######## block 1 ########
[src/rtl/adsr_envelope_if.sv]
// adsr_envelope_if: control, sample and status bundle between the note/oscillator
// front end (master) and the ADSR amplitude stage (slave).
interface adsr_envelope_if;
   logic               gate;
   logic [15:0]        attack_rate;
   logic [15:0]        decay_rate;
   logic [7:0]         sustain_level;
   logic [15:0]        release_rate;
   logic signed [7:0]  sample_in;
   logic signed [7:0]  sample_out;
   logic [7:0]         env_level;
   logic [2:0]         state;
   logic               busy;

   modport master (
      output gate, attack_rate, decay_rate, sustain_level, release_rate, sample_in,
      input  sample_out, env_level, state, busy
   );

   modport slave (
      input  gate, attack_rate, decay_rate, sustain_level, release_rate, sample_in,
      output sample_out, env_level, state, busy
   );
endinterface

[src/rtl/adsr_envelope.sv]
// adsr_envelope: gate-driven ADSR envelope on a prescaled tick, scaling a signed
// oscillator sample by the 8-bit envelope level with a 2-cycle datapath.
// Optional build macro ADSR_EXP_RELEASE_EN: exponential-like release
// (step = max(1, env*release_rate >> 16)); undefined gives linear release.
module adsr_envelope #(
   parameter int TICK_DIV = 256
) (
   input  logic clk,
   input  logic rst_n,
   adsr_envelope_if.slave bus
);
   typedef enum logic [2:0] {
      IDLE    = 3'd0,
      ATTACK  = 3'd1,
      DECAY   = 3'd2,
      SUSTAIN = 3'd3,
      RELEASE = 3'd4
   } state_e;

   localparam int CW = (TICK_DIV > 1) ? $clog2(TICK_DIV) : 1;

   state_e             state_q, state_d;
   logic [15:0]        env_q, env_d;
   logic               gate_q;
   logic [CW-1:0]      cnt_q, cnt_d;
   logic               tick, rise, fall;
   logic [15:0]        floor_w, rel_step;
   logic [16:0]        att_sum, dec_diff;
   logic signed [16:0] s_ext, e_ext, p_d, p_q;
   logic signed [7:0]  so_q;

   assign tick    = (cnt_q == CW'(TICK_DIV - 1));
   assign cnt_d   = tick ? '0 : cnt_q + 1'b1;
   assign rise    = bus.gate & ~gate_q;
   assign fall    = ~bus.gate & gate_q;
   assign floor_w = {bus.sustain_level, 8'h00};
   assign att_sum = {1'b0, env_q} + {1'b0, bus.attack_rate};
   assign dec_diff = {1'b0, env_q} - {1'b0, bus.decay_rate};

`ifdef ADSR_EXP_RELEASE_EN
   // Step shrinks with the level; never 0 so release always reaches IDLE.
   logic [31:0] rel_prod;
   assign rel_prod = {16'h0000, env_q} * {16'h0000, bus.release_rate};
   assign rel_step = (rel_prod[31:16] == 16'h0000) ? 16'd1 : rel_prod[31:16];
`else
   assign rel_step = bus.release_rate;
`endif

   // Envelope FSM next state: fall beats rise beats the tick update.
   always_comb begin
      state_d = state_q;
      env_d   = env_q;
      case (state_q)
         IDLE: begin
            env_d = 16'h0000;
            if (rise) state_d = ATTACK;
         end
         ATTACK: begin
            if (fall) state_d = RELEASE;
            else if (tick) begin
               if (att_sum[16] || att_sum[15:0] == 16'hFFFF) begin
                  env_d   = 16'hFFFF;
                  state_d = DECAY;
               end else begin
                  env_d = att_sum[15:0];
               end
            end
         end
         DECAY: begin
            if (fall) state_d = RELEASE;
            else if (env_q <= floor_w) begin
               // Sustain raised above the current level: snap up to it.
               env_d   = floor_w;
               state_d = SUSTAIN;
            end else if (tick) begin
               if (dec_diff[16] || dec_diff[15:0] <= floor_w) begin
                  env_d   = floor_w;
                  state_d = SUSTAIN;
               end else begin
                  env_d = dec_diff[15:0];
               end
            end
         end
         SUSTAIN: begin
            if (fall) state_d = RELEASE;
            else      env_d = floor_w;
         end
         RELEASE: begin
            // Retrigger continues from the current level.
            if (rise) state_d = ATTACK;
            else if (tick) begin
               if (env_q <= rel_step) begin
                  env_d   = 16'h0000;
                  state_d = IDLE;
               end else begin
                  env_d = env_q - rel_step;
               end
            end
         end
         default: begin
            state_d = IDLE;
            env_d   = 16'h0000;
         end
      endcase
   end

   // Envelope state, gate edge detector and tick prescaler.
   always_ff @(posedge clk or negedge rst_n) begin
      if (!rst_n) begin
         state_q <= IDLE;
         env_q   <= 16'h0000;
         gate_q  <= 1'b0;
         cnt_q   <= '0;
      end else begin
         state_q <= state_d;
         env_q   <= env_d;
         gate_q  <= bus.gate;
         cnt_q   <= cnt_d;
      end
   end

   // Stage 1 multiplies by the level currently on env_level; product fits 16 bits signed.
   assign s_ext = {{9{bus.sample_in[7]}}, bus.sample_in};
   assign e_ext = {9'b0_0000_0000, env_q[15:8]};
   assign p_d   = s_ext * e_ext;

   // Two-stage scaling pipeline: product, then arithmetic >> 8.
   always_ff @(posedge clk or negedge rst_n) begin
      if (!rst_n) begin
         p_q  <= '0;
         so_q <= '0;
      end else begin
         p_q  <= p_d;
         so_q <= p_q[15:8];
      end
   end

   assign bus.sample_out = so_q;
   assign bus.env_level  = env_q[15:8];
   assign bus.state      = state_q;
   assign bus.busy       = (state_q != IDLE);
endmodule
[src/flat_wrapper.sv]
// flat-port wrapper written by rule: the top's interface ports become plain ports
module adsr_envelope_flat 
#(
   parameter int TICK_DIV = 256
)
  (clk, rst_n, bus_gate, bus_attack_rate, bus_decay_rate, bus_sustain_level, bus_release_rate, bus_sample_in, bus_sample_out, bus_env_level, bus_state, bus_busy);
  adsr_envelope_if bus_i ();
  input  logic clk;
  input  logic rst_n;
  input wire logic [$bits(bus_i.gate)-1:0] bus_gate;
  input wire logic [$bits(bus_i.attack_rate)-1:0] bus_attack_rate;
  input wire logic [$bits(bus_i.decay_rate)-1:0] bus_decay_rate;
  input wire logic [$bits(bus_i.sustain_level)-1:0] bus_sustain_level;
  input wire logic [$bits(bus_i.release_rate)-1:0] bus_release_rate;
  input wire logic [$bits(bus_i.sample_in)-1:0] bus_sample_in;
  output wire logic [$bits(bus_i.sample_out)-1:0] bus_sample_out;
  output wire logic [$bits(bus_i.env_level)-1:0] bus_env_level;
  output wire logic [$bits(bus_i.state)-1:0] bus_state;
  output wire logic [$bits(bus_i.busy)-1:0] bus_busy;
  assign bus_i.gate = bus_gate;
  assign bus_i.attack_rate = bus_attack_rate;
  assign bus_i.decay_rate = bus_decay_rate;
  assign bus_i.sustain_level = bus_sustain_level;
  assign bus_i.release_rate = bus_release_rate;
  assign bus_i.sample_in = bus_sample_in;
  assign bus_sample_out = bus_i.sample_out;
  assign bus_env_level = bus_i.env_level;
  assign bus_state = bus_i.state;
  assign bus_busy = bus_i.busy;
  adsr_envelope #(.TICK_DIV(TICK_DIV)) u_core (.clk(clk), .rst_n(rst_n), .bus(bus_i));
endmodule
[config.mk]
export PLATFORM = sky130hd
export DESIGN_NAME = adsr_envelope_flat
export DESIGN_NICKNAME = d
export VERILOG_FILES = /design/src/rtl/adsr_envelope_if.sv /design/src/rtl/adsr_envelope.sv /design/src/flat_wrapper.sv
export SDC_FILE = /design/constraint.sdc
export NUM_CORES = 1
export LEC_CHECK = 0
export CORE_ASPECT_RATIO = 2
export CORE_MARGIN = 2
export CORE_UTILIZATION = 41
export DETAILED_ROUTE_END_ITERATION = 7
export GPL_TIMING_DRIVEN = 0
export PLACE_DENSITY_LB_ADDON = 0.2
export RECOVER_POWER = 100
export SLEW_MARGIN = 20
export SYNTH_ARGS = -nofsm -noshare
export SYNTH_HDL_FRONTEND = slang
export SYNTH_SLANG_ARGS = --single-unit
[constraint.sdc]
create_clock -name clk -period 5.5 [get_ports clk]
set_input_delay 0.825 -clock clk [delete_from_list [all_inputs] [get_ports clk]]
set_output_delay 0.825 -clock clk [all_outputs]
set_load 0.05 [all_outputs]
block_1/zoom.png
Scale bar: 20 um. Region (23, 106) to (73, 156) um. Cells in grey, sequential cells in the stronger grey; small squares are vias.
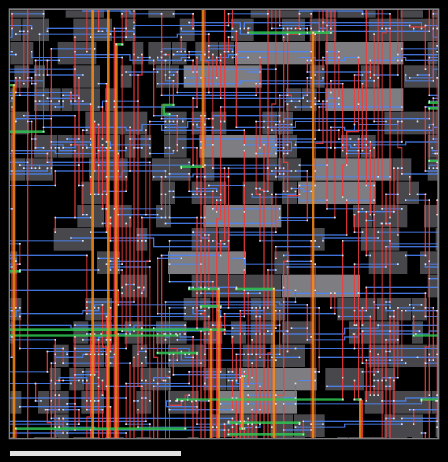
legend:
  met4:
    colour: orange
  met2:
    colour: red
  met3:
    colour: green
  met1:
    colour: blue
netlist names of flops here include: u_core.env_q (12)
most frequent: nand2_1 (16), o21ai_0 (14), ha_1 (13)
sequential cells in the window: 12
cells with their middle in the window: 152

==> summary.txt <==
Notes from the flow run.

Synthesis:
- Per the synthesis report, the single largest cell type by area occupies 18.66% of cell area.
- Counting distinct cell types in the post-synthesis netlist gives 66.
- In the synthesized netlist, the cells that appear most often are sky130_fd_sc_hd__inv_1, sky130_fd_sc_hd__ha_1, sky130_fd_sc_hd__nand2_1.
- The run gives the mean post-synth cell area as just over 8 um^2.
- In the post-synthesis netlist, the biggest area contributors are sky130_fd_sc_hd__ha_1, sky130_fd_sc_hd__dfrtp_1, sky130_fd_sc_hd__fa_1.
- After synthesis the netlist holds a flip-flop and latch count of between 40 and 50.
- For this run, the chip area from Yosys synthesis comes to 6908 um^2.
- The run gives the most area-hungry cell type in the Yosys netlist as sky130_fd_sc_hd__ha_1.
- Among the non-sequential cells, adder cells take the most area.
- When the netlist entered floorplanning its net count stood at roughly 1,000.

Route:
- Signal routing reaches up to met4.
- TritonRoute reported its final design rule violation total as 0.
- The run gives the number of iterations in the first detailed-routing pass as 6.
- After detailed routing, the met2 layer carries 9298 um of wire.
- In the detailed route, the total length drawn on met3 is 792 um.
- The run gives the iteration-0 DRC count of the detailed router as 382.
- The run gives the via density per instance as between 5 and 6.
- The run gives the detailed-route wire length per cell as ~17 um.
- The run puts the wire length on met1 at between 8000 and 9000 um.

Final timing:
- The run gives the slew at the pin closest to its max-slew limit as roughly 1600 ps.
- OpenROAD reports that the post-layout worst path occupies 96.96% of the period.
- Setup repair after global routing left no endpoint under its margin.
- The run gives the maximum clock frequency as 187.5 MHz.
- The final timing report lists a max-slew violation count of 29.
- The run gives the total negative setup slack as 0 ps.

Final layout:
- After layout the clock buffers and inverters come to approximately 1.8% of cell area.
- The run puts the count of clock-net buffers in the final layout at 7.
- The register with the most flip-flops in the final layout is u_core.env_q.
- The run gives the sequential cell area as approximately 1100 um^2.
- By area, combinational gates come first.
- The layout stage reports a final design area of approximately 8400 um^2.
- The run gives the flip-flop count of the largest register after layout as 16.
- The run gives the most common cell after layout, fill and taps aside as sky130_fd_sc_hd__inv_1.
- Per the layout report, the design carries 1,636 filler cells.

Global routing:
- The run puts the met3 layer usage reported by global route at 2.129%.
- The via count of the first global-routing pass is 6,429.
- The run gives the number of antenna violations at the first check in global routing as 0.
- Per the GRT log, the top usage layer is met2.
- The first global-routing pass estimated 31,190 um of wire.

Critical path:
- The run puts the maximum cell stage delay along the critical path at 520 ps.
- The run gives the family of cells with the greatest summed delay on the critical path as AND-OR/OR-AND gates.
- STA classifies the critical path endpoint as a flop.
- The run gives the kind of critical path as input pin to flop.
- The run puts the internal reg-to-reg setup slack at 400 ps.
- The slowest stage of the critical path is the sky130_fd_sc_hd__or4_4 cell.
- The run puts the arrival time at the worst endpoint at roughly 5600 ps.

Power and ir drop:
- The run puts the total power density per cell area at around 350 nW/um^2.
- The run puts the maximum vdd ir drop at 0.0002213 V.
- The run gives the power drawn by the combinational cells as between 2 and 2.5 mW.
- The run puts the sequential share of power at 17.3%.
- The run puts the cell-internal power at 1.444 mW.
- The run puts the leakage power at 4.018 nW.
- The run gives the power share of the combinational group as 71.8%.
- For the sequential group, total power comes out at 0.504 mW.
- Net switching is 50.29% of the power.

Placed design:
- The run gives the tally of buffers added on design ports as ~86.
- The number of placed instances, taps included, is around 1,100.
- After its last routability iteration, the placer logged a weighted congestion of 0.9324.
- In this run the cell area measured after placement is 8043 um^2.
- The run gives the sum of net half-perimeters after detailed placement as between 15,000 and 20,000 um.

Floorplan:
- After floorplanning, the die was sized to cover 17,970 um^2.
- 87 I/O pins were placed.

Worst hold path:
- The run puts the worst hold path depth at 0.

Status:
- The run finished, with violations left.
- The final reports fail on max-capacitance violations, max-slew violations.

CTS:
- The number of clock buffers added by TritonCTS is 5.

Run:
- The run puts the number of max-capacitance violations reported at 1.

######## block 2 ########
## config.mk

```make
export PLATFORM = sky130hd
export DESIGN_NAME = fifo_put_controller
export DESIGN_NICKNAME = d
export VERILOG_FILES = /design/src/rtl/fifo_pkg.sv /design/src/rtl/full_detector.sv /design/src/rtl/fifo_put_controller.sv
export SDC_FILE = /design/constraint.sdc
export NUM_CORES = 1
export LEC_CHECK = 0
export ABC_AREA = 1
export CORE_ASPECT_RATIO = 0.5
export CORE_UTILIZATION = 35
export CTS_BUF_LIST = sky130_fd_sc_hd__clkbuf_8
export DETAILED_ROUTE_END_ITERATION = 8
export GPL_TIMING_DRIVEN = 0
export PLACE_DENSITY = 0.74
export SETUP_SLACK_MARGIN = 0.05
export SYNTH_ARGS = -nofsm -noshare
export SYNTH_HDL_FRONTEND = slang
export SYNTH_SLANG_ARGS = --single-unit
export TNS_END_PERCENT = 20
```

## constraint.sdc

```tcl
create_clock -name clk -period 1.2 [get_ports clk]
set_clock_uncertainty 0.05 [all_clocks]
set_input_delay 0.3 -clock clk [delete_from_list [all_inputs] [get_ports clk]]
set_output_delay 0.3 -clock clk [all_outputs]
set_load 0.05 [all_outputs]
```

## src/rtl/fifo_pkg.sv

```systemverilog
// fifo_pkg: shared defaults and types for the cell-array FIFO controllers.
package fifo_pkg;
  localparam int N_CELLS_DEF = 16;
  localparam int DATA_W_DEF = 8;
  typedef logic [N_CELLS_DEF-1:0] cell_vec_t;
  localparam cell_vec_t TOKEN_RST = cell_vec_t'(1);
endpackage

```

## src/rtl/full_detector.sv

```systemverilog
// full_detector: registered anticipating full flag, set when no two ring-adjacent cells are both empty.
module full_detector #(
  parameter int N_CELLS = 16
) (
  input  logic               clk,
  input  logic               reset,
  input  logic [N_CELLS-1:0] f_i,
  output logic               full
);
  logic [N_CELLS-1:0] pair_ok;
  logic full_next;
  always_comb begin
    pair_ok = f_i | {f_i[0], f_i[N_CELLS-1:1]};
    full_next = &pair_ok;
  end
  always_ff @(posedge clk)
    full <= reset ? 1'b0 : full_next;
endmodule

```

## src/rtl/fifo_put_controller.sv

```systemverilog
// fifo_put_controller: put-side token ring, write gating, overflow flag; PUT_ALMOST_FULL_EN adds almost_full.
module fifo_put_controller
  import fifo_pkg::*;
#(
  parameter int N_CELLS = N_CELLS_DEF,
  parameter int DATA_W = DATA_W_DEF
`ifdef PUT_ALMOST_FULL_EN
  , parameter int AF_MARGIN = 2
`endif
) (
  input  logic               clk,
  input  logic               reset,
  input  logic               req_put,
  input  logic [DATA_W-1:0]  data_put,
  input  logic [N_CELLS-1:0] f_i,
  output logic [N_CELLS-1:0] we_o,
  output logic [DATA_W-1:0]  data_o,
  output logic               full,
  output logic               put_ack,
  output logic               ovf_err
`ifdef PUT_ALMOST_FULL_EN
  , output logic             almost_full
`endif
);
  logic [N_CELLS-1:0] token;
  logic en_put;
  full_detector #(.N_CELLS(N_CELLS)) u_full (
    .clk(clk),
    .reset(reset),
    .f_i(f_i),
    .full(full)
  );
  always_comb begin
    en_put = req_put & ~full & ~reset;
    put_ack = en_put;
    we_o = token & {N_CELLS{en_put}};
    data_o = data_put;
  end
  always_ff @(posedge clk) begin
    if (reset) begin
      token <= N_CELLS'(TOKEN_RST);
      ovf_err <= 1'b0;
    end else if (en_put) begin
      token <= {token[N_CELLS-2:0], token[N_CELLS-1]};
      ovf_err <= ovf_err | (|(token & f_i));
    end
  end
`ifdef PUT_ALMOST_FULL_EN
  always_ff @(posedge clk)
    almost_full <= reset ? 1'b0 : ($countones(f_i) >= N_CELLS - AF_MARGIN);
`endif
endmodule

```

block_2/clock_map.png
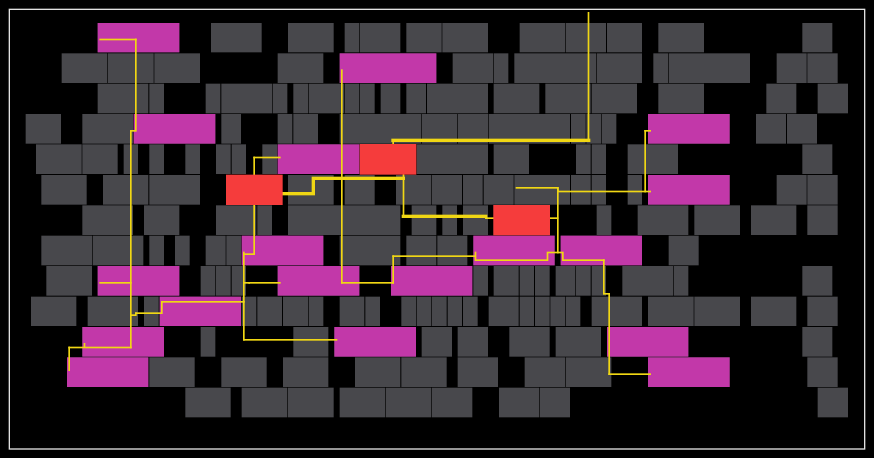
legend:
  cells driving clock nets:
    colour: red
    count: 3
  clock wires:
    colour: yellow
    length: 238 um
  flip-flops:
    colour: magenta
    count: 18
routed clock nets: 4

==> summary.txt <==
Notes from the flow run.

Power and ir drop:
- Of the total power, combinational logic draws 27.6%.
- Net switching is between 20% and 30% of the power.
- The run gives the cell-internal power as between 1 and 1.5 mW.
- For the combinational group, total power comes out at roughly 0.43 mW.

Final timing:
- The run gives the post-route worst setup slack as -440.3 ps.
- Endpoints with negative setup slack in the final report add up to 18.
- The run gives the maximum clock frequency as about 600 MHz.
- The run gives the smallest hold slack as 449.8 ps.

Critical path:
- The critical path crosses 7 cells after its start point.
- The run gives the maximum cell stage delay along the critical path as 240 ps.
- STA reports a reg2reg setup slack of 10 ps.
- The cell family contributing the most delay on the critical path is buffers and inverters.

Floorplan:
- The flow inserted 37 tap cells.
- The run puts the I/O pin count at 54.
- The run gives the x dimension of the die as 76.39 um.
- In this run the full chip footprint comes out at 2994 um^2.

Placed design:
- The run puts the tally of buffers added on design ports at around 45.
- The run gives the post-place instance area as 1622 um^2.

Global routing:
- The global routing report lists met2 layer usage as 37.61%.
- The run gives the pin count of the biggest net entering global routing as 11.
- The global route stage reports its total congestion overflow as 0.

Route:
- The first routing iteration left 26 violations.
- The run puts the via density per instance at 4.697.
- After detailed routing, the met2 layer carries 1544 um of wire.

Status:
- The run finished, with violations left.
- The final reports fail on negative setup slack.

Final layout:
- The run puts the core utilization of the finished layout at 70.82%.
- The final layout report lists a non-clock buffer count of 69.
- Registers take ~360 um^2.
- The top cell type in the final layout, fill and taps aside, is sky130_fd_sc_hd__nand2_1.

CTS:
- The run puts the number of buffers inserted to repair setup after CTS at 4.
- Looking at the worst setup and hold paths, the clock pins of their registers show a slew of 70 ps.

Synthesis:
- The run gives the area share of xor/xnor cells in the synthesized design as 0%.
- The run puts the AND-OR/OR-AND share of the synthesized area at 23.00%.
- The run puts the summed standard-cell area reported by yosys at 968.4 um^2.
- The synthesized design spends more area on one cell type than any other, namely sky130_fd_sc_hd__dfxtp_1.

Run:
- The number of maximum-capacitance violations recorded for the run is 0.

Worst hold path:
- The path class of the tightest hold or removal check is input pin to flop.

######## block 3 ########
## src/rtl/miniRV_pkg.sv

```systemverilog
// miniRV_pkg: shared types and constants for the miniRV fetch path.
//   fetch_state_t    - fetch/execute sequencer states
//   INSTR_BYTES      - size of one instruction word in bytes
//   FETCH_ALIGN_MASK - address bits that must be zero for a legal fetch target
//   fetch_aligned()  - helper that tests an address against FETCH_ALIGN_MASK
package miniRV_pkg;

   localparam int unsigned INSTR_BYTES      = 4;
   localparam logic [31:0] FETCH_ALIGN_MASK = 32'(INSTR_BYTES - 1);

   typedef enum logic [2:0] {
      StIdle,
      StReq,
      StWaitData,
      StIssue,
      StExec,
      StHalted,
      StFault
   } fetch_state_t;

   function automatic logic fetch_aligned(input logic [31:0] addr);
      return (addr & FETCH_ALIGN_MASK) == 32'h0;
   endfunction

endpackage

```

## src/rtl/wait_timer.sv

```systemverilog
// wait_timer: bounded-wait counter for the fetch handshake.
//   clk      in  - core clock
//   reset_n  in  - asynchronous active-low reset
//   clear    in  - return the count to zero
//   enable   in  - count this cycle
//   expired  out - the current cycle is the MAX_WAIT-th counted cycle (or later)
module wait_timer #(
   parameter int unsigned MAX_WAIT = 16
) (
   input  logic clk,
   input  logic reset_n,
   input  logic clear,
   input  logic enable,
   output logic expired
);

   // count_q holds the number of cycles already spent, so the MAX_WAIT-th
   // cycle is the one where count_q == MAX_WAIT-1.
   localparam logic [7:0] LAST_COUNT = 8'(MAX_WAIT - 1);

   logic [7:0] count_q, count_d;

   assign expired = (count_q >= LAST_COUNT);

   always_comb begin
      count_d = count_q;
      if (clear) begin
         count_d = 8'd0;
      end else if (enable && !expired) begin
         // Saturate so expired stays asserted until cleared.
         count_d = count_q + 8'd1;
      end
   end

   always_ff @(posedge clk or negedge reset_n) begin
      if (!reset_n) begin
         count_q <= 8'd0;
      end else begin
         count_q <= count_d;
      end
   end

endmodule

```

## src/rtl/fetch_ctrl.sv

```systemverilog
// fetch_ctrl: multi-cycle fetch/execute sequencer for the miniRV core.
// Drives the pc register's load controls, fetches one instruction at a time
// from instruction memory, offers it to execute and advances the PC only when
// execute reports completion.
//   clk, reset_n              - core clock, asynchronous active-low reset
//   pc_addr                   - current PC from the pc register
//   pc_in_addr, pc_is_addr    - pc register load value / load select (0 = PC+4)
//   imem_req, imem_addr       - fetch request and address
//   imem_gnt                  - request accepted
//   imem_rvalid, imem_rdata   - read response
//   instr_valid, instr        - instruction offered to execute
//   instr_pc                  - PC of instr
//   exec_ready, exec_done     - execute accept / completion
//   redirect_valid/_addr      - redirect target, qualified by exec_done
//   halt                      - stop fetching
//   busy, fault               - activity status, sticky error
module fetch_ctrl
   import miniRV_pkg::*;
#(
   parameter int unsigned MAX_WAIT = 16
) (
   input  logic        clk,
   input  logic        reset_n,
   input  logic [31:0] pc_addr,
   output logic [31:0] pc_in_addr,
   output logic        pc_is_addr,
   output logic        imem_req,
   output logic [31:0] imem_addr,
   input  logic        imem_gnt,
   input  logic        imem_rvalid,
   input  logic [31:0] imem_rdata,
   output logic        instr_valid,
   output logic [31:0] instr,
   output logic [31:0] instr_pc,
   input  logic        exec_ready,
   input  logic        exec_done,
   input  logic        redirect_valid,
   input  logic [31:0] redirect_addr,
   input  logic        halt,
   output logic        busy,
   output logic        fault
);

   fetch_state_t state_q, state_d;
   logic [31:0]  instr_q, instr_pc_q;
   logic         capture;
   logic         in_fetch;
   logic         wait_expired;

   // The timer runs only while a fetch is outstanding; leaving REQ/WAIT_DATA
   // clears it, so it always starts from zero on entry to REQ.
   assign in_fetch = (state_q == StReq) || (state_q == StWaitData);

   wait_timer #(
      .MAX_WAIT (MAX_WAIT)
   ) u_wait_timer (
      .clk     (clk),
      .reset_n (reset_n),
      .clear   (!in_fetch),
      .enable  (in_fetch),
      .expired (wait_expired)
   );

   always_comb begin
      state_d     = state_q;
      pc_is_addr  = 1'b1;
      pc_in_addr  = pc_addr;
      imem_req    = 1'b0;
      instr_valid = 1'b0;
      capture     = 1'b0;

      unique case (state_q)
         StIdle: begin
            state_d = halt ? StHalted : StReq;
         end
         StReq: begin
            imem_req = 1'b1;
            if (imem_gnt) begin
               state_d = StWaitData;
            end else if (wait_expired) begin
               state_d = StFault;
            end
         end
         StWaitData: begin
            if (imem_rvalid) begin
               capture = 1'b1;
               state_d = StIssue;
            end else if (wait_expired) begin
               state_d = StFault;
            end
         end
         StIssue: begin
            instr_valid = 1'b1;
            // exec_done here is deliberately ignored: completion only counts
            // once the instruction has been accepted.
            if (exec_ready) begin
               state_d = StExec;
            end
         end
         StExec: begin
            if (exec_done) begin
               if (redirect_valid) begin
                  if (fetch_aligned(redirect_addr)) begin
                     pc_in_addr = redirect_addr;
                     state_d    = halt ? StHalted : StReq;
                  end else begin
                     state_d = StFault;
                  end
               end else begin
                  pc_is_addr = 1'b0;
                  state_d    = halt ? StHalted : StReq;
               end
            end
         end
         StHalted: begin
            if (!halt) begin
               state_d = StReq;
            end
         end
         StFault: begin
            state_d = StFault;
         end
         default: begin
            state_d = StIdle;
         end
      endcase
   end

   always_ff @(posedge clk or negedge reset_n) begin
      if (!reset_n) begin
         state_q <= StIdle;
      end else begin
         state_q <= state_d;
      end
   end

   // Captured instruction stays put from ISSUE until the next fetch returns.
   always_ff @(posedge clk or negedge reset_n) begin
      if (!reset_n) begin
         instr_q    <= 32'h0;
         instr_pc_q <= 32'h0;
      end else if (capture) begin
         instr_q    <= imem_rdata;
         instr_pc_q <= pc_addr;
      end
   end

   assign imem_addr = pc_addr;
   assign instr     = instr_q;
   assign instr_pc  = instr_pc_q;
   assign busy      = (state_q != StHalted) && (state_q != StFault);
   assign fault     = (state_q == StFault);

endmodule

```

## config.mk

```make
export PLATFORM = sky130hd
export DESIGN_NAME = fetch_ctrl
export DESIGN_NICKNAME = d
export VERILOG_FILES = /design/src/rtl/miniRV_pkg.sv /design/src/rtl/wait_timer.sv /design/src/rtl/fetch_ctrl.sv
export SDC_FILE = /design/constraint.sdc
export NUM_CORES = 1
export LEC_CHECK = 0
export ABC_AREA = 1
export CORE_ASPECT_RATIO = 0.9
export CORE_UTILIZATION = 35
export CTS_BUF_LIST = sky130_fd_sc_hd__clkbuf_4
export DETAILED_ROUTE_END_ITERATION = 8
export GPL_ROUTABILITY_DRIVEN = 0
export PLACE_DENSITY = 0.8
export SYNTH_ARGS = -nofsm -noshare
export SYNTH_HDL_FRONTEND = slang
export SYNTH_HIERARCHICAL = 1
export SYNTH_SLANG_ARGS = --single-unit
```

## constraint.sdc

```tcl
create_clock -name clk -period 1.7 [get_ports clk]
set_clock_uncertainty 0.1 [all_clocks]
set_input_delay 0.425 -clock clk [delete_from_list [all_inputs] [get_ports clk]]
set_output_delay 0.425 -clock clk [all_outputs]
set_load 0.02 [all_outputs]
```

==> summary.txt <==
Notes from the flow run.

Status:
- The run finished, with violations left.
- The final reports fail on negative setup slack.

Synthesis:
- The run gives the prevailing post-synth register cell as sky130_fd_sc_hd__dfrtp_1.
- Summing every instance area after synthesis gives 3852 um^2.

CTS:
- The run puts the number of gates given a new drive strength after cts at 454.
- The run puts the source-to-sink clock delay at the later pin of the worst-skew pair at 410 ps.
- The run gives the number of clock buffers inserted by TritonCTS as 9.

Final layout:
- The run gives the number of non-clock buffers in the layout as about 320.
- The run puts the core utilization of the finished layout at 67.72%.
- The library cells used most frequently in the layout, excluding fill and tap cells, are sky130_fd_sc_hd__nand2_1, sky130_fd_sc_hd__clkdlybuf4s50_1, sky130_fd_sc_hd__dfrtp_1.
- The design has 75 sequential cells.

Route:
- The run puts the iteration-0 DRC count of the detailed router at ~200.
- The run puts the via density per instance at ~4.8.

Placed design:
- The run gives the minimum setup slack after placement as -1185 ps.
- The run puts the tally of buffers added on design ports at 236.
- The run puts the count of placed standard cells including taps at 858.

Critical path:
- The slowest stage of the critical path belongs to the cell sky130_fd_sc_hd__dfrtp_1.
- The run gives the timing startpoint of the critical path as state_q[1].
- The run gives the maximum cell stage delay along the critical path as 410 ps.
- Traced cell by cell, the critical path runs through nor2_2, nand2_2, nor2_4, buf_12, clkbuf_16, nand2_1, o21ai_2, buf_6.

Power and ir drop:
- The largest share of the power goes to combinational cells.
- The run puts the power share of the combinational group at 53.4%.
- The run puts the maximum vdd ir drop at 0.0005689 V.

Final timing:
- The run puts the final setup violation count at 39.
- Setup repair after global routing could not meet its margin everywhere.
- The run gives the post-route worst setup slack as -688.9 ps.
- At the pin with the least slew margin, the transition time is 398.6 ps.

Worst hold path:
- The worst hold path belongs to the class input pin to flop.

Floorplan:
- During tapcell insertion the tool placed 129 well taps.

Global routing:
- The first global-routing pass estimated 20,370 um of wire.
- The run puts the number of antenna violations at the first check in global routing at 0.
block_3/pins.png
Scale bar: 20 um. Pins as bars across the die edge, other pins in grey.
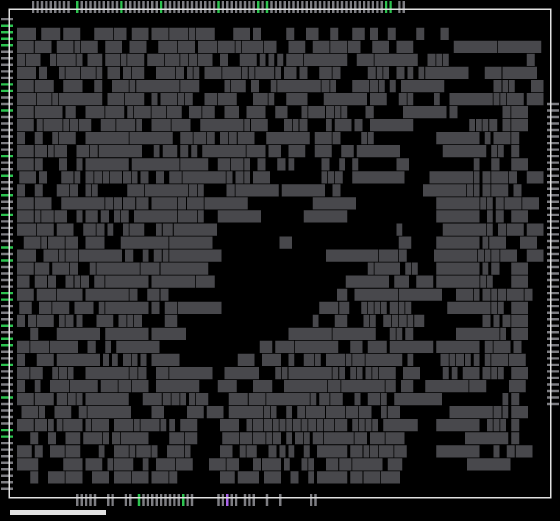
legend:
  redirect_valid:
    colour: purple
    pins: 1
    direction: input
    edge: bottom
  imem_addr:
    colour: green
    pins: 32
    direction: output
    edge: 22 left, 8 top, 2 bottom
all pins by edge: 83 top, 73 left, 47 right, 34 bottom

block_3/zoom.png
Scale bar: 20 um. Region (31, 46) to (81, 96) um. Cells in grey, sequential cells in the stronger grey; small squares are vias.
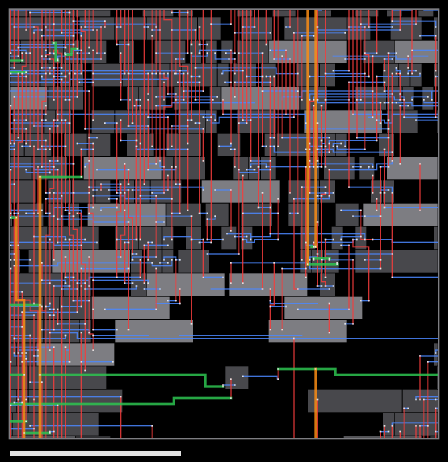
legend:
  met2:
    colour: red
  met3:
    colour: green
  met1:
    colour: blue
  met4:
    colour: orange
cells with their middle in the window: 159
sequential cells in the window: 17
netlist names of flops here include: instr_pc (10), instr (7)
most frequent: nand2_1 (31), clkdlybuf4s50_1 (18), dfrtp_1 (17)


######## block 4 ########
block_4/met1.png
Scale bar: 50 um.
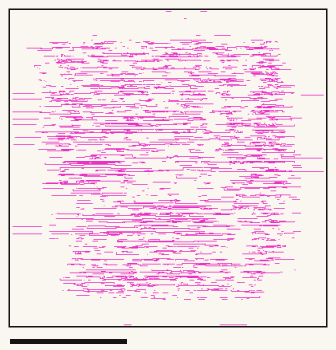
block_4/zoom.png
Scale bar: 20 um. Region (42, 69) to (92, 119) um. Cells in grey, sequential cells in the stronger grey; small squares are vias.
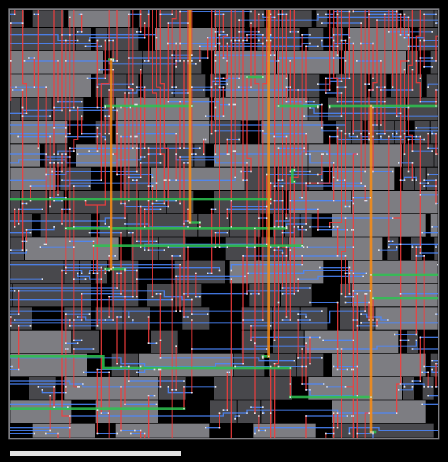
--- src/rtl/hsiao_64_pkg.sv ---
// hsiao_64_pkg: Hsiao (72,64) SEC-DED code constants shared by encoder and decoder.
// H_COL[i] is column i of H; element j of a column is H[j][i], the c_j contribution of data bit i.
package hsiao_64_pkg;
    localparam int DATA_W = 64;
    localparam int CHK_W = 8;
    localparam int CODE_W = 72;
    // 56 weight-3 columns in lexicographic order, then 8 weight-5 columns
    localparam logic [0:CHK_W-1] H_COL [0:DATA_W-1] = '{
        8'b11100000, 8'b11010000, 8'b11001000, 8'b11000100, 8'b11000010, 8'b11000001,
        8'b10110000, 8'b10101000, 8'b10100100, 8'b10100010, 8'b10100001,
        8'b10011000, 8'b10010100, 8'b10010010, 8'b10010001,
        8'b10001100, 8'b10001010, 8'b10001001, 8'b10000110, 8'b10000101, 8'b10000011,
        8'b01110000, 8'b01101000, 8'b01100100, 8'b01100010, 8'b01100001,
        8'b01011000, 8'b01010100, 8'b01010010, 8'b01010001,
        8'b01001100, 8'b01001010, 8'b01001001, 8'b01000110, 8'b01000101, 8'b01000011,
        8'b00111000, 8'b00110100, 8'b00110010, 8'b00110001,
        8'b00101100, 8'b00101010, 8'b00101001, 8'b00100110, 8'b00100101, 8'b00100011,
        8'b00011100, 8'b00011010, 8'b00011001, 8'b00010110, 8'b00010101, 8'b00010011,
        8'b00001110, 8'b00001101, 8'b00001011, 8'b00000111,
        8'b11111000, 8'b01111100, 8'b00111110, 8'b00011111,
        8'b10001111, 8'b11000111, 8'b11100011, 8'b11110001
    };
endpackage

--- src/rtl/hsiao_64_par32.sv ---
// hsiao_64_par32: combinational partial check bits for one 32-bit half of the data word.
// BASE selects which half of H the data bits map onto (0 or 32).
module hsiao_64_par32
    import hsiao_64_pkg::*;
#(
    parameter int BASE = 0
) (
    input  logic [0:31]      data,
    output logic [0:CHK_W-1] par
);
    always_comb begin
        par = '0;
        for (int i = 0; i < 32; i++) par ^= data[i] ? H_COL[BASE + i] : '0;
    end
endmodule

--- src/rtl/hsiao_64_enc_pipe.sv ---
// hsiao_64_enc_pipe: 2-stage valid/ready Hsiao (72,64) encoder with delivered-word counter.
// Define HSIAO_ERR_INJECT_EN to add one-shot armed error injection into a chosen codeword.
module hsiao_64_enc_pipe
    import hsiao_64_pkg::*;
#(
    parameter int CNT_W = 16
) (
    input  logic                clk,
    input  logic                reset,
    input  logic                i_valid,
    output logic                o_ready,
    input  logic [0:DATA_W-1]   i_data,
    output logic                o_valid,
    input  logic                i_ready,
    output logic [0:CODE_W-1]   o_code,
    output logic [CNT_W-1:0]    o_word_cnt
`ifdef HSIAO_ERR_INJECT_EN
    ,
    input  logic                i_inj_arm,
    input  logic [0:CODE_W-1]   i_inj_mask,
    output logic                o_inj_done
`endif
);
    logic s1_valid, s1_adv, s2_adv, in_xfer, out_xfer;
    logic [0:DATA_W-1] s1_data;
    logic [0:CHK_W-1] plo, phi, s1_plo, s1_phi;
    logic [0:CODE_W-1] s1_mask;
    assign s2_adv = !o_valid || i_ready;
    assign s1_adv = !s1_valid || s2_adv;
    assign o_ready = s1_adv && !reset;
    assign in_xfer = i_valid && o_ready;
    assign out_xfer = o_valid && i_ready;
    hsiao_64_par32 #(.BASE(0)) u_par_lo (.data(i_data[0:31]), .par(plo));
    hsiao_64_par32 #(.BASE(32)) u_par_hi (.data(i_data[32:63]), .par(phi));
`ifdef HSIAO_ERR_INJECT_EN
    logic armed, inj_hit, s1_tag, s2_tag;
    logic [0:CODE_W-1] arm_mask, inj_mask;
    // a same-cycle arm takes precedence so the accepted word gets the newest mask
    assign inj_hit = i_inj_arm || armed;
    assign inj_mask = i_inj_arm ? i_inj_mask : arm_mask;
    assign o_inj_done = !reset && out_xfer && s2_tag;
    always_ff @(posedge clk) begin
        if (reset) begin
            armed <= 1'b0;
            s1_tag <= 1'b0;
            s2_tag <= 1'b0;
            s1_mask <= '0;
        end else begin
            armed <= in_xfer ? 1'b0 : (i_inj_arm || armed);
            if (i_inj_arm) arm_mask <= i_inj_mask;
            if (s1_adv) s1_tag <= i_valid && inj_hit;
            if (in_xfer) s1_mask <= inj_hit ? inj_mask : '0;
            if (s2_adv) s2_tag <= s1_valid && s1_tag;
        end
    end
`else
    assign s1_mask = '0;
`endif
    always_ff @(posedge clk) begin
        if (reset) begin
            s1_valid <= 1'b0;
            o_valid <= 1'b0;
            o_code <= '0;
            o_word_cnt <= '0;
        end else begin
            if (s1_adv) s1_valid <= i_valid;
            if (in_xfer) begin
                s1_data <= i_data;
                s1_plo <= plo;
                s1_phi <= phi;
            end
            if (s2_adv) o_valid <= s1_valid;
            if (s2_adv && s1_valid) o_code <= {s1_data, s1_plo ^ s1_phi} ^ s1_mask;
            if (out_xfer) o_word_cnt <= o_word_cnt + 1'b1;
        end
    end
endmodule
--- config.mk ---
export PLATFORM = sky130hd
export DESIGN_NAME = hsiao_64_enc_pipe
export DESIGN_NICKNAME = d
export VERILOG_FILES = /design/src/rtl/hsiao_64_pkg.sv /design/src/rtl/hsiao_64_par32.sv /design/src/rtl/hsiao_64_enc_pipe.sv
export SDC_FILE = /design/constraint.sdc
export NUM_CORES = 1
export LEC_CHECK = 0
export CORE_MARGIN = 10
export CORE_UTILIZATION = 54
export CTS_CLUSTER_DIAMETER = 150
export DETAILED_ROUTE_END_ITERATION = 7
export PLACE_DENSITY = 0.85
export SLEW_MARGIN = 15
export SYNTH_ARGS = -nofsm -noshare
export SYNTH_HDL_FRONTEND = slang
export SYNTH_HIERARCHICAL = 1
export SYNTH_SLANG_ARGS = --single-unit
--- constraint.sdc ---
create_clock -name clk -period 6.8 [get_ports clk]
set_input_delay 1.7 -clock clk [delete_from_list [all_inputs] [get_ports clk]]
set_output_delay 1.7 -clock clk [all_outputs]
set_load 0.01 [all_outputs]
==> summary.txt <==
Notes from the flow run.

Critical path:
- The run gives the slowest stage cell on the critical path as sky130_fd_sc_hd__clkdlybuf4s50_1.
- On the critical path the data arrives at roughly 3300 ps.
- The run gives the critical path capture point type as an output pin.
- The run puts the count of cell instances traversed by the critical path at 4.
- The cell sequence reported for the critical path is clkdlybuf4s50_1, and2b_4, a21oi_1, clkdlybuf4s50_1.

Synthesis:
- The run gives the area share of xor/xnor cells in the synthesized design as between 20% and 30%.
- The run puts the mean post-synth cell area at 11.90 um^2.
- Sorting the synthesized cells by area gives the leading types as sky130_fd_sc_hd__edfxtp_1, sky130_fd_sc_hd__dfxtp_1, sky130_fd_sc_hd__xnor2_1.
- After technology mapping, the gate count stands at 597.
- The run gives the part of the Yosys area used for sequential elements as approximately three fifths.
- Yosys mapped a number of flops with a built-in enable equal to 80.
- The run gives the AND-OR/OR-AND share of the synthesized area as roughly 5.6%.
- The run puts the summed standard-cell area reported by yosys at 7106 um^2.
- The run gives the largest family of logic cells by area as XOR/XNOR gates.
- The run gives the share of flip-flops with an asynchronous set or reset after synthesis as 0%.

Global routing:
- The global routing report lists met2 layer usage as between 30% and 40%.
- Looking at the global route congestion table, the highest-usage layer is met2.
- The run puts the number of antenna violations at the first check in global routing at 0.
- The run puts the first-pass GRT wire length at 26,650 um.
- The run gives the overall overflow remaining after global route as 0.
- Overall routing resource usage recorded by global route was 18.89%.

Final layout:
- The registers reported with the highest flop counts are o_code (72), s1_data (64), o_word_cnt (16).
- The most common logic cells in the final layout are sky130_fd_sc_hd__clkdlybuf4s50_1, sky130_fd_sc_hd__nand2_1, sky130_fd_sc_hd__dfxtp_1.
- In the final layout, non-clock buffers account for 16.84% of the cell area.
- The post-route netlist has under 10% of its cells at a drive strength greater than 1.
- The run puts the flop share of the area at 44.77%.
- The run gives the number of antenna cells inserted as 0.
- The run puts the combinational gate area at 2791 um^2.
- The flow measured a signed area growth from synthesis to layout of 32.15%.

Floorplan:
- The run gives the I/O pin count as around 160.
- The design received a total of roughly 170 well taps at floorplan.

CTS:
- The run gives the number of gates given a new drive strength after cts as 0.
- The clock tree synthesis step divided the H-tree into 4 levels.
- The run puts the CTS clock-pin slew for the worst setup and hold paths at around 60 ps.
- The run puts the number of clock buffers inserted by TritonCTS at 17.
- The run gives the largest buffer count on any clock path as 2.

Power and ir drop:
- Power attributed to the clock group is 0.957 mW.
- The script computed the net switching share of total power as 23.40%.
- The run gives the sequential share of power as 45.7%.
- The run puts the proportion of power drawn by the clock network at a little under two fifths.
- The run gives the cell-internal power as around 2.0 mW.

Worst hold path:
- The run gives the classification of the worst-slack hold path as flop to flop.

Route:
- After detailed routing, the met3 layer carries 1089 um of wire.
- The run puts the via density per instance at 5.192.
- The run gives the post-route DRC violation count as 0.

Placed design:
- The run gives the sum of net half-perimeters after detailed placement as ~12,000 um.
- The run gives the global placer's final weighted congestion as 0.8276.
- The run gives the post-place instance area as about 8800 um^2.

Run:
- The number of maximum-capacitance violations recorded for the run is 0.

Final timing:
- The run gives the worst setup skew after layout as around 8 ps.
- The run puts the number of max-slew violations in the final report at 0.
- For the final routed database, the setup TNS stands at 0 ps.
- The run puts the smallest hold slack at 456.2 ps.
- Setup slack closes at 1764 ps.

Status:
- The run finished with clean final reports.
Notes on block_4/met1.png above:
main direction: horizontal
longest straight run: 51.9 um
nets with wire on the layer: 750

Notes on block_4/zoom.png above:
legend:
  met4:
    colour: orange
  met1:
    colour: blue
  met2:
    colour: red
  met3:
    colour: green
sequential cells in the window: 41
netlist names of flops here include: s1_data (19), o_code (16), s1_plo (4)
cells with their middle in the window: 170
most frequent: clkdlybuf4s50_1 (33), nand2_1 (32), edfxtp_1 (25)


######## block 5 ########
block_5/met1.png
Scale bar: 20 um.
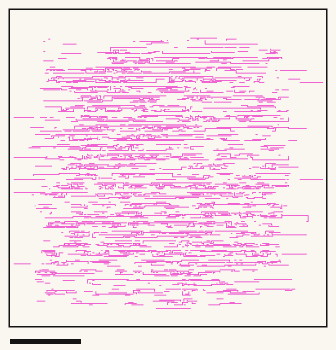
## src/rtl/alu_secuenciador.sv

```systemverilog
// alu_secuenciador
// Command sequencer and accumulator that drives an external 8-bit ALU and
// consumes its result. Each accepted command produces one response carrying
// the accumulator value and flags. MUL is an 8-step shift-add multiply that
// reuses the ALU adder.
//
// Ports:
//   CLK, RST_N                  clock; asynchronous active-low reset
//   CMD_VALID/CMD_READY         command handshake (ready only in IDLE)
//   CMD_OP[2:0], CMD_DATA[7:0]  opcode and operand
//   ALU_A, ALU_B, ALU_COND      registered ALU operand/select lines
//   ALU_OUT, ALU_CARRY          ALU result; carry is always that of A+B
//   RES_VALID/RES_READY         response handshake
//   RES_DATA, RES_C, RES_Z      accumulator after command, carry flag, zero flag
module alu_secuenciador #(
    parameter int WIDTH  = 8,
    parameter bit MUL_EN = 1'b1
) (
    input  logic             CLK,
    input  logic             RST_N,
    input  logic             CMD_VALID,
    output logic             CMD_READY,
    input  logic [2:0]       CMD_OP,
    input  logic [WIDTH-1:0] CMD_DATA,
    output logic [WIDTH-1:0] ALU_A,
    output logic [WIDTH-1:0] ALU_B,
    output logic [1:0]       ALU_COND,
    input  logic [WIDTH-1:0] ALU_OUT,
    input  logic             ALU_CARRY,
    output logic             RES_VALID,
    input  logic             RES_READY,
    output logic [WIDTH-1:0] RES_DATA,
    output logic             RES_C,
    output logic             RES_Z
);

    localparam int CW = $clog2(WIDTH);
    localparam logic [CW-1:0] LAST_ITER = CW'(WIDTH - 1);
    localparam logic [CW:0]   WIDTH_L   = (CW + 1)'(WIDTH);

    localparam logic [2:0] OP_LOAD = 3'b000;
    localparam logic [2:0] OP_ADD  = 3'b001;
    localparam logic [2:0] OP_SUB  = 3'b010;
    localparam logic [2:0] OP_AND  = 3'b011;
    localparam logic [2:0] OP_OR   = 3'b100;
    localparam logic [2:0] OP_MUL  = 3'b101;
    localparam logic [2:0] OP_CLR  = 3'b110;

    typedef enum logic [1:0] {IDLE, EXEC, MUL, RESP} state_t;

    state_t           state_q, state_d;
    logic [WIDTH-1:0] acc_q, acc_d;
    logic [WIDTH-1:0] opnd_q, opnd_d;
    logic [2:0]       op_q, op_d;
    logic [WIDTH-1:0] p_q, p_d;
    logic [WIDTH-1:0] m_q, m_d;
    logic             ov_q, ov_d;
    logic [CW-1:0]    iter_q, iter_d;
    logic [WIDTH-1:0] alu_a_q, alu_a_d;
    logic [WIDTH-1:0] alu_b_q, alu_b_d;
    logic [1:0]       alu_cond_q, alu_cond_d;
    logic             res_valid_q, res_valid_d;
    logic [WIDTH-1:0] res_data_q, res_data_d;
    logic             res_c_q, res_c_d;
    logic             res_z_q, res_z_d;

    logic [WIDTH-1:0] p_next;
    logic             c_next;
    logic             lost_bits;

    // Bits of M pushed past the top by the current shift (none for i=0).
    assign lost_bits = |(m_q >> (WIDTH_L - {1'b0, iter_q}));

    always_comb begin
        state_d     = state_q;
        acc_d       = acc_q;
        opnd_d      = opnd_q;
        op_d        = op_q;
        p_d         = p_q;
        m_d         = m_q;
        ov_d        = ov_q;
        iter_d      = iter_q;
        alu_a_d     = alu_a_q;
        alu_b_d     = alu_b_q;
        alu_cond_d  = alu_cond_q;
        res_valid_d = res_valid_q;
        res_data_d  = res_data_q;
        res_c_d     = res_c_q;
        res_z_d     = res_z_q;
        p_next      = p_q;
        c_next      = 1'b0;

        case (state_q)
            IDLE: begin
                if (CMD_VALID) begin
                    op_d   = CMD_OP;
                    opnd_d = CMD_DATA;
                    if (CMD_OP == OP_MUL && MUL_EN) begin
                        // First iteration adds M<<0 onto a zero product.
                        state_d    = MUL;
                        p_d        = '0;
                        m_d        = acc_q;
                        ov_d       = 1'b0;
                        iter_d     = '0;
                        alu_a_d    = '0;
                        alu_b_d    = acc_q;
                        alu_cond_d = 2'b00;
                    end else begin
                        state_d = EXEC;
                        alu_a_d = acc_q;
                        alu_b_d = CMD_DATA;
                        case (CMD_OP)
                            OP_SUB:  alu_cond_d = 2'b01;
                            OP_AND:  alu_cond_d = 2'b10;
                            OP_OR:   alu_cond_d = 2'b11;
                            default: alu_cond_d = 2'b00;
                        endcase
                    end
                end
            end
            EXEC: begin
                case (op_q)
                    OP_LOAD: acc_d = opnd_q;
                    OP_ADD: begin
                        acc_d  = ALU_OUT;
                        c_next = ALU_CARRY;
                    end
                    OP_SUB: begin
                        // ALU carry is that of A+B, so the borrow is formed here.
                        acc_d  = ALU_OUT;
                        c_next = (acc_q < opnd_q);
                    end
                    OP_AND, OP_OR: acc_d = ALU_OUT;
                    OP_CLR:  acc_d = '0;
                    default: acc_d = acc_q;
                endcase
                state_d     = RESP;
                res_valid_d = 1'b1;
                res_data_d  = acc_d;
                res_c_d     = c_next;
                res_z_d     = (acc_d == '0);
            end
            MUL: begin
                if (opnd_q[iter_q]) begin
                    p_next = ALU_OUT;
                    ov_d   = ov_q | ALU_CARRY | lost_bits;
                end
                p_d = p_next;
                if (iter_q == LAST_ITER) begin
                    acc_d       = p_next;
                    state_d     = RESP;
                    res_valid_d = 1'b1;
                    res_data_d  = p_next;
                    res_c_d     = ov_d;
                    res_z_d     = (p_next == '0);
                end else begin
                    iter_d  = iter_q + 1'b1;
                    alu_a_d = p_next;
                    alu_b_d = m_q << (iter_q + 1'b1);
                end
            end
            RESP: begin
                if (RES_READY) begin
                    state_d     = IDLE;
                    res_valid_d = 1'b0;
                end
            end
            default: state_d = IDLE;
        endcase
    end

    always_ff @(posedge CLK or negedge RST_N) begin
        if (!RST_N) begin
            state_q     <= IDLE;
            acc_q       <= '0;
            opnd_q      <= '0;
            op_q        <= 3'b111;
            p_q         <= '0;
            m_q         <= '0;
            ov_q        <= 1'b0;
            iter_q      <= '0;
            alu_a_q     <= '0;
            alu_b_q     <= '0;
            alu_cond_q  <= 2'b00;
            res_valid_q <= 1'b0;
            res_data_q  <= '0;
            res_c_q     <= 1'b0;
            res_z_q     <= 1'b0;
        end else begin
            state_q     <= state_d;
            acc_q       <= acc_d;
            opnd_q      <= opnd_d;
            op_q        <= op_d;
            p_q         <= p_d;
            m_q         <= m_d;
            ov_q        <= ov_d;
            iter_q      <= iter_d;
            alu_a_q     <= alu_a_d;
            alu_b_q     <= alu_b_d;
            alu_cond_q  <= alu_cond_d;
            res_valid_q <= res_valid_d;
            res_data_q  <= res_data_d;
            res_c_q     <= res_c_d;
            res_z_q     <= res_z_d;
        end
    end

    assign CMD_READY = (state_q == IDLE);
    assign ALU_A     = alu_a_q;
    assign ALU_B     = alu_b_q;
    assign ALU_COND  = alu_cond_q;
    assign RES_VALID = res_valid_q;
    assign RES_DATA  = res_data_q;
    assign RES_C     = res_c_q;
    assign RES_Z     = res_z_q;

endmodule

```

## config.mk

```make
export PLATFORM = sky130hd
export DESIGN_NAME = alu_secuenciador
export DESIGN_NICKNAME = d
export VERILOG_FILES = /design/src/rtl/alu_secuenciador.sv
export SDC_FILE = /design/constraint.sdc
export NUM_CORES = 1
export LEC_CHECK = 0
export ABC_AREA = 1
export ABC_CLOCK_PERIOD_IN_PS = 4100
export CORE_MARGIN = 5
export CORE_UTILIZATION = 59
export CTS_BUF_LIST = sky130_fd_sc_hd__clkbuf_4 sky130_fd_sc_hd__clkbuf_8
export DETAILED_ROUTE_END_ITERATION = 8
export PLACE_DENSITY = 0.95
export SKIP_LAST_GASP = 1
export SLEW_MARGIN = 30
export SYNTH_ARGS = -nofsm -noshare
export SYNTH_HDL_FRONTEND = slang
export SYNTH_SLANG_ARGS = --single-unit
```

## constraint.sdc

```tcl
create_clock -name CLK -period 4.1 [get_ports CLK]
set_input_delay 0.82 -clock CLK [delete_from_list [all_inputs] [get_ports CLK]]
set_output_delay 0.82 -clock CLK [all_outputs]
set_load 0.03 [all_outputs]
```

==> summary.txt <==
Notes from the flow run.

Synthesis:
- The run gives the number of cells in the yosys synthesis report as approximately 500.
- After Yosys synthesis, and, or, nand and nor cells account for 25.80% of the synthesized area.
- The run puts the count of yosys warnings during synthesis at 0.
- The run gives the prevailing post-synth register cell as sky130_fd_sc_hd__dfrtp_1.
- The run gives the AND-OR/OR-AND share of the synthesized area as 17.85%.
- The run puts the net count after synthesis at 547.

Floorplan:
- The run gives the number of well taps as 75.
- The run puts the area of the core at 5991 um^2.
- The run puts the area of the die at around 7900 um^2.
- The die is between 80 and 90 um wide.

Route:
- The run gives the met2 layer wire length in the routed design as 5055 um.
- The run gives the number of routed nets with antenna violations as 0.
- The run gives the total met3 wirelength after detailed routing as 1302 um.
- In this run the top signal layer used is met4.
- The run puts the detailed-route wire length per cell at 17.45 um.
- The routed design shows a via density per instance of 6.074.
- The run gives the overall routed net length as 11,260 um.

Final timing:
- The run gives the post-route minimum period as 2898 ps.
- The run puts the worst setup skew after layout at 6.577 ps.
- In this build the clock could be raised as far as 345.1 MHz.
- The worst-case max-slew headroom was logged as 58.03%.

Critical path:
- For reference, the critical path is captured by p_q[0].
- The run gives the arrival time at the worst endpoint as 3160 ps.
- The critical path contains buffers and inverters numbering 6 combined.
- The run gives the slowest stage cell on the critical path as sky130_fd_sc_hd__nor2_1.
- The worst setup path is captured at a flop.

Power and ir drop:
- The run gives the overall power consumption as 4.470 mW.
- The biggest slice of the total power is consumed by combinational cells.

Final layout:
- The top cell type in the final layout, fill and taps aside, is sky130_fd_sc_hd__nand2_1.
- The run puts the fraction of final layout cells with drive strength greater than 1 at about 6.3%.
- The run puts the number of flip-flops and latches at about 62.
- The most common logic cells in the final layout are sky130_fd_sc_hd__nand2_1, sky130_fd_sc_hd__inv_1, sky130_fd_sc_hd__dfrtp_1.

Global routing:
- The run puts the overall overflow remaining after global route at 0.
- met1 track demand over resource after global routing is 39.19%.
- In this run the most used layer during global routing was met2.
- The run puts the total routing resource utilization after global routing at 31.03%.

CTS:
- The run puts the source-to-sink clock delay at the later pin of the worst-skew pair at 350 ps.

Placed design:
- The run puts the tally of buffers added on design ports at 53.

Status:
- The flow ran to the end, and the final reports show no timing, DRC or antenna violations.
## Picture notes: block_5/met1.png
main direction: horizontal
wire length on this layer: 4,320 um
longest straight run: 28.1 um
nets with wire on the layer: 545


######## block 6 ########
block_6/registers.png
Scale bar: 20 um.
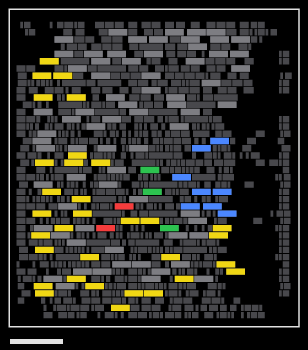
==> config.mk <==
export PLATFORM = sky130hd
export DESIGN_NAME = coproc_axi_master
export DESIGN_NICKNAME = d
export VERILOG_FILES = /design/src/rtl/coproc_axi_master.sv
export SDC_FILE = /design/constraint.sdc
export NUM_CORES = 1
export LEC_CHECK = 0
export CAP_MARGIN = 20
export CORE_ASPECT_RATIO = 1.1
export CORE_MARGIN = 2
export CORE_UTILIZATION = 45
export CTS_CLUSTER_SIZE = 24
export DETAILED_ROUTE_END_ITERATION = 6
export GPL_TIMING_DRIVEN = 0
export PLACE_DENSITY = 0.91
export SETUP_SLACK_MARGIN = 0.05
export SYNTH_ARGS = -nofsm -noshare
export SYNTH_HDL_FRONTEND = slang
export SYNTH_SLANG_ARGS = --single-unit
==> constraint.sdc <==
create_clock -name clk -period 4.4 [get_ports clk]
set_input_delay 0.88 -clock clk [delete_from_list [all_inputs] [get_ports clk]]
set_output_delay 0.88 -clock clk [all_outputs]
set_load 0.05 [all_outputs]
==> src/rtl/coproc_axi_master.sv <==
//==============================================================================
// Module   : coproc_axi_master
// Purpose  : Upstream driver for the arithmetic coprocessor's AXI4-Lite slave.
//            Takes one command (num1, num2, instruction), writes the three
//            operand registers, polls the status register until ready or
//            MAX_POLLS reads have been made, then reads the result back and
//            presents it on a response valid/ready interface.
// Revision : 1.0 - initial release
//------------------------------------------------------------------------------
// Ports
//   clk, reset                 clock, synchronous active-high reset
//   cmd_valid/cmd_ready        command handshake
//   cmd_num1/num2/instruction  command payload
//   rsp_valid/rsp_ready        response handshake
//   rsp_result, rsp_timeout    response payload (result invalid on timeout)
//   axi_aw*/axi_w*/axi_b*      AXI4-Lite write channels
//   axi_ar*/axi_r*             AXI4-Lite read channels
//==============================================================================
`timescale 1ns/1ps
`default_nettype none

module coproc_axi_master #(
  parameter logic [31:0] BASE_ADDR = 32'h0000_0000,
  parameter int          MAX_POLLS = 255
) (
  input  logic        clk,
  input  logic        reset,
  input  logic        cmd_valid,
  output logic        cmd_ready,
  input  logic [31:0] cmd_num1,
  input  logic [31:0] cmd_num2,
  input  logic [1:0]  cmd_instruction,
  output logic        rsp_valid,
  input  logic        rsp_ready,
  output logic [31:0] rsp_result,
  output logic        rsp_timeout,
  output logic [31:0] axi_awaddr,
  output logic        axi_awvalid,
  input  logic        axi_awready,
  output logic [31:0] axi_wdata,
  output logic        axi_wvalid,
  input  logic        axi_wready,
  input  logic        axi_bvalid,
  output logic        axi_bready,
  output logic [31:0] axi_araddr,
  output logic        axi_arvalid,
  input  logic        axi_arready,
  input  logic [31:0] axi_rdata,
  input  logic        axi_rvalid,
  output logic        axi_rready
);

  typedef enum logic [2:0] {
    S_IDLE         = 3'd0,
    S_WR_ADDR_DATA = 3'd1,
    S_WR_RESP      = 3'd2,
    S_RD_ADDR      = 3'd3,
    S_RD_DATA      = 3'd4,
    S_RESP         = 3'd5
  } state_t;

  typedef enum logic [2:0] {
    STEP_NUM1   = 3'd0,
    STEP_NUM2   = 3'd1,
    STEP_INSTR  = 3'd2,
    STEP_STATUS = 3'd3,
    STEP_RESULT = 3'd4
  } step_t;

  localparam logic [31:0] c_OFF_NUM1   = 32'h0000_0000;
  localparam logic [31:0] c_OFF_NUM2   = 32'h0000_0004;
  localparam logic [31:0] c_OFF_INSTR  = 32'h0000_0008;
  localparam logic [31:0] c_OFF_STATUS = 32'h0000_000C;
  localparam logic [31:0] c_OFF_RESULT = 32'h0000_0010;
  localparam logic [7:0]  c_MAX_POLLS  = 8'(MAX_POLLS);

  state_t      r_state;
  state_t      w_next;
  step_t       r_step;
  logic [31:0] r_num1;
  logic [31:0] r_num2;
  logic [1:0]  r_instr;
  logic [7:0]  r_polls;
  logic        r_aw_done;
  logic        r_w_done;
  logic [31:0] r_rsp_result;
  logic        r_rsp_timeout;

  logic        w_aw_pending;
  logic        w_w_pending;
  logic        w_aw_fire;
  logic        w_w_fire;
  logic        w_wr_done;
  logic [7:0]  w_polls_next;
  logic        w_poll_last;
  logic [31:0] w_wr_offset;
  logic [31:0] w_wr_data;
  logic [31:0] w_rd_offset;

  // AW and W are tracked separately so each valid can drop on its own.
  assign w_aw_pending = (r_state == S_WR_ADDR_DATA) && !r_aw_done;
  assign w_w_pending  = (r_state == S_WR_ADDR_DATA) && !r_w_done;
  assign w_aw_fire    = w_aw_pending && axi_awready;
  assign w_w_fire     = w_w_pending && axi_wready;
  // Both handshakes done, counting one that completes this very cycle.
  assign w_wr_done    = (r_aw_done || w_aw_fire) && (r_w_done || w_w_fire);

  assign w_polls_next = r_polls + 8'd1;
  assign w_poll_last  = (w_polls_next == c_MAX_POLLS);

  always_comb begin
    w_wr_offset = c_OFF_INSTR;
    w_wr_data   = {30'd0, r_instr};
    case (r_step)
      STEP_NUM1: begin
        w_wr_offset = c_OFF_NUM1;
        w_wr_data   = r_num1;
      end
      STEP_NUM2: begin
        w_wr_offset = c_OFF_NUM2;
        w_wr_data   = r_num2;
      end
      default: ;
    endcase
  end

  assign w_rd_offset = (r_step == STEP_RESULT) ? c_OFF_RESULT : c_OFF_STATUS;

  // cmd_ready is masked by reset so it is low while reset is held.
  assign cmd_ready   = (r_state == S_IDLE) && !reset;
  assign rsp_result  = r_rsp_result;
  assign rsp_timeout = r_rsp_timeout;

  always_ff @(posedge clk) begin
    if (reset) begin
      r_state <= S_IDLE;
    end else begin
      r_state <= w_next;
    end
  end

  always_comb begin
    w_next      = r_state;
    axi_awvalid = 1'b0;
    axi_wvalid  = 1'b0;
    axi_bready  = 1'b0;
    axi_arvalid = 1'b0;
    axi_rready  = 1'b0;
    axi_awaddr  = 32'd0;
    axi_wdata   = 32'd0;
    axi_araddr  = 32'd0;
    rsp_valid   = 1'b0;
    case (r_state)
      S_IDLE: begin
        if (cmd_valid) w_next = S_WR_ADDR_DATA;
      end
      S_WR_ADDR_DATA: begin
        axi_awvalid = w_aw_pending;
        axi_wvalid  = w_w_pending;
        axi_awaddr  = BASE_ADDR + w_wr_offset;
        axi_wdata   = w_wr_data;
        if (w_wr_done) w_next = S_WR_RESP;
      end
      S_WR_RESP: begin
        axi_bready = 1'b1;
        if (axi_bvalid) begin
          w_next = (r_step == STEP_INSTR) ? S_RD_ADDR : S_WR_ADDR_DATA;
        end
      end
      S_RD_ADDR: begin
        axi_arvalid = 1'b1;
        axi_araddr  = BASE_ADDR + w_rd_offset;
        if (axi_arready) w_next = S_RD_DATA;
      end
      S_RD_DATA: begin
        axi_rready = 1'b1;
        if (axi_rvalid) begin
          if (r_step == STEP_RESULT) begin
            w_next = S_RESP;
          end else if (!axi_rdata[0] && w_poll_last) begin
            w_next = S_RESP;
          end else begin
            w_next = S_RD_ADDR;
          end
        end
      end
      S_RESP: begin
        rsp_valid = 1'b1;
        if (rsp_ready) w_next = S_IDLE;
      end
      default: w_next = S_IDLE;
    endcase
  end

  always_ff @(posedge clk) begin
    if (reset) begin
      r_step        <= STEP_NUM1;
      r_num1        <= 32'd0;
      r_num2        <= 32'd0;
      r_instr       <= 2'd0;
      r_polls       <= 8'd0;
      r_aw_done     <= 1'b0;
      r_w_done      <= 1'b0;
      r_rsp_result  <= 32'd0;
      r_rsp_timeout <= 1'b0;
    end else begin
      case (r_state)
        S_IDLE: begin
          if (cmd_valid) begin
            r_num1  <= cmd_num1;
            r_num2  <= cmd_num2;
            r_instr <= cmd_instruction;
            r_step  <= STEP_NUM1;
            r_polls <= 8'd0;
          end
        end
        S_WR_ADDR_DATA: begin
          if (w_wr_done) begin
            r_aw_done <= 1'b0;
            r_w_done  <= 1'b0;
          end else begin
            r_aw_done <= r_aw_done || w_aw_fire;
            r_w_done  <= r_w_done || w_w_fire;
          end
        end
        S_WR_RESP: begin
          if (axi_bvalid) begin
            case (r_step)
              STEP_NUM1: r_step <= STEP_NUM2;
              STEP_NUM2: r_step <= STEP_INSTR;
              default:   r_step <= STEP_STATUS;
            endcase
          end
        end
        S_RD_DATA: begin
          if (axi_rvalid) begin
            if (r_step == STEP_RESULT) begin
              r_rsp_result  <= axi_rdata;
              r_rsp_timeout <= 1'b0;
            end else if (axi_rdata[0]) begin
              r_step <= STEP_RESULT;
            end else begin
              r_polls <= w_polls_next;
              if (w_poll_last) begin
                r_rsp_timeout <= 1'b1;
                r_rsp_result  <= 32'd0;
              end
            end
          end
        end
        default: ;
      endcase
    end
  end

endmodule

`default_nettype wire

==> summary.txt <==
Notes from the flow run.

Synthesis:
- The run gives the most area-hungry cell type in the Yosys netlist as sky130_fd_sc_hd__dfxtp_1.
- For this run, the register share of the synthesized area comes to 42.90%.
- The run gives the count of flip-flops with a built-in enable after synthesis as 0.
- The stat command in Yosys gives a chip area of 5366 um^2.

Critical path:
- The worst setup path is captured at an output pin.
- The run puts the maximum cell stage delay along the critical path at 750 ps.
- The run puts the top fanout value on the critical path at 10.
- The run gives the family of cells with the greatest summed delay on the critical path as buffers and inverters.
- The worst setup path is launched from a flop.

Power and ir drop:
- The design draws 3.342 mW.
- The run puts the proportion of power drawn by the clock network at 49.1%.
- The run gives the cell-internal power as 2.473 mW.
- The run gives the power drawn by the combinational cells as a little under 0.6 mW.
- In this run the power density over the cells is between 400 and 500 nW/um^2.
- The run gives the sequential power as 1.12 mW.
- The run puts the switching part of the total at 26.00%.

Final timing:
- The run gives the post-route worst setup slack as 493.0 ps.
- After layout, the worst path uses 88.80% of the clock period.
- In the final report, the number of pins over their slew limit comes to 0.
- Counting endpoints that fail hold in the final report gives 0.

Route:
- The run puts the number of iterations in the first detailed-routing pass at 5.
- Per the detail_route log, the uppermost layer with routed signals is met4.
- The run gives the wire length on met1 as 6250 um.
- The run puts the post-route DRC violation count at 0.

Final layout:
- In the final layout, the share of cells above drive strength 1 is between 10% and 20%.
- Non-clock buffers in the final layout number 289.
- The area taken by multi-input combinational cells is reported as around 2600 um^2.

CTS:
- The run puts the CTS clock-pin slew for the worst setup and hold paths at 50 ps.

Global routing:
- The run gives the met3 layer usage reported by global route as under 10%.
- For this run the aggregate overflow at the end of global routing stands at 0.
- The run puts the via count of the first global-routing pass at 5,330.
- The run puts the total routing resource utilization after global routing at between 20% and 30%.
- The run gives the pin count of the biggest net entering global routing as 17.

Status:
- The run finished with clean final reports.
Notes on block_6/registers.png above:
legend:
  r_num1:
    colour: yellow
    sequential_cells: 32
  r_instr:
    colour: red
    sequential_cells: 2
  r_polls:
    colour: blue
    sequential_cells: 8
  r_step:
    colour: green
    sequential_cells: 3


######## block 7 ########
block_7/met1.png
Scale bar: 20 um.
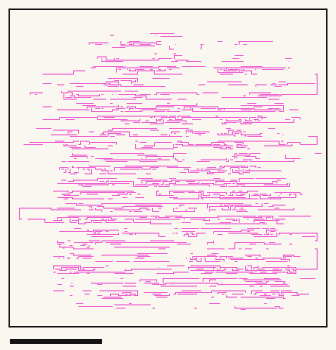
==> config.mk <==
export PLATFORM = sky130hd
export DESIGN_NAME = channel_change_responder
export DESIGN_NICKNAME = d
export VERILOG_FILES = /design/src/rtl/channel_change_responder.sv
export SDC_FILE = /design/constraint.sdc
export NUM_CORES = 1
export LEC_CHECK = 0
export CORE_MARGIN = 2
export CORE_UTILIZATION = 60
export CTS_CLUSTER_DIAMETER = 50
export CTS_CLUSTER_SIZE = 20
export DETAILED_ROUTE_END_ITERATION = 10
export PLACE_DENSITY = 0.89
export SLEW_MARGIN = 5
export SYNTH_ARGS = -nofsm -noshare
export SYNTH_HDL_FRONTEND = slang
export SYNTH_SLANG_ARGS = --single-unit
==> constraint.sdc <==
create_clock -name Clock -period 3.33 [get_ports Clock]
set_clock_uncertainty 0.05 [all_clocks]
set_input_delay 0.8325 -clock Clock [delete_from_list [all_inputs] [get_ports Clock]]
set_output_delay 0.8325 -clock Clock [all_outputs]
set_load 0.05 [all_outputs]
==> src/rtl/channel_change_responder.sv <==
`default_nettype none
// ============================================================================
// Module   : channel_change_responder
// Purpose  : Answers a ChannelChange request. It writes the CC2420 FSCTRL word
//            for the new channel over write-only SPI, strobes SRXON, then
//            pulses ChannelChange_done.
// Revision : 1.0 - initial release
// ============================================================================
module channel_change_responder #(
    parameter int         SCLK_DIV     = 4,
    parameter logic [7:0] FSCTRL_ADDR  = 8'h18,
    parameter logic [9:0] FREQ_BASE    = 10'd357,
    parameter logic [5:0] FSCTRL_UPPER = 6'b010000,
    parameter logic [7:0] STROBE_CMD   = 8'h03
) (
    input  logic       Clock,
    input  logic       Reset,
    input  logic [3:0] Channel,
    input  logic       ChannelChange,
    output logic       ChannelChange_done,
    output logic       SPI_SCLK,
    output logic       SPI_MOSI,
    output logic       SPI_CSn,
    output logic       Busy,
    output logic [2:0] State
);

    localparam int CNT_W = $clog2(2 * SCLK_DIV) + 1;

    localparam logic [2:0] c_IDLE     = 3'd0;
    localparam logic [2:0] c_LOAD     = 3'd1;
    localparam logic [2:0] c_CS_SETUP = 3'd2;
    localparam logic [2:0] c_SHIFT    = 3'd3;
    localparam logic [2:0] c_CS_HOLD  = 3'd4;
    localparam logic [2:0] c_GAP      = 3'd5;
    localparam logic [2:0] c_DONE     = 3'd6;
    localparam logic [2:0] c_WAIT_LOW = 3'd7;

    localparam logic [CNT_W-1:0] c_HALF_LAST = CNT_W'(SCLK_DIV - 1);
    localparam logic [CNT_W-1:0] c_GAP_LAST  = CNT_W'(2 * SCLK_DIV - 1);

    logic [2:0]       r_state;
    logic [CNT_W-1:0] r_cnt;
    logic [4:0]       r_bitCnt;
    logic [23:0]      r_shift;
    logic [3:0]       r_chanQ;
    logic             r_strobe;
    logic [9:0]       w_freq;

    assign w_freq   = FREQ_BASE + ({6'd0, r_chanQ} * 10'd5);
    // MOSI is the MSB of the shift register; it is cleared whenever CSn rises.
    assign SPI_MOSI = r_shift[23];
    assign State    = r_state;

    always_ff @(posedge Clock) begin
        if (Reset) begin
            r_state            <= c_IDLE;
            r_cnt              <= '0;
            r_bitCnt           <= '0;
            r_shift            <= '0;
            r_chanQ            <= '0;
            r_strobe           <= 1'b0;
            ChannelChange_done <= 1'b0;
            SPI_SCLK           <= 1'b0;
            SPI_CSn            <= 1'b1;
            Busy               <= 1'b0;
        end else begin
            case (r_state)
                c_IDLE: begin
                    if (ChannelChange) begin
                        r_chanQ <= Channel;
                        Busy    <= 1'b1;
                        r_state <= c_LOAD;
                    end
                end
                c_LOAD: begin
                    r_shift  <= {FSCTRL_ADDR, FSCTRL_UPPER, w_freq};
                    r_bitCnt <= 5'd24;
                    r_strobe <= 1'b0;
                    r_cnt    <= '0;
                    SPI_CSn  <= 1'b0;
                    r_state  <= c_CS_SETUP;
                end
                c_CS_SETUP: begin
                    if (r_cnt == c_HALF_LAST) begin
                        r_cnt   <= '0;
                        r_state <= c_SHIFT;
                    end else begin
                        r_cnt <= r_cnt + CNT_W'(1);
                    end
                end
                c_SHIFT: begin
                    if (r_cnt != c_HALF_LAST) begin
                        r_cnt <= r_cnt + CNT_W'(1);
                    end else begin
                        r_cnt <= '0;
                        if (!SPI_SCLK) begin
                            SPI_SCLK <= 1'b1;
                        end else begin
                            SPI_SCLK <= 1'b0;
                            // Last bit stays on MOSI through CS_HOLD.
                            if (r_bitCnt == 5'd1) begin
                                r_state <= c_CS_HOLD;
                            end else begin
                                r_shift  <= {r_shift[22:0], 1'b0};
                                r_bitCnt <= r_bitCnt - 5'd1;
                            end
                        end
                    end
                end
                c_CS_HOLD: begin
                    if (r_cnt == c_HALF_LAST) begin
                        r_cnt   <= '0;
                        r_shift <= '0;
                        SPI_CSn <= 1'b1;
                        if (r_strobe) begin
                            ChannelChange_done <= 1'b1;
                            r_state            <= c_DONE;
                        end else begin
                            r_state <= c_GAP;
                        end
                    end else begin
                        r_cnt <= r_cnt + CNT_W'(1);
                    end
                end
                c_GAP: begin
                    if (r_cnt == c_GAP_LAST) begin
                        r_cnt    <= '0;
                        r_shift  <= {STROBE_CMD, 16'h0000};
                        r_bitCnt <= 5'd8;
                        r_strobe <= 1'b1;
                        SPI_CSn  <= 1'b0;
                        r_state  <= c_CS_SETUP;
                    end else begin
                        r_cnt <= r_cnt + CNT_W'(1);
                    end
                end
                c_DONE: begin
                    ChannelChange_done <= 1'b0;
                    r_state            <= c_WAIT_LOW;
                end
                c_WAIT_LOW: begin
                    if (!ChannelChange) begin
                        Busy    <= 1'b0;
                        r_state <= c_IDLE;
                    end
                end
                default: begin
                    r_state <= c_IDLE;
                    Busy    <= 1'b0;
                end
            endcase
        end
    end

endmodule
`default_nettype wire

==> summary.txt <==
Notes from the flow run.

Status:
- The run finished with clean final reports.

Critical path:
- For the worst setup path, the data arrival time is between 1500 and 2000 ps.
- Among cell families on the critical path, the largest total delay comes from buffers and inverters.
- The setup path with the least slack is of type flop to output pin.

Synthesis:
- The run gives the area share of xor/xnor cells in the synthesized design as 2.775%.
- The run gives the proportion of netlist area held by the largest area contributor as 35.68%.
- The run puts the synthesized-area fraction occupied by and/or/nand/nor cells at between 20% and 30%.
- Looking at area per cell type in the netlist, the leader is sky130_fd_sc_hd__dfxtp_1.
- The run puts the net count after synthesis at 320.
- The run puts the share of flip-flops with an asynchronous set or reset after synthesis at 0%.

Final layout:
- The run gives the register with the most flip-flops as r_shift.
- For this run, the share of the core covered by cells in the final layout is 67.45%.
- The run gives the combinational gate area as approximately 1400 um^2.
- The number of antenna diodes in the final layout is 0.

CTS:
- In this run the number of H-tree levels came out at 2.
- The clock net in this run drives a total of ~45 sinks.
- CTS placed an instance of sky130_fd_sc_hd__clkbuf_8 at the clock tree root.
- Looking at the post-CTS report, the setup buffer insertion count equals 0.

Placed design:
- The run gives the global placer's final weighted congestion as 0.8549.

Floorplan:
- The chip occupies 4743 um^2.
- The run gives the number of well taps as 50.

Power and ir drop:
- The run puts the maximum vdd ir drop at 0.0004571 V.
- Power attributed to the clock group is 0.363 mW.

Global routing:
- The via count of the first global-routing pass is around 2,000.
- Global routing finished with a remaining overflow of 0.

Final timing:
- The run gives the post-route minimum period as 2860 ps.
- The run puts the final setup violation count at 0.

Route:
- The run puts the wire length on met1 at 2533 um.
## Picture notes: block_7/met1.png
nets with wire on the layer: 293
main direction: horizontal
wire length on this layer: 2,530 um
longest straight run: 30.8 um


######## block 8 ########
File: src/rtl/updown_counter_ctl.sv
// Bounded up/down counter with step, wrap/saturate, load and sticky flags.
// Count, tc, ovf and udf are registered; at_hi/at_lo/cfg_err are combinational.
module updown_counter_ctl #(
   parameter int WIDTH  = 8,
   parameter int STEP_W = 4
) (
   input  logic              clk,
   input  logic              reset,
   input  logic              en,
   input  logic              up,
   input  logic [STEP_W-1:0] step,
   input  logic              load,
   input  logic [WIDTH-1:0]  load_val,
   input  logic [WIDTH-1:0]  lo,
   input  logic [WIDTH-1:0]  hi,
   input  logic              sat,
   input  logic              clr_flags,
   output logic [WIDTH-1:0]  count,
   output logic              tc,
   output logic              ovf,
   output logic              udf,
   output logic              at_hi,
   output logic              at_lo,
   output logic              cfg_err
);

   // One guard bit above the wider of count and step keeps sums exact.
   localparam int SW = ((WIDTH > STEP_W) ? WIDTH : STEP_W) + 1;

   logic [SW-1:0]    cnt_x;
   logic [SW-1:0]    lo_x;
   logic [SW-1:0]    hi_x;
   logic [SW-1:0]    stp_x;
   logic [SW-1:0]    sum_up;
   logic [SW-1:0]    lo_plus;
   logic             stepping;
   logic             out_rng;
   logic             up_cross;
   logic             dn_cross;
   logic [WIDTH-1:0] count_d;
   logic             tc_d;
   logic             ovf_d;
   logic             udf_d;

   assign at_hi   = (count == hi);
   assign at_lo   = (count == lo);
   assign cfg_err = (lo > hi);

   // Widened operands and crossing detection.
   always_comb begin
      cnt_x    = SW'(count);
      lo_x     = SW'(lo);
      hi_x     = SW'(hi);
      stp_x    = SW'(step);
      sum_up   = cnt_x + stp_x;
      lo_plus  = lo_x + stp_x;
      stepping = en && (step != '0);
      out_rng  = (count < lo) || (count > hi);
      up_cross = (sum_up > hi_x);
      dn_cross = (cnt_x < lo_plus);
   end

   // Next-state selection in priority order: cfg hold, load, step.
   always_comb begin
      count_d = count;
      tc_d    = 1'b0;
      ovf_d   = ovf && !clr_flags;
      udf_d   = udf && !clr_flags;
      priority case (1'b1)
         cfg_err: begin
            count_d = count;
         end
         load: begin
            if (load_val < lo)
               count_d = lo;
            else if (load_val > hi)
               count_d = hi;
            else
               count_d = load_val;
         end
         (stepping && out_rng): begin
            count_d = lo;
         end
         (stepping && up): begin
            if (up_cross) begin
               count_d = sat ? hi : lo;
               tc_d    = 1'b1;
               ovf_d   = 1'b1;
            end else begin
               count_d = sum_up[WIDTH-1:0];
            end
         end
         (stepping && !up): begin
            if (dn_cross) begin
               count_d = sat ? lo : hi;
               tc_d    = 1'b1;
               udf_d   = 1'b1;
            end else begin
               count_d = count - WIDTH'(step);
            end
         end
         default: begin
            count_d = count;
         end
      endcase
   end

   // State register with synchronous reset.
   always_ff @(posedge clk) begin
      if (reset) begin
         count <= '0;
         tc    <= 1'b0;
         ovf   <= 1'b0;
         udf   <= 1'b0;
      end else begin
         count <= count_d;
         tc    <= tc_d;
         ovf   <= ovf_d;
         udf   <= udf_d;
      end
   end

endmodule

File: config.mk
export PLATFORM = sky130hd
export DESIGN_NAME = updown_counter_ctl
export DESIGN_NICKNAME = d
export VERILOG_FILES = /design/src/rtl/updown_counter_ctl.sv
export SDC_FILE = /design/constraint.sdc
export NUM_CORES = 1
export LEC_CHECK = 0
export CAP_MARGIN = 25
export CORE_ASPECT_RATIO = 1.5
export CORE_MARGIN = 4
export CORE_UTILIZATION = 55
export CTS_CLUSTER_SIZE = 14
export DETAILED_ROUTE_END_ITERATION = 8
export PLACE_DENSITY = 0.91
export SLEW_MARGIN = 25
export SYNTH_ARGS = -nofsm -noshare
export SYNTH_HDL_FRONTEND = slang
export SYNTH_SLANG_ARGS = --single-unit
export TNS_END_PERCENT = 50
File: constraint.sdc
create_clock -name clk -period 5.6 [get_ports clk]
set_clock_uncertainty 0.05 [all_clocks]
set_input_delay 1.12 -clock clk [delete_from_list [all_inputs] [get_ports clk]]
set_output_delay 1.12 -clock clk [all_outputs]
set_load 0.02 [all_outputs]
block_8/wire_density.png
Scale bar: 20 um. 13 x 19 tiles, from dark blue (low) to red (high), scaled to the fullest tile. Values are wire area over tile area, all layers added.
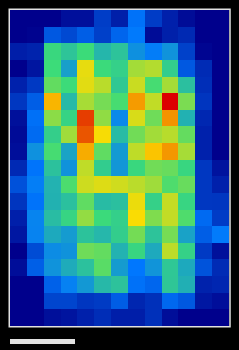
emptiest ninth of the die: bottom left
nearly empty tiles: 11%
mean over tiles: 0.26
tiles over half the peak: 25%

block_8/clock_map.png
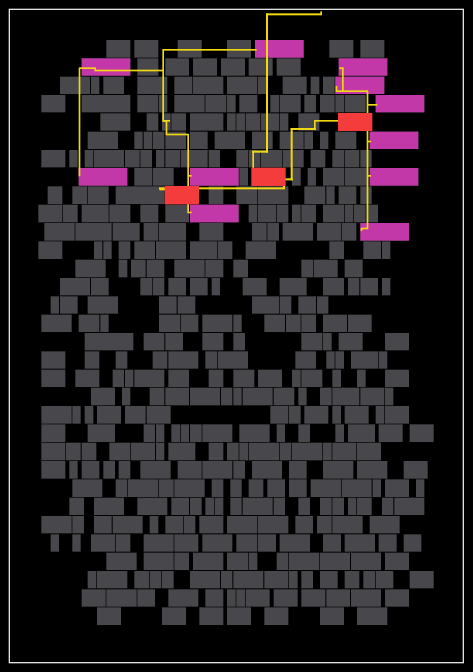
legend:
  cells driving clock nets:
    colour: red
    count: 3
  clock wires:
    colour: yellow
    length: 180 um
  flip-flops:
    colour: magenta
    count: 11
routed clock nets: 4

block_8/met1.png
Scale bar: 20 um.
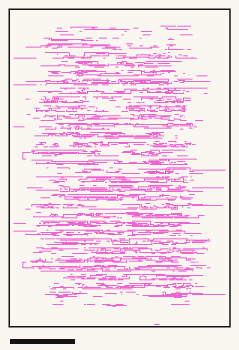
longest straight run: 18.9 um
share of all routed wire: 37%
wire length on this layer: 3,760 um
main direction: horizontal
nets with wire on the layer: 469

==> summary.txt <==
Notes from the flow run.

Final timing:
- Per the final timing report, the hold violations number 0.
- The run gives the total negative setup slack as 0 ps.
- The run gives the maximum clock frequency as 200.4 MHz.
- The run gives the post-route worst setup slack as 608.9 ps.
- The run puts the post-route minimum period at between 4000 and 5000 ps.

Synthesis:
- The run puts the area share of xor/xnor cells in the synthesized design at 5.443%.
- The run gives the mean post-synth cell area as 8.024 um^2.
- Counting flops with an async set or reset pin after synthesis yields a share of 0%.
- In the synthesized netlist, the cells that appear most often are sky130_fd_sc_hd__ha_1, sky130_fd_sc_hd__inv_1, sky130_fd_sc_hd__nor2_1.
- In this run, the synthesized area fraction spent on AND-OR/OR-AND gates is recorded as 26.39%.
- Summed over all instances, the cell type with the most area after synthesis is sky130_fd_sc_hd__ha_1.
- The cell-mix breakdown from Yosys lists the adder-cell area share as between 30% and 40%.
- The run puts the count of state elements after synthesis at 11.
- The run puts the proportion of netlist area held by the largest area contributor at 28.51%.

Run:
- The report counts max-capacitance violations totalling 0.

Route:
- Per the detail_route report, the via count comes to ~3,200.
- After detailed routing, no signal wire sits above met4.
- The run puts the number of routed nets with antenna violations at 0.
- The run puts the overall routed net length at 10,060 um.
- The run gives the met2 layer wire length in the routed design as a little under 5000 um.

Floorplan:
- The run puts the starting density of the core at about 57%.
- The run puts the die span in y at 96.88 um.

Final layout:
- The run gives the total number of multi-input combinational cells as 308.
- Measured on the finished design, the core utilization comes to roughly two thirds.
- The run gives the clock network contribution to total cell area as between 1 and 1.5%.
- The most common logic cells in the final layout are sky130_fd_sc_hd__ha_1, sky130_fd_sc_hd__clkdlybuf4s50_1, sky130_fd_sc_hd__inv_1.
- The run puts the flop share of the area at 6.320%.

CTS:
- The run puts the number of gates given a new drive strength after cts at 0.
- Per the TritonCTS log, the buffer count is 3.
- The run puts the largest buffer count on any clock path at 2.
- The run gives the number of buffers inserted to repair setup after CTS as 0.
- The cell sitting at the root of the clock tree is a sky130_fd_sc_hd__clkbuf_8.

Worst hold path:
- Checking hold timing, the worst path is listed with class flop to flop.

Critical path:
- In this run the worst setup path terminates at count[0].
- The run puts the top fanout value on the critical path at 12.
- The setup path with the least slack is of type input pin to flop.
- The run gives the count of cells along the worst register-to-register path as 13.

Power and ir drop:
- The run gives the switching part of the total as 48.67%.
- Combinational logic is responsible for between 70% and 80% of the overall power.
- The run gives the power of the clock network as 0.0816 mW.
- The run gives the sequential power as 0.119 mW.
- The design draws 0.6914 mW.

Global routing:
- Across every metal layer, demand over resource in global routing totals a little under a third.
- The run gives the met3 layer usage reported by global route as 3.717%.
- For this run, global-route usage on met2 was measured as 52.12%.
- The via count of the first global-routing pass was between 3,000 and 4,000.
- The run gives the first-pass GRT wire length as around 16,000 um.
- The run puts the overall overflow remaining after global route at 0.

Placed design:
- The run gives the minimum setup slack after placement as around 410 ps.
- The run gives the tally of buffers added on design ports as 48.

Status:
- The run finished with clean final reports.

######## block 9 ########
block_9/met1.png
Scale bar: 50 um.
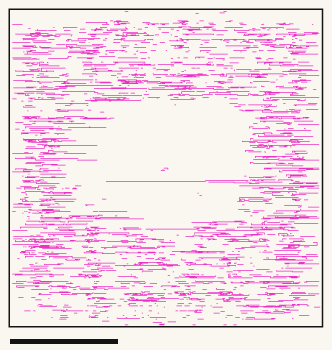
block_9/zoom.png
Scale bar: 20 um. Region (47, 77) to (97, 127) um. Cells in grey, sequential cells in the stronger grey; small squares are vias.
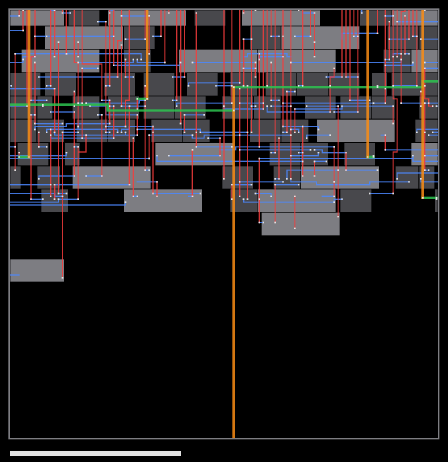
block_9/registers.png
Scale bar: 50 um.
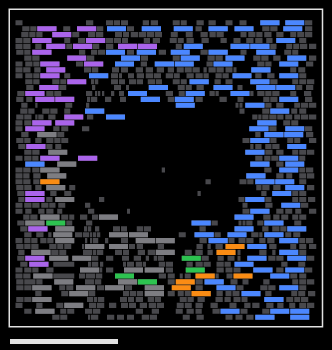
`src/rtl/pipe_stage_reg.sv`:
```
// Purpose: handshaked pipeline register carrying PC/instr/payload/hazard metadata between core stages.
// Latency: one cycle from in_fire to the entry on out_*.
// Backpressure: holds while out_ready=0; the optional skid entry lets in_ready be a registered signal.
//
// Ports:
//   clk, reset (async, active-low), flush (sync kill of all held entries)
//   in_valid/in_ready + in_pc, in_instr, in_data, in_op, in_grf_write, in_grf_a3, in_tnew
//   out_valid/out_ready + out_pc, out_instr, out_data, out_op, out_grf_write, out_grf_a3, out_tnew
// Build option: define PIPE_STAGE_REG_SKID_EN to add a second (skid) entry behind the output register.
module pipe_stage_reg #(
  parameter int DATA_W = 96,
  parameter int A3_W   = 5,
  parameter int TNEW_W = 4,
  parameter int OP_W   = 8
) (
  input  logic              clk,
  input  logic              reset,
  input  logic              flush,
  input  logic              in_valid,
  output logic              in_ready,
  input  logic [31:0]       in_pc,
  input  logic [31:0]       in_instr,
  input  logic [DATA_W-1:0] in_data,
  input  logic [OP_W-1:0]   in_op,
  input  logic              in_grf_write,
  input  logic [A3_W-1:0]   in_grf_a3,
  input  logic [TNEW_W-1:0] in_tnew,
  output logic              out_valid,
  input  logic              out_ready,
  output logic [31:0]       out_pc,
  output logic [31:0]       out_instr,
  output logic [DATA_W-1:0] out_data,
  output logic [OP_W-1:0]   out_op,
  output logic              out_grf_write,
  output logic [A3_W-1:0]   out_grf_a3,
  output logic [TNEW_W-1:0] out_tnew
);

  typedef struct packed {
    logic [31:0]       pc;
    logic [31:0]       instr;
    logic [DATA_W-1:0] data;
    logic [OP_W-1:0]   op;
    logic              grf_write;
    logic [A3_W-1:0]   a3;
    logic [TNEW_W-1:0] tnew;
  } entry_t;

  entry_t in_ent;
  entry_t m_q;
  logic   m_vld;
  logic   in_fire;
  logic   out_fire;

  // Tnew counts down by one stage on capture, saturating at zero.
  always_comb begin
    in_ent           = '0;
    in_ent.pc        = in_pc;
    in_ent.instr     = in_instr;
    in_ent.data      = in_data;
    in_ent.op        = in_op;
    in_ent.grf_write = in_grf_write;
    in_ent.a3        = in_grf_a3;
    in_ent.tnew      = (in_tnew == '0) ? '0 : in_tnew - TNEW_W'(1);
  end

  assign in_fire  = in_valid & in_ready & ~flush;
  assign out_fire = m_vld & out_ready;

`ifdef PIPE_STAGE_REG_SKID_EN
  entry_t s_q;
  logic   s_vld;

  // Ready depends only on skid occupancy, so it is a flop output.
  assign in_ready = ~s_vld;

  always_ff @(posedge clk or negedge reset) begin
    if (!reset) begin
      m_q   <= '0;
      m_vld <= 1'b0;
      s_q   <= '0;
      s_vld <= 1'b0;
    end else if (flush) begin
      m_q   <= '0;
      m_vld <= 1'b0;
      s_q   <= '0;
      s_vld <= 1'b0;
    end else if (out_fire || !m_vld) begin
      // M is free this edge: the older skid entry goes first to keep FIFO order.
      // S is only ever occupied while M is valid, so an empty M implies empty S.
      if (s_vld) begin
        m_q   <= s_q;
        m_vld <= 1'b1;
        s_q   <= '0;
        s_vld <= 1'b0;
      end else if (in_fire) begin
        m_q   <= in_ent;
        m_vld <= 1'b1;
      end else begin
        m_q   <= '0;
        m_vld <= 1'b0;
      end
    end else if (in_fire) begin
      // M stalled with a valid entry: park the incoming entry in S.
      s_q   <= in_ent;
      s_vld <= 1'b1;
    end
  end
`else
  assign in_ready = ~m_vld | out_ready;

  always_ff @(posedge clk or negedge reset) begin
    if (!reset) begin
      m_q   <= '0;
      m_vld <= 1'b0;
    end else if (flush) begin
      m_q   <= '0;
      m_vld <= 1'b0;
    end else if (in_fire) begin
      m_q   <= in_ent;
      m_vld <= 1'b1;
    end else if (out_fire) begin
      m_q   <= '0;
      m_vld <= 1'b0;
    end
  end
`endif

  assign out_valid     = m_vld;
  assign out_pc        = m_q.pc;
  assign out_instr     = m_q.instr;
  assign out_data      = m_q.data;
  assign out_op        = m_q.op;
  assign out_grf_write = m_q.grf_write;
  assign out_grf_a3    = m_q.a3;
  assign out_tnew      = m_q.tnew;

endmodule

```
`config.mk`:
```
export PLATFORM = sky130hd
export DESIGN_NAME = pipe_stage_reg
export DESIGN_NICKNAME = d
export VERILOG_FILES = /design/src/rtl/pipe_stage_reg.sv
export SDC_FILE = /design/constraint.sdc
export NUM_CORES = 1
export LEC_CHECK = 0
export CAP_MARGIN = 10
export CORE_AREA = 2 2 142 144
export CTS_BUF_LIST = sky130_fd_sc_hd__clkbuf_2
export DETAILED_ROUTE_END_ITERATION = 6
export DIE_AREA = 0 0 144 146
export GPL_TIMING_DRIVEN = 0
export PLACE_DENSITY_LB_ADDON = 0.3
export SETUP_SLACK_MARGIN = 0.5
export SLEW_MARGIN = 20
export SYNTH_ARGS = -nofsm -noshare
export SYNTH_HDL_FRONTEND = slang
export SYNTH_SLANG_ARGS = --single-unit
export TNS_END_PERCENT = 20
```
`constraint.sdc`:
```
create_clock -name clk -period 3.5 [get_ports clk]
set_input_delay 1.05 -clock clk [delete_from_list [all_inputs] [get_ports clk]]
set_output_delay 1.05 -clock clk [all_outputs]
set_load 0.02 [all_outputs]
```
==> summary.txt <==
Notes from the flow run.

Power and ir drop:
- The largest share of the power goes to registers.
- The highest supply drop recorded on VDD is 0.0002466 V.
- The run puts the total power density per cell area at about 390 nW/um^2.

Critical path:
- The run puts the maximum cell stage delay along the critical path at 410 ps.
- The run gives the end of the critical path as in_ready.
- The run puts the top fanout value on the critical path at 3.
- The run puts the arrival time at the worst endpoint at 1820 ps.
- In this run the critical path is formed by clkdlybuf4s50_1, nor2b_2, inv_2, buf_2.
- On the critical path, the stage with the largest delay is an instance of sky130_fd_sc_hd__clkdlybuf4s50_1.
- The run puts the critical path data required time at 2450 ps.
- The critical path is of the input pin to output pin type.

Global routing:
- Global route summary, busiest routing layer listed as met2.
- The run gives the overall overflow remaining after global route as 0.
- The run gives the first-pass GRT wire length as 31,730 um.

Synthesis:
- The run puts the number of cells in the yosys synthesis report at around 410.
- The run gives the share of flip-flops with an asynchronous set or reset after synthesis as 100.0%.
- The run puts the synthesized-area fraction occupied by and/or/nand/nor cells at 0.9037%.
- According to the Yosys statistics, the synthesized design has a chip area of 6369 um^2.
- The run puts the AND-OR/OR-AND share of the synthesized area at 24.62%.
- The net count after synthesis is 596.
- The run gives the post-synthesis adder-cell area fraction as 0.3929%.
- The biggest area contributor in the post-synthesis netlist is sky130_fd_sc_hd__dfrtp_1.
- The run gives the number of instances in the synthesized netlist as 411.

CTS:
- The run gives the clock tree root driver cell as sky130_fd_sc_hd__clkbuf_2.
- Buffers added to address setup during post-CTS repair amount to 1.
- The run gives the number of H-tree branching levels as 4.
- Gates resized during post-CTS repair numbered 3.

Final layout:
- According to the cell report, the number of logic gates is between 150 and 200.
- The run gives the fill cell total of the finished layout as approximately 1,700.
- The run gives the count of inverters not on the clock network in the layout as 3.
- The run gives the cell class ranked first by area as registers.
- Multi-input gates account for between 10% and 20% of the area.
- The run puts the fraction of final layout cells with drive strength greater than 1 at 9.158%.
- Per the layout area report, the combinational gate area comes to 1668 um^2.
- The run puts the tally of non-filler cells in the final layout at 1,074.
- The run gives the flop share of the area as 42.30%.
- The run puts the flip-flop count of the largest register after layout at 96.

Floorplan:
- For this configuration, the core starts out at a cell density of 32.94%.
- The run puts the row count at 51.
- The run puts the area of the core at between 15,000 and 20,000 um^2.
- Tap insertion was completed with 265 tapcells.

Route:
- Signal routing reaches up to met4.
- Summed over all nets, wire length on met2 after detailed routing comes to 10,430 um.
- The run puts the number of vias after detailed routing at 5,208.

Final timing:
- The run puts the number of max-slew violations in the final report at 0.
- The run gives the worst setup skew after layout as 36.36 ps.
- The run gives the maximum clock frequency as 348.0 MHz.
- The run puts the slew at the pin closest to its max-slew limit at 508.5 ps.
- The final layout reports a setup TNS of 0 ps.

Placed design:
- The run puts the sum of net half-perimeters after detailed placement at 15,830 um.
- The number of placed instances, taps included, is 1,040.
- The run puts the post-place instance area at 10,380 um^2.

Status:
- The flow ran to the end, and the final reports show no timing, DRC or antenna violations.

Run:
- The run gives the total number of warnings across the stage logs as 28.
Notes on block_9/met1.png above:
share of all routed wire: 38%
nets with wire on the layer: 852
wire length on this layer: 7,820 um
longest straight run: 46.0 um
main direction: horizontal

Notes on block_9/zoom.png above:
legend:
  met1:
    colour: blue
  met2:
    colour: red
  met3:
    colour: green
  met4:
    colour: orange
netlist names of flops here include: out_data (17)
sequential cells in the window: 17
cells with their middle in the window: 72
most frequent: clkdlybuf4s50_1 (32), dfrtp_1 (17), a22o_1 (15)

Notes on block_9/registers.png above:
legend:
  out_instr:
    colour: purple
    sequential_cells: 32
  out_data:
    colour: blue
    sequential_cells: 96
  out_grf_a3:
    colour: green
    sequential_cells: 5
    where: bottom middle
  out_op:
    colour: orange
    sequential_cells: 8
not coloured: 38


######## block 10 ########
block_10/met1.png
Scale bar: 50 um.
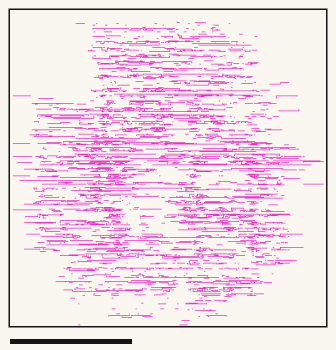
block_10/final_clocks.png
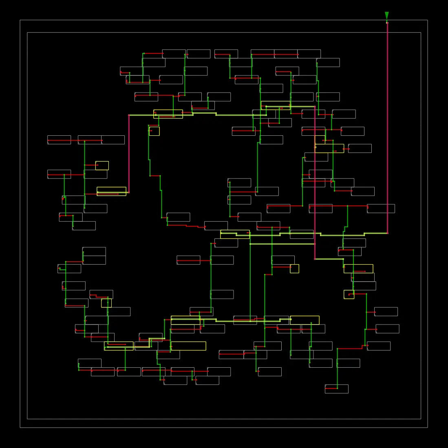
[src/rtl/dc_ipu_filter_phase_ctrl.sv]
// dc_ipu_filter_phase_ctrl
//
// This block sequences the filter phase for one output line of the IPU bicubic scaler.
// It steps a fixed-point source coordinate once per output pixel.
// The fractional part goes out as the weights-pipeline alpha.
// The integer source index and a last-pixel flag travel in sidecar registers.
// Those sidecars track the 2-stage latency of the weights pipeline.
// A stall on the output freezes the whole pipe, including the shared weights enable.
//
// Optional feature: define DC_IPU_PHASE_CTRL_CLAMP_EN to enable edge clamping.
// When it is defined, any source index beyond cfg_src_len-1 saturates to the last
// source pixel, and its alpha is forced to zero.
module dc_ipu_filter_phase_ctrl #(
    parameter int WEIGHT_WIDTH       = 12,
    parameter int WEIGHT_FRACT_WIDTH = 8,
    parameter int IDX_WIDTH          = 12,
    parameter int LEN_WIDTH          = 12
) (
    input  logic                                  clk,
    input  logic                                  reset,
    input  logic                                  start,
    input  logic [IDX_WIDTH+WEIGHT_FRACT_WIDTH-1:0] cfg_init_phase,
    input  logic [IDX_WIDTH+WEIGHT_FRACT_WIDTH-1:0] cfg_step,
    input  logic [LEN_WIDTH-1:0]                  cfg_out_len,
    input  logic [LEN_WIDTH-1:0]                  cfg_src_len,
    output logic                                  wgt_en,
    output logic [WEIGHT_WIDTH-1:0]               wgt_alpha,
    output logic                                  out_valid,
    input  logic                                  out_ready,
    output logic [IDX_WIDTH-1:0]                  out_src_idx,
    output logic                                  out_last,
    output logic                                  busy,
    output logic                                  done
);

    localparam int PHASE_WIDTH = IDX_WIDTH + WEIGHT_FRACT_WIDTH;
    localparam int CMP_WIDTH   = IDX_WIDTH + LEN_WIDTH;

    typedef enum logic [1:0] {
        IDLE  = 2'd0,
        RUN   = 2'd1,
        DRAIN = 2'd2,
        DONE  = 2'd3
    } state_t;

    state_t state;
    state_t state_next;

    logic [PHASE_WIDTH-1:0]        acc;
    logic [PHASE_WIDTH-1:0]        step_q;
    logic [LEN_WIDTH-1:0]          out_len_q;
    logic [LEN_WIDTH-1:0]          cnt;
    logic                          v0;
    logic                          v1;
    logic                          last0;
    logic                          last1;
    logic [IDX_WIDTH-1:0]          idx0;
    logic [IDX_WIDTH-1:0]          idx1;
    logic [WEIGHT_WIDTH-1:0]       alpha_q;

    logic                          adv;
    logic                          issue;
    logic                          last_issue;
    logic                          start_ok;
    logic [IDX_WIDTH-1:0]          raw_idx;
    logic [WEIGHT_FRACT_WIDTH-1:0] raw_frac;
    logic [IDX_WIDTH-1:0]          issue_idx;
    logic                          clamped;
    logic [WEIGHT_WIDTH-1:0]       issue_alpha;

    // The pipe advances unless a valid output is being held back by the consumer.
    assign adv        = !(v1 && !out_ready);
    assign issue      = (state == RUN) && adv;
    assign last_issue = (cnt == out_len_q - LEN_WIDTH'(1));
    assign raw_idx    = acc[PHASE_WIDTH-1:WEIGHT_FRACT_WIDTH];
    assign raw_frac   = acc[WEIGHT_FRACT_WIDTH-1:0];

`ifdef DC_IPU_PHASE_CTRL_CLAMP_EN
    logic [LEN_WIDTH-1:0] src_len_q;
    logic [LEN_WIDTH-1:0] src_lim;

    assign src_lim = src_len_q - LEN_WIDTH'(1);

    // Saturate the index at the last source pixel.
    // A zero-length source pins the index at 0.
    always_comb begin
        issue_idx = raw_idx;
        clamped   = 1'b0;
        if (src_len_q == '0) begin
            issue_idx = '0;
            clamped   = 1'b1;
        end else if (CMP_WIDTH'(raw_idx) > CMP_WIDTH'(src_lim)) begin
            issue_idx = IDX_WIDTH'(src_lim);
            clamped   = 1'b1;
        end
    end

    // Capture the source length together with the rest of the line configuration.
    always_ff @(posedge clk) begin
        if (reset) begin
            src_len_q <= '0;
        end else if (start_ok) begin
            src_len_q <= cfg_src_len;
        end
    end
`else
    logic unused_src_len;

    assign unused_src_len = ^cfg_src_len;
    assign issue_idx      = raw_idx;
    assign clamped        = 1'b0;
`endif

    // Clamped pixels replicate the edge, so they take zero alpha.
    assign issue_alpha = clamped ? '0
                                 : {{(WEIGHT_WIDTH-WEIGHT_FRACT_WIDTH){1'b0}}, raw_frac};

    assign wgt_en      = adv;
    assign wgt_alpha   = issue ? issue_alpha : alpha_q;
    assign out_valid   = v1;
    assign out_src_idx = idx1;
    assign out_last    = last1;

    // State register; a reset mid-line drops straight back to idle.
    always_ff @(posedge clk) begin
        if (reset) begin
            state <= IDLE;
        end else begin
            state <= state_next;
        end
    end

    // Next-state logic, plus the busy, done and start-acceptance decodes.
    always_comb begin
        state_next = state;
        busy       = 1'b1;
        done       = 1'b0;
        start_ok   = 1'b0;
        case (state)
            IDLE: begin
                busy = 1'b0;
                if (start) begin
                    start_ok   = 1'b1;
                    state_next = (cfg_out_len == '0) ? DONE : RUN;
                end
            end
            RUN: begin
                if (issue && last_issue) begin
                    state_next = DRAIN;
                end
            end
            DRAIN: begin
                if ((!v0 && !v1) || (v1 && last1 && out_ready)) begin
                    state_next = DONE;
                end
            end
            DONE: begin
                done       = 1'b1;
                state_next = IDLE;
            end
            default: begin
                state_next = IDLE;
            end
        endcase
    end

    // Phase accumulator and pixel counter.
    // Both load on an accepted start and step only on issue cycles.
    always_ff @(posedge clk) begin
        if (reset) begin
            acc       <= '0;
            step_q    <= '0;
            out_len_q <= '0;
            cnt       <= '0;
        end else if (start_ok) begin
            acc       <= cfg_init_phase;
            step_q    <= cfg_step;
            out_len_q <= cfg_out_len;
            cnt       <= '0;
        end else if (issue) begin
            acc <= acc + step_q;
            cnt <= cnt + LEN_WIDTH'(1);
        end
    end

    // Hold the most recently issued alpha between issue cycles.
    always_ff @(posedge clk) begin
        if (reset) begin
            alpha_q <= '0;
        end else if (issue) begin
            alpha_q <= issue_alpha;
        end
    end

    // Valid bits and sidecars mirror the 2-stage weights pipeline.
    // They move only when the shared enable is high.
    always_ff @(posedge clk) begin
        if (reset) begin
            v0    <= 1'b0;
            v1    <= 1'b0;
            idx0  <= '0;
            idx1  <= '0;
            last0 <= 1'b0;
            last1 <= 1'b0;
        end else if (adv) begin
            v0    <= issue;
            v1    <= v0;
            if (issue) begin
                idx0 <= issue_idx;
            end
            idx1  <= idx0;
            last0 <= issue && last_issue;
            last1 <= last0;
        end
    end

endmodule

[config.mk]
export PLATFORM = sky130hd
export DESIGN_NAME = dc_ipu_filter_phase_ctrl
export DESIGN_NICKNAME = d
export VERILOG_FILES = /design/src/rtl/dc_ipu_filter_phase_ctrl.sv
export SDC_FILE = /design/constraint.sdc
export NUM_CORES = 1
export LEC_CHECK = 0
export CAP_MARGIN = 10
export CORE_MARGIN = 2
export CORE_UTILIZATION = 35
export DETAILED_ROUTE_END_ITERATION = 16
export PLACE_DENSITY = 0.64
export SLEW_MARGIN = 10
export SYNTH_ARGS = -nofsm -noshare
export SYNTH_HDL_FRONTEND = slang
export SYNTH_SLANG_ARGS = --single-unit
[constraint.sdc]
create_clock -name clk -period 2.53 [get_ports clk]
set_input_delay 0.506 -clock clk [delete_from_list [all_inputs] [get_ports clk]]
set_output_delay 0.506 -clock clk [all_outputs]
set_load 0.1 [all_outputs]
==> summary.txt <==
Notes from the flow run.

Status:
- The run finished with clean final reports.

Critical path:
- The run gives the count of cells along the worst register-to-register path as 11.
- STA classifies the critical path startpoint as an input pin.
- The run puts the internal reg-to-reg setup slack at between 100 and 150 ps.
- The critical path goes through clkdlybuf4s50_1, nor2b_2, inv_2, and2_1, buf_12, nand2_1, nand2_4, buf_12.
- The timing report shows that the slowest cell on the worst path is sky130_fd_sc_hd__clkdlybuf4s50_1.
- The worst register-to-register path ends at acc[12].
- The worst setup path is captured at an output pin.
- By startpoint and endpoint, the worst setup path is classified as input pin to output pin.
- The run gives the arrival time at the worst endpoint as 1940 ps.
- According to the timing report, the critical path is captured at wgt_alpha[6].
- According to the timing report, the critical path is launched from out_ready.
- The run gives the number of buffer and inverter stages on the critical path as 4.

Route:
- The run gives the detailed-route wire length per cell as 13.87 um.
- The run gives the total met3 wirelength after detailed routing as around 600 um.
- The run puts the via density per instance at 4.979.
- The run gives the uppermost metal layer occupied by signal nets as met4.
- The run puts the overall routed net length at 14,180 um.
- Across all layers, the routed design uses 5,089 vias.
- The run puts the iteration-0 DRC count of the detailed router at 318.
- Before antenna repair, the detailed router went through 4 iterations.

Final timing:
- The run gives the total negative setup slack as 0 ps.
- The run gives the slew at the pin closest to its max-slew limit as 406.9 ps.
- Per the final report, max-transition violations number 0.
- The run puts the number of failing hold endpoints at the final stage at 0.
- The run puts the worst relative slew slack at ~73%.

Final layout:
- The run puts the combinational gate area at about 3300 um^2.
- In the final layout, excluding clock buffers the buffer count is ~120.
- The run gives the number of nets in the layout as ~900.
- The run gives the buffer share of cell area as 16.64%.
- The class occupying the most area after layout is reported as combinational gates.
- The registers reported with the highest flop counts are acc (20), step_q (20).
- Between the synthesized netlist and the finished layout, the area growth was recorded as 32.77%.
- The run puts the fill cell total of the finished layout at 1,516.
- The run puts the count of inverters not on the clock network in the layout at 13.
- The top cell type in the final layout, fill and taps aside, is sky130_fd_sc_hd__nand2_1.

Synthesis:
- The run puts the distinct cell type count of the synthesized netlist at ~52.
- Yosys instantiated no cell more often than sky130_fd_sc_hd__nand2_1.
- Of all cell types, the one taking the most synthesized area is sky130_fd_sc_hd__dfxtp_1.
- Looking at the cell usage after synthesis, the top flip-flop cell is sky130_fd_sc_hd__dfxtp_1.
- The run puts the AND-OR/OR-AND share of the synthesized area at 18.92%.
- The run gives the share of flip-flops with an asynchronous set or reset after synthesis as 0%.
- The run puts the mean post-synth cell area at between 7 and 8 um^2.
- The run puts the synthesized-area fraction occupied by and/or/nand/nor cells at 25.85%.
- Ranked by total cell area, the synthesized netlist is headed by sky130_fd_sc_hd__dfxtp_1, sky130_fd_sc_hd__nand2_1, sky130_fd_sc_hd__a21oi_1.
- The run gives the count of yosys warnings during synthesis as 0.

CTS:
- TritonCTS built the clock tree.
- The run puts the CTS clock-pin slew for the worst setup and hold paths at 80 ps.
- The run puts the largest buffer count on any clock path at 2.
- Post-CTS repair changed the size of 0 cells.

Global routing:
- The global routing report lists combined usage of all routing layers as 17.63%.
- The run puts the met1 track demand over resource in global routing at 23.87%.
- The global router reports that the layer with the highest usage is met2.
- The via count of the first global-routing pass came to 4,790.

Floorplan:
- The run puts the x dimension of the die at 129.1 um.
- The run gives the I/O pin count as 97.

Power and ir drop:
- The run gives the net switching component of the power as ~2.1 mW.
- Power attributed to combinational cells is 2.13 mW.
- The group that draws the most power in this run is combinational cells.
- Sequential cells consume a total of between 2 and 2.5 mW.

Placed design:
- The run gives the tally of buffers added on design ports as 84.
- After detailed placement, the total cell area comes to 6833 um^2.
- The run puts the count of placed standard cells including taps at about 1,000.

Worst hold path:
- STA reports the tightest min-delay check as being of type flop to flop.
- Looking at hold timing, the worst path starts from out_src_idx[7].
About block_10/met1.png:
nets with wire on the layer: 814
main direction: horizontal
longest straight run: 48.8 um

About block_10/final_clocks.png:
Num CTS Buffers: 9
Sink Count: 106
total clock network power: 1.46 mW
number of clock-tree buffers in the layout: 9
sequential cell count of the final layout: 106


######## block 11 ########
### config.mk
export PLATFORM = sky130hd
export DESIGN_NAME = dram_arbiter
export DESIGN_NICKNAME = d
export VERILOG_FILES = /design/src/rtl/dram_arbiter.sv
export SDC_FILE = /design/constraint.sdc
export NUM_CORES = 1
export LEC_CHECK = 0
export CAP_MARGIN = 20
export CORE_UTILIZATION = 35
export CTS_CLUSTER_SIZE = 20
export DETAILED_ROUTE_END_ITERATION = 12
export MAX_ROUTING_LAYER = met4
export PLACE_DENSITY_LB_ADDON = 0.05
export SETUP_SLACK_MARGIN = 0.15
export SLEW_MARGIN = 30
export SYNTH_ARGS = -nofsm -noshare
export SYNTH_HDL_FRONTEND = slang
export SYNTH_SLANG_ARGS = --single-unit
### constraint.sdc
create_clock -name clk -period 1.5 [get_ports clk]
set_input_delay 0.3 -clock clk [delete_from_list [all_inputs] [get_ports clk]]
set_output_delay 0.3 -clock clk [all_outputs]
set_load 0.01 [all_outputs]
### src/rtl/dram_arbiter.sv
// dram_arbiter: two-requester arbiter in front of a single-port DRAM.
// Each accepted request runs IDLE -> ISSUE -> RESP. A request with an
// out-of-range address skips ISSUE and answers with an error.
// Optional build macro DRAM_ARB_ROUND_ROBIN_EN: alternates the winner under
// contention. Without it, requester 0 always wins.
module dram_arbiter #(
  parameter int ADDR_MIN = 8,
  parameter int ADDR_MAX = 6144
) (
  input  logic        clk,
  input  logic        rst,
  input  logic        req0_valid,
  input  logic        req0_we,
  input  logic [15:0] req0_addr,
  input  logic [15:0] req0_wdata,
  output logic        req0_ready,
  input  logic        req1_valid,
  input  logic        req1_we,
  input  logic [15:0] req1_addr,
  input  logic [15:0] req1_wdata,
  output logic        req1_ready,
  output logic        resp0_valid,
  output logic [15:0] resp0_rdata,
  output logic        resp0_err,
  output logic        resp1_valid,
  output logic [15:0] resp1_rdata,
  output logic        resp1_err,
  output logic        mem_read,
  output logic        mem_write,
  output logic [15:0] mem_addr,
  output logic [15:0] mem_d_in,
  input  logic [15:0] mem_d_out
);

  localparam logic [15:0] ADDR_LO = 16'(ADDR_MIN);
  localparam logic [15:0] ADDR_HI = 16'(ADDR_MAX);

  typedef enum logic [1:0] {IDLE, ISSUE, RESP} state_t;

  state_t      state;
  state_t      state_next;

  logic        grant_id;
  logic        grant_any;
  logic        handshake;
  logic        sel_we;
  logic [15:0] sel_addr;
  logic [15:0] sel_wdata;
  logic        sel_in_range;

  logic        lat_id;
  logic        lat_we;
  logic        lat_err;
  logic [15:0] lat_addr;
  logic [15:0] lat_wdata;
  logic [15:0] lat_rdata;

`ifdef DRAM_ARB_ROUND_ROBIN_EN
  logic        last_grant;

  // Pick the winner: under contention the requester not granted last wins.
  always_comb begin
    grant_any = req0_valid | req1_valid;
    grant_id  = req1_valid;
    if (req0_valid && req1_valid) begin
      grant_id = ~last_grant;
    end
  end

  // Remember who was granted on every handshake; reset favours requester 0.
  always_ff @(posedge clk) begin
    if (rst) begin
      last_grant <= 1'b1;
    end else if (handshake) begin
      last_grant <= grant_id;
    end
  end
`else
  // Pick the winner: requester 0 always wins when it is asking.
  always_comb begin
    grant_any = req0_valid | req1_valid;
    grant_id  = ~req0_valid;
  end
`endif

  // Select the winning request fields, range-check, and drive ready in IDLE.
  always_comb begin
    sel_we       = grant_id ? req1_we    : req0_we;
    sel_addr     = grant_id ? req1_addr  : req0_addr;
    sel_wdata    = grant_id ? req1_wdata : req0_wdata;
    sel_in_range = (sel_addr >= ADDR_LO) && (sel_addr <= ADDR_HI);
    req0_ready   = (state == IDLE) && !rst && grant_any && !grant_id;
    req1_ready   = (state == IDLE) && !rst && grant_any && grant_id;
    handshake    = req0_ready | req1_ready;
  end

  // State register.
  always_ff @(posedge clk) begin
    if (rst) begin
      state <= IDLE;
    end else begin
      state <= state_next;
    end
  end

  // Next-state logic: bad addresses bypass the DRAM and go straight to RESP.
  always_comb begin
    state_next = state;
    case (state)
      IDLE:    if (handshake) state_next = sel_in_range ? ISSUE : RESP;
      ISSUE:   state_next = RESP;
      RESP:    state_next = IDLE;
      default: state_next = IDLE;
    endcase
  end

  // Latch the request at handshake and capture read data at the end of ISSUE.
  always_ff @(posedge clk) begin
    if (rst) begin
      lat_id    <= 1'b0;
      lat_we    <= 1'b0;
      lat_err   <= 1'b0;
      lat_addr  <= '0;
      lat_wdata <= '0;
      lat_rdata <= '0;
    end else if (handshake) begin
      lat_id    <= grant_id;
      lat_we    <= sel_we;
      lat_err   <= ~sel_in_range;
      lat_addr  <= sel_addr;
      lat_wdata <= sel_wdata;
      lat_rdata <= '0;
    end else if (state == ISSUE) begin
      lat_rdata <= lat_we ? 16'h0000 : mem_d_out;
    end
  end

  // Outputs decoded from state: DRAM strobes in ISSUE, response strobe in RESP.
  always_comb begin
    mem_read    = 1'b0;
    mem_write   = 1'b0;
    mem_addr    = '0;
    mem_d_in    = '0;
    resp0_valid = 1'b0;
    resp0_rdata = '0;
    resp0_err   = 1'b0;
    resp1_valid = 1'b0;
    resp1_rdata = '0;
    resp1_err   = 1'b0;
    case (state)
      ISSUE: begin
        mem_read  = ~lat_we;
        mem_write = lat_we;
        mem_addr  = lat_addr;
        mem_d_in  = lat_wdata;
      end
      RESP: begin
        if (lat_id) begin
          resp1_valid = 1'b1;
          resp1_rdata = lat_rdata;
          resp1_err   = lat_err;
        end else begin
          resp0_valid = 1'b1;
          resp0_rdata = lat_rdata;
          resp0_err   = lat_err;
        end
      end
      default: ;
    endcase
  end

endmodule

==> summary.txt <==
Notes from the flow run.

Final layout:
- The run gives the tally of non-filler cells in the final layout as about 660.
- Buffers outside the clock tree occupy 46.07% of the routed design's cell area.
- The run puts the count of inverters not on the clock network in the layout at 1.
- The run puts the area added between synthesis and finish at 131.6%.
- Counting the fill cells in the layout gives 429.
- The run puts the count of clock-net buffers in the final layout at 6.
- After layout the clock buffers and inverters come to around 1.3% of cell area.
- The final report gives the core utilization as 84.10%.
- By instance count after routing, the leading logic cell type is sky130_fd_sc_hd__buf_6.

Floorplan:
- The run puts the number of well taps at 102.
- The run gives the x dimension of the die as 91.55 um.
- The run gives the starting density of the core as 36.32%.
- The run gives the row count as 32.

Final timing:
- The run puts the final period utilization at 135.1%.
- The run puts the number of failing hold endpoints at the final stage at 0.
- The run gives the final setup violation count as between 100 and 150.
- The run puts the total negative setup slack at -32,450 ps.
- Setup repair after global routing could not meet its margin everywhere.
- The run puts the post-route worst setup slack at -526.2 ps.
- The run gives the slew at the pin closest to its max-slew limit as 418.8 ps.

Power and ir drop:
- The flow reports that combinational logic draws roughly 36% of the design power.
- The run gives the switching part of the total as 29.90%.
- Per report_power, the top consumer among the power groups is registers.
- The run puts the power drawn by the combinational cells at 1.35 mW.
- The run gives the power of the clock network as 0.805 mW.
- The run gives the leakage power as ~2.8 nW.

Synthesis:
- The run puts the distinct cell type count of the synthesized netlist at 38.
- Synthesis produced a netlist whose cell count is 314.
- The run gives the synthesized-area fraction occupied by and/or/nand/nor cells as 29.65%.
- Of all flip-flops after synthesis, the portion carrying an async set or reset was 0%.
- At floorplan, the net count of the design was reported as 400.
- The run gives the summed standard-cell area reported by yosys as about 2800 um^2.
- The run puts the multiplexer share of the synthesized area at 11.41%.
- The run gives the count of yosys warnings during synthesis as 0.

Global routing:
- The run gives the met2 layer usage reported by global route as 51.75%.
- The run puts the number of antenna violations at the first check in global routing at 0.
- The run gives the met1 track demand over resource in global routing as 28.86%.

Critical path:
- The cell sequence reported for the critical path is buf_6, nor3b_4, buf_2, buf_6, buf_6, and2_4, buf_6.
- The slowest stage of the critical path belongs to the cell sky130_fd_sc_hd__dfxtp_4.
- The run puts the count of cells along the worst register-to-register path at 9.
- The run puts the internal reg-to-reg setup slack at -280 ps.
- The startpoint identified for the worst register-to-register timing path is state[0].
- The run gives the type of element launching the critical path as a flop.
- The endpoint identified for the worst register-to-register timing path is lat_rdata[7].

Route:
- After detailed routing, the met2 layer carries 6792 um of wire.
- After detailed routing, no signal wire sits above met4.
- The run puts the number of vias after detailed routing at roughly 3,400.
- The run gives the total met3 wirelength after detailed routing as 695 um.
- The run puts the via density per instance at 5.220.

CTS:
- The run gives the largest buffer count on any clock path as 2.
- The run gives the number of buffers inserted to repair setup after CTS as 46.
- The run gives the clock tree root driver cell as sky130_fd_sc_hd__clkbuf_8.

Worst hold path:
- The run puts the worst hold path depth at 3.
- Looking at hold timing, the worst path starts from req0_addr[1].

Status:
- The run finished, with violations left.
- The final reports fail on negative setup slack.

Placed design:
- The run puts the post-place instance area at 4579 um^2.
- The run gives the sum of net half-perimeters after detailed placement as 5688 um.
- The run puts the minimum setup slack after placement at -778.5 ps.
- The run gives the global placer's final weighted congestion as 0.8169.

Run:
- The stage logs contain a warning count of 29.
block_11/registers.png
Scale bar: 20 um.
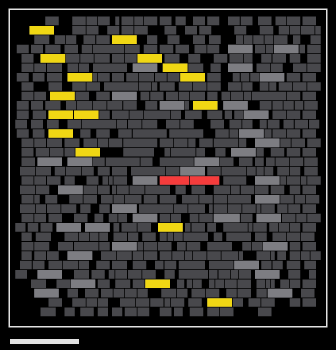
legend:
  state:
    colour: red
    sequential_cells: 2
  lat_wdata:
    colour: yellow
    sequential_cells: 16
not coloured: 35

block_11/zoom.png
Scale bar: 20 um. Region (21, 39) to (71, 89) um. Cells in grey, sequential cells in the stronger grey; small squares are vias.
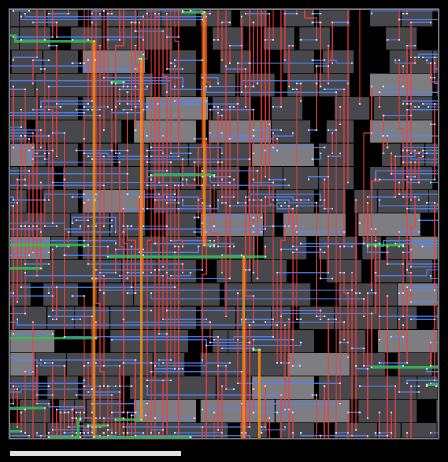
legend:
  met4:
    colour: orange
  met3:
    colour: green
  met1:
    colour: blue
  met2:
    colour: red
most frequent: buf_6 (27), clkdlybuf4s50_1 (27), dfxtp_1 (18)
netlist names of flops here include: lat_wdata (7), lat_rdata (5), lat_addr (4)
sequential cells in the window: 20
cells with their middle in the window: 176


######## block 12 ########
block_12/pins.png
Scale bar: 20 um. Pins as bars across the die edge, other pins in grey.
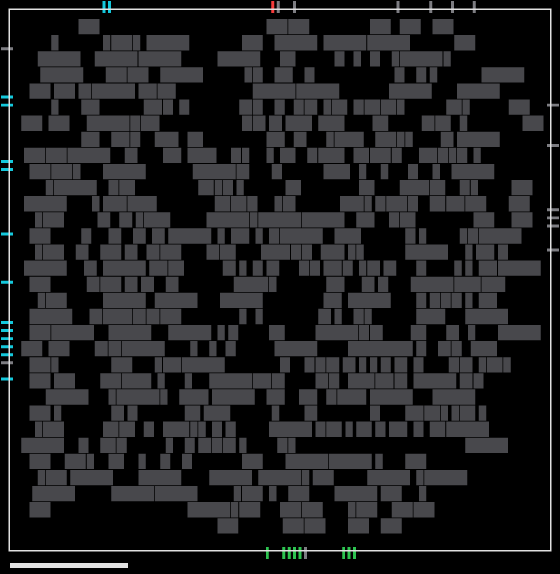
block_12/zoom.png
Scale bar: 20 um. Region (21, 39) to (71, 89) um. Cells in grey, sequential cells in the stronger grey; small squares are vias.
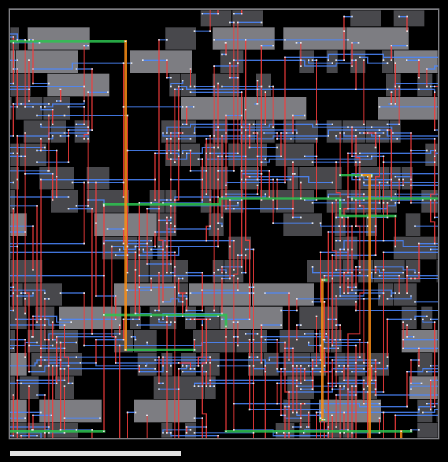
### src/rtl/uart_tx_scheduler.sv
// uart_tx_scheduler: round-robin scheduler that sends single chars and ASCII decimal counts to a byte UART
module uart_tx_scheduler #(
  parameter bit CRLF_EN = 1'b1
) (
  input  logic        clk,
  input  logic        reset,
  input  logic        req_char,
  input  logic [7:0]  char_data,
  input  logic        req_cnt,
  input  logic [13:0] cnt_value,
  input  logic        tx_busy,
  input  logic        tx_done,
  output logic        tx_start,
  output logic [7:0]  tx_data,
  output logic        busy
);
  typedef enum logic [1:0] {IDLE, CONV, START, WAIT} state_t;
  state_t      state_q, state_d;
  logic        p_char_q, p_char_d, p_cnt_q, p_cnt_d;
  logic [7:0]  char_q, char_d;
  logic [13:0] cnt_q, cnt_d, bin_q, bin_d, sat;
  logic [15:0] bcd_q, bcd_d, adj;
  logic [3:0]  step_q, step_d, digit;
  logic [2:0]  idx_q, idx_d, last_idx;
  logic        last_cnt_q, last_cnt_d, src_cnt_q, src_cnt_d;
  logic        tx_start_q, tx_start_d;
  logic [7:0]  tx_data_q, tx_data_d, cur_byte;
  logic        grant_cnt, grant_char;
  assign sat        = cnt_q > 14'd9999 ? 14'd9999 : cnt_q;
  assign grant_cnt  = p_cnt_q && (!p_char_q || !last_cnt_q);
  assign grant_char = p_char_q && !grant_cnt;
  assign digit      = idx_q[1:0] == 2'd0 ? bcd_q[15:12] :
                      idx_q[1:0] == 2'd1 ? bcd_q[11:8]  :
                      idx_q[1:0] == 2'd2 ? bcd_q[7:4]   : bcd_q[3:0];
  // a char frame reuses the low byte of the BCD register to hold its byte
  assign cur_byte   = !src_cnt_q ? bcd_q[7:0] :
                      idx_q == 3'd4 ? 8'h0D :
                      idx_q == 3'd5 ? 8'h0A : {4'h3, digit};
  assign last_idx   = !src_cnt_q ? 3'd0 : CRLF_EN ? 3'd5 : 3'd3;
  assign tx_start   = tx_start_q;
  assign tx_data    = tx_data_q;
  assign busy       = state_q != IDLE || p_char_q || p_cnt_q;
  always_comb begin
    adj = bcd_q;
    for (int i = 0; i < 4; i++)
      adj[4*i +: 4] = bcd_q[4*i +: 4] > 4'd4 ? bcd_q[4*i +: 4] + 4'd3 : bcd_q[4*i +: 4];
  end
  always_comb begin
    state_d    = state_q;
    p_char_d   = p_char_q;
    p_cnt_d    = p_cnt_q;
    char_d     = char_q;
    cnt_d      = cnt_q;
    bin_d      = bin_q;
    bcd_d      = bcd_q;
    step_d     = step_q;
    idx_d      = idx_q;
    last_cnt_d = last_cnt_q;
    src_cnt_d  = src_cnt_q;
    tx_start_d = 1'b0;
    tx_data_d  = tx_data_q;
    unique case (state_q)
      IDLE: begin
        if (grant_char) begin
          p_char_d  = 1'b0;
          src_cnt_d = 1'b0;
          bcd_d     = {8'h00, char_q};
          idx_d     = 3'd0;
          state_d   = START;
        end else if (grant_cnt) begin
          p_cnt_d   = 1'b0;
          src_cnt_d = 1'b1;
          bin_d     = sat;
          bcd_d     = 16'h0000;
          step_d    = 4'd0;
          idx_d     = 3'd0;
          state_d   = CONV;
        end
      end
      CONV: begin
        {bcd_d, bin_d} = {adj[14:0], bin_q, 1'b0};
        step_d         = step_q + 4'd1;
        state_d        = step_q == 4'd13 ? START : CONV;
      end
      START: begin
        if (!tx_busy) begin
          tx_start_d = 1'b1;
          tx_data_d  = cur_byte;
          state_d    = WAIT;
        end
      end
      WAIT: begin
        if (tx_done) begin
          idx_d      = idx_q + 3'd1;
          state_d    = idx_q == last_idx ? IDLE : START;
          last_cnt_d = idx_q == last_idx ? src_cnt_q : last_cnt_q;
        end
      end
    endcase
    if (req_char) begin
      p_char_d = 1'b1;
      char_d   = char_data;
    end
    if (req_cnt) begin
      p_cnt_d = 1'b1;
      cnt_d   = cnt_value;
    end
  end
  always_ff @(posedge clk) begin
    if (reset) begin
      state_q    <= IDLE;
      p_char_q   <= 1'b0;
      p_cnt_q    <= 1'b0;
      char_q     <= 8'h00;
      cnt_q      <= 14'd0;
      bin_q      <= 14'd0;
      bcd_q      <= 16'h0000;
      step_q     <= 4'd0;
      idx_q      <= 3'd0;
      last_cnt_q <= 1'b1;
      src_cnt_q  <= 1'b0;
      tx_start_q <= 1'b0;
      tx_data_q  <= 8'h00;
    end else begin
      state_q    <= state_d;
      p_char_q   <= p_char_d;
      p_cnt_q    <= p_cnt_d;
      char_q     <= char_d;
      cnt_q      <= cnt_d;
      bin_q      <= bin_d;
      bcd_q      <= bcd_d;
      step_q     <= step_d;
      idx_q      <= idx_d;
      last_cnt_q <= last_cnt_d;
      src_cnt_q  <= src_cnt_d;
      tx_start_q <= tx_start_d;
      tx_data_q  <= tx_data_d;
    end
  end
endmodule

### config.mk
export PLATFORM = sky130hd
export DESIGN_NAME = uart_tx_scheduler
export DESIGN_NICKNAME = d
export VERILOG_FILES = /design/src/rtl/uart_tx_scheduler.sv
export SDC_FILE = /design/constraint.sdc
export NUM_CORES = 1
export LEC_CHECK = 0
export ABC_AREA = 0
export CELL_PAD_IN_SITES_DETAIL_PLACEMENT = 0
export CELL_PAD_IN_SITES_GLOBAL_PLACEMENT = 1
export CORE_UTILIZATION = 46
export DETAILED_ROUTE_END_ITERATION = 12
export PLACE_DENSITY = 0.82
export RECOVER_POWER = 50
export SETUP_SLACK_MARGIN = 0.02
export SLEW_MARGIN = 20
export SYNTH_ARGS = -nofsm -noshare
export SYNTH_HDL_FRONTEND = slang
export SYNTH_SLANG_ARGS = --single-unit
### constraint.sdc
create_clock -name clk -period 4.89 [get_ports clk]
set_input_delay 0.489 -clock clk [delete_from_list [all_inputs] [get_ports clk]]
set_output_delay 0.489 -clock clk [all_outputs]
set_load 0.02 [all_outputs]
==> summary.txt <==
Notes from the flow run.

Status:
- The flow ran to the end, and the final reports show no timing, DRC or antenna violations.

Global routing:
- The run puts the met1 track demand over resource in global routing at 26.68%.
- The run gives the met2 layer usage reported by global route as 35.10%.
- On met3, the global router reports a usage of 4.858%.

Route:
- The run puts the met2 layer wire length in the routed design at 4036 um.
- The pre-antenna-repair detailed-routing pass consisted of 4 iterations.
- The routed layout has 3,081 vias.
- The run gives the post-route DRC violation count as 0.

Final layout:
- The register with the most flip-flops in the layout has 16 of them.
- Of the total standard cell area in the layout, the multi-input combinational portion is 46.63%.
- By instance count after routing, the leading logic cell types are sky130_fd_sc_hd__dfxtp_1, sky130_fd_sc_hd__nor2_1, sky130_fd_sc_hd__a21oi_1.
- The finished layout reports a core utilization of 54.55%.
- The run puts the area of all placed cells without fillers at 4215 um^2.
- The run gives the sequential cell area as around 1500 um^2.
- The run gives the flop share of the area as 35.14%.

Synthesis:
- The run puts the mapped cell area at ~3700 um^2.
- By area, the combinational part of the netlist is dominated by simple AND/OR/NAND/NOR gates.
- The run gives the summed standard-cell area reported by yosys as 3661 um^2.
- The run gives the net count after synthesis as 463.
- During synthesis, Yosys emitted a total of 0 warnings.

Final timing:
- The run gives the worst setup skew after layout as approximately 5 ps.
- The run puts the post-route minimum period at about 2700 ps.
- Setup repair after global routing left no endpoint under its margin.
- The run puts the number of max-slew violations in the final report at 0.
- The run gives the worst relative slew slack as approximately 43%.
- Hold timing on the final database bottoms out at a slack of 451.1 ps.
- The worst path meets setup with 2231 ps of slack.

Placed design:
- According to the dpl log, the detail-placed design has an HPWL of 5575 um.
- The run puts the post-place instance area at between 4000 and 5000 um^2.
- The run puts the minimum setup slack after placement at 2671 ps.

Floorplan:
- The run gives the area of the core as 7727 um^2.
- The run gives the row count as 32.

CTS:
- The run puts the number of clock sinks at 74.
- The run gives the clock tree root driver cell as sky130_fd_sc_hd__clkbuf_8.
- The run puts the source-to-sink clock delay at the later pin of the worst-skew pair at between 300 and 400 ps.

Power and ir drop:
- The run puts the overall power consumption at 1.571 mW.
- The run puts the switching part of the total at approximately a third.
- The run puts the power of the clock network at 0.469 mW.
- The run puts the leakage power at 1.587 nW.

Worst hold path:
- STA lists the startpoint of the worst hold path as tx_data[5].
- The worst hold path was traced through 2 stages.
- The worst hold path terminates at tx_data[5].

Run:
- The run puts the total number of warnings across the stage logs at 30.

Critical path:
- The run gives the arrival time at the worst endpoint as 2170 ps.
- In this run the worst setup path begins at state_q[1].
- The run gives the number of buffer and inverter stages on the critical path as 1.
Notes on block_12/pins.png above:
legend:
  char_data:
    colour: green
    pins: 8
    direction: input
    edge: bottom
  cnt_value:
    colour: cyan
    pins: 14
    direction: input
    edge: 12 left, 2 top
  busy:
    colour: red
    pins: 1
    direction: output
    edge: top

Notes on block_12/zoom.png above:
legend:
  met1:
    colour: blue
  met2:
    colour: red
  met3:
    colour: green
  met4:
    colour: orange
most frequent: dfxtp_1 (21), a21oi_1 (19)
cells with their middle in the window: 167
netlist names of flops here include: bcd_q (5), bin_q (4), tx_data (4)
sequential cells in the window: 21



==> notes/layouts.md <==
Pictures saved along the way, in no particular order.

Close-up of the layout.
panel A
Scale bar: 20 um. Region (40, 65) to (90, 115) um. Cells in grey, sequential cells in the stronger grey; small squares are vias.
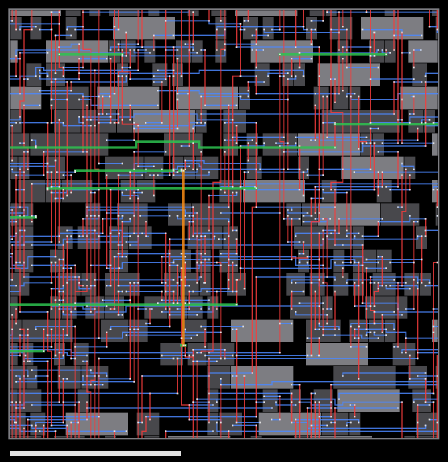
panel B
Scale bar: 20 um. Region (19, 37) to (69, 87) um. Cells in grey, sequential cells in the stronger grey; small squares are vias.
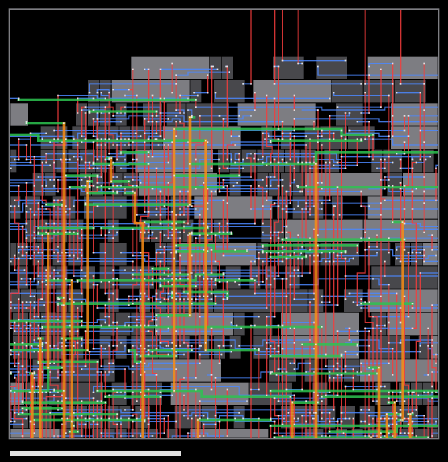
panel C
Scale bar: 20 um. Region (29, 58) to (79, 108) um. Cells in grey, sequential cells in the stronger grey; small squares are vias.
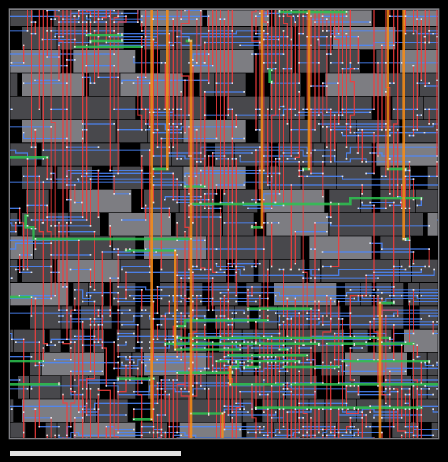
block 6 -> panel C
block 5 -> panel B
block 10 -> panel A

Key to panel B:
legend:
  met2:
    colour: red
  met4:
    colour: orange
  met1:
    colour: blue
  met3:
    colour: green
most frequent: nand2_1 (54), o21ai_0 (28), nor2_1 (25)
cells with their middle in the window: 226
netlist names of flops here include: p_q (8), ALU_A (5), RES_DATA (5)
sequential cells in the window: 24


==> layout pictures side by side <==
Signal metal coverage by tile.
image #1
Scale bar: 20 um. 18 x 18 tiles, from dark blue (low) to red (high), scaled to the fullest tile. Values are wire area over tile area, all layers added.
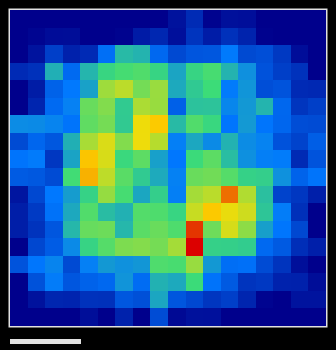
image #2
Scale bar: 20 um. 14 x 14 tiles, from dark blue (low) to red (high), scaled to the fullest tile. Values are wire area over tile area, all layers added.
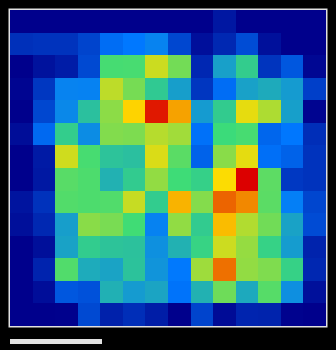
image #3
Scale bar: 20 um. 15 x 8 tiles, from dark blue (low) to red (high), scaled to the fullest tile. Values are wire area over tile area, all layers added.
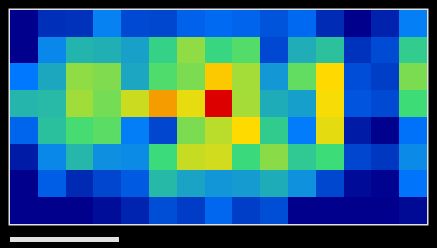
- block 5 = image #1
- block 2 = image #3
- block 7 = image #2
Of these, largest die: image #1
Of these, smallest die: image #3

No activity file was given, so power comes from the tool's default toggle rates.
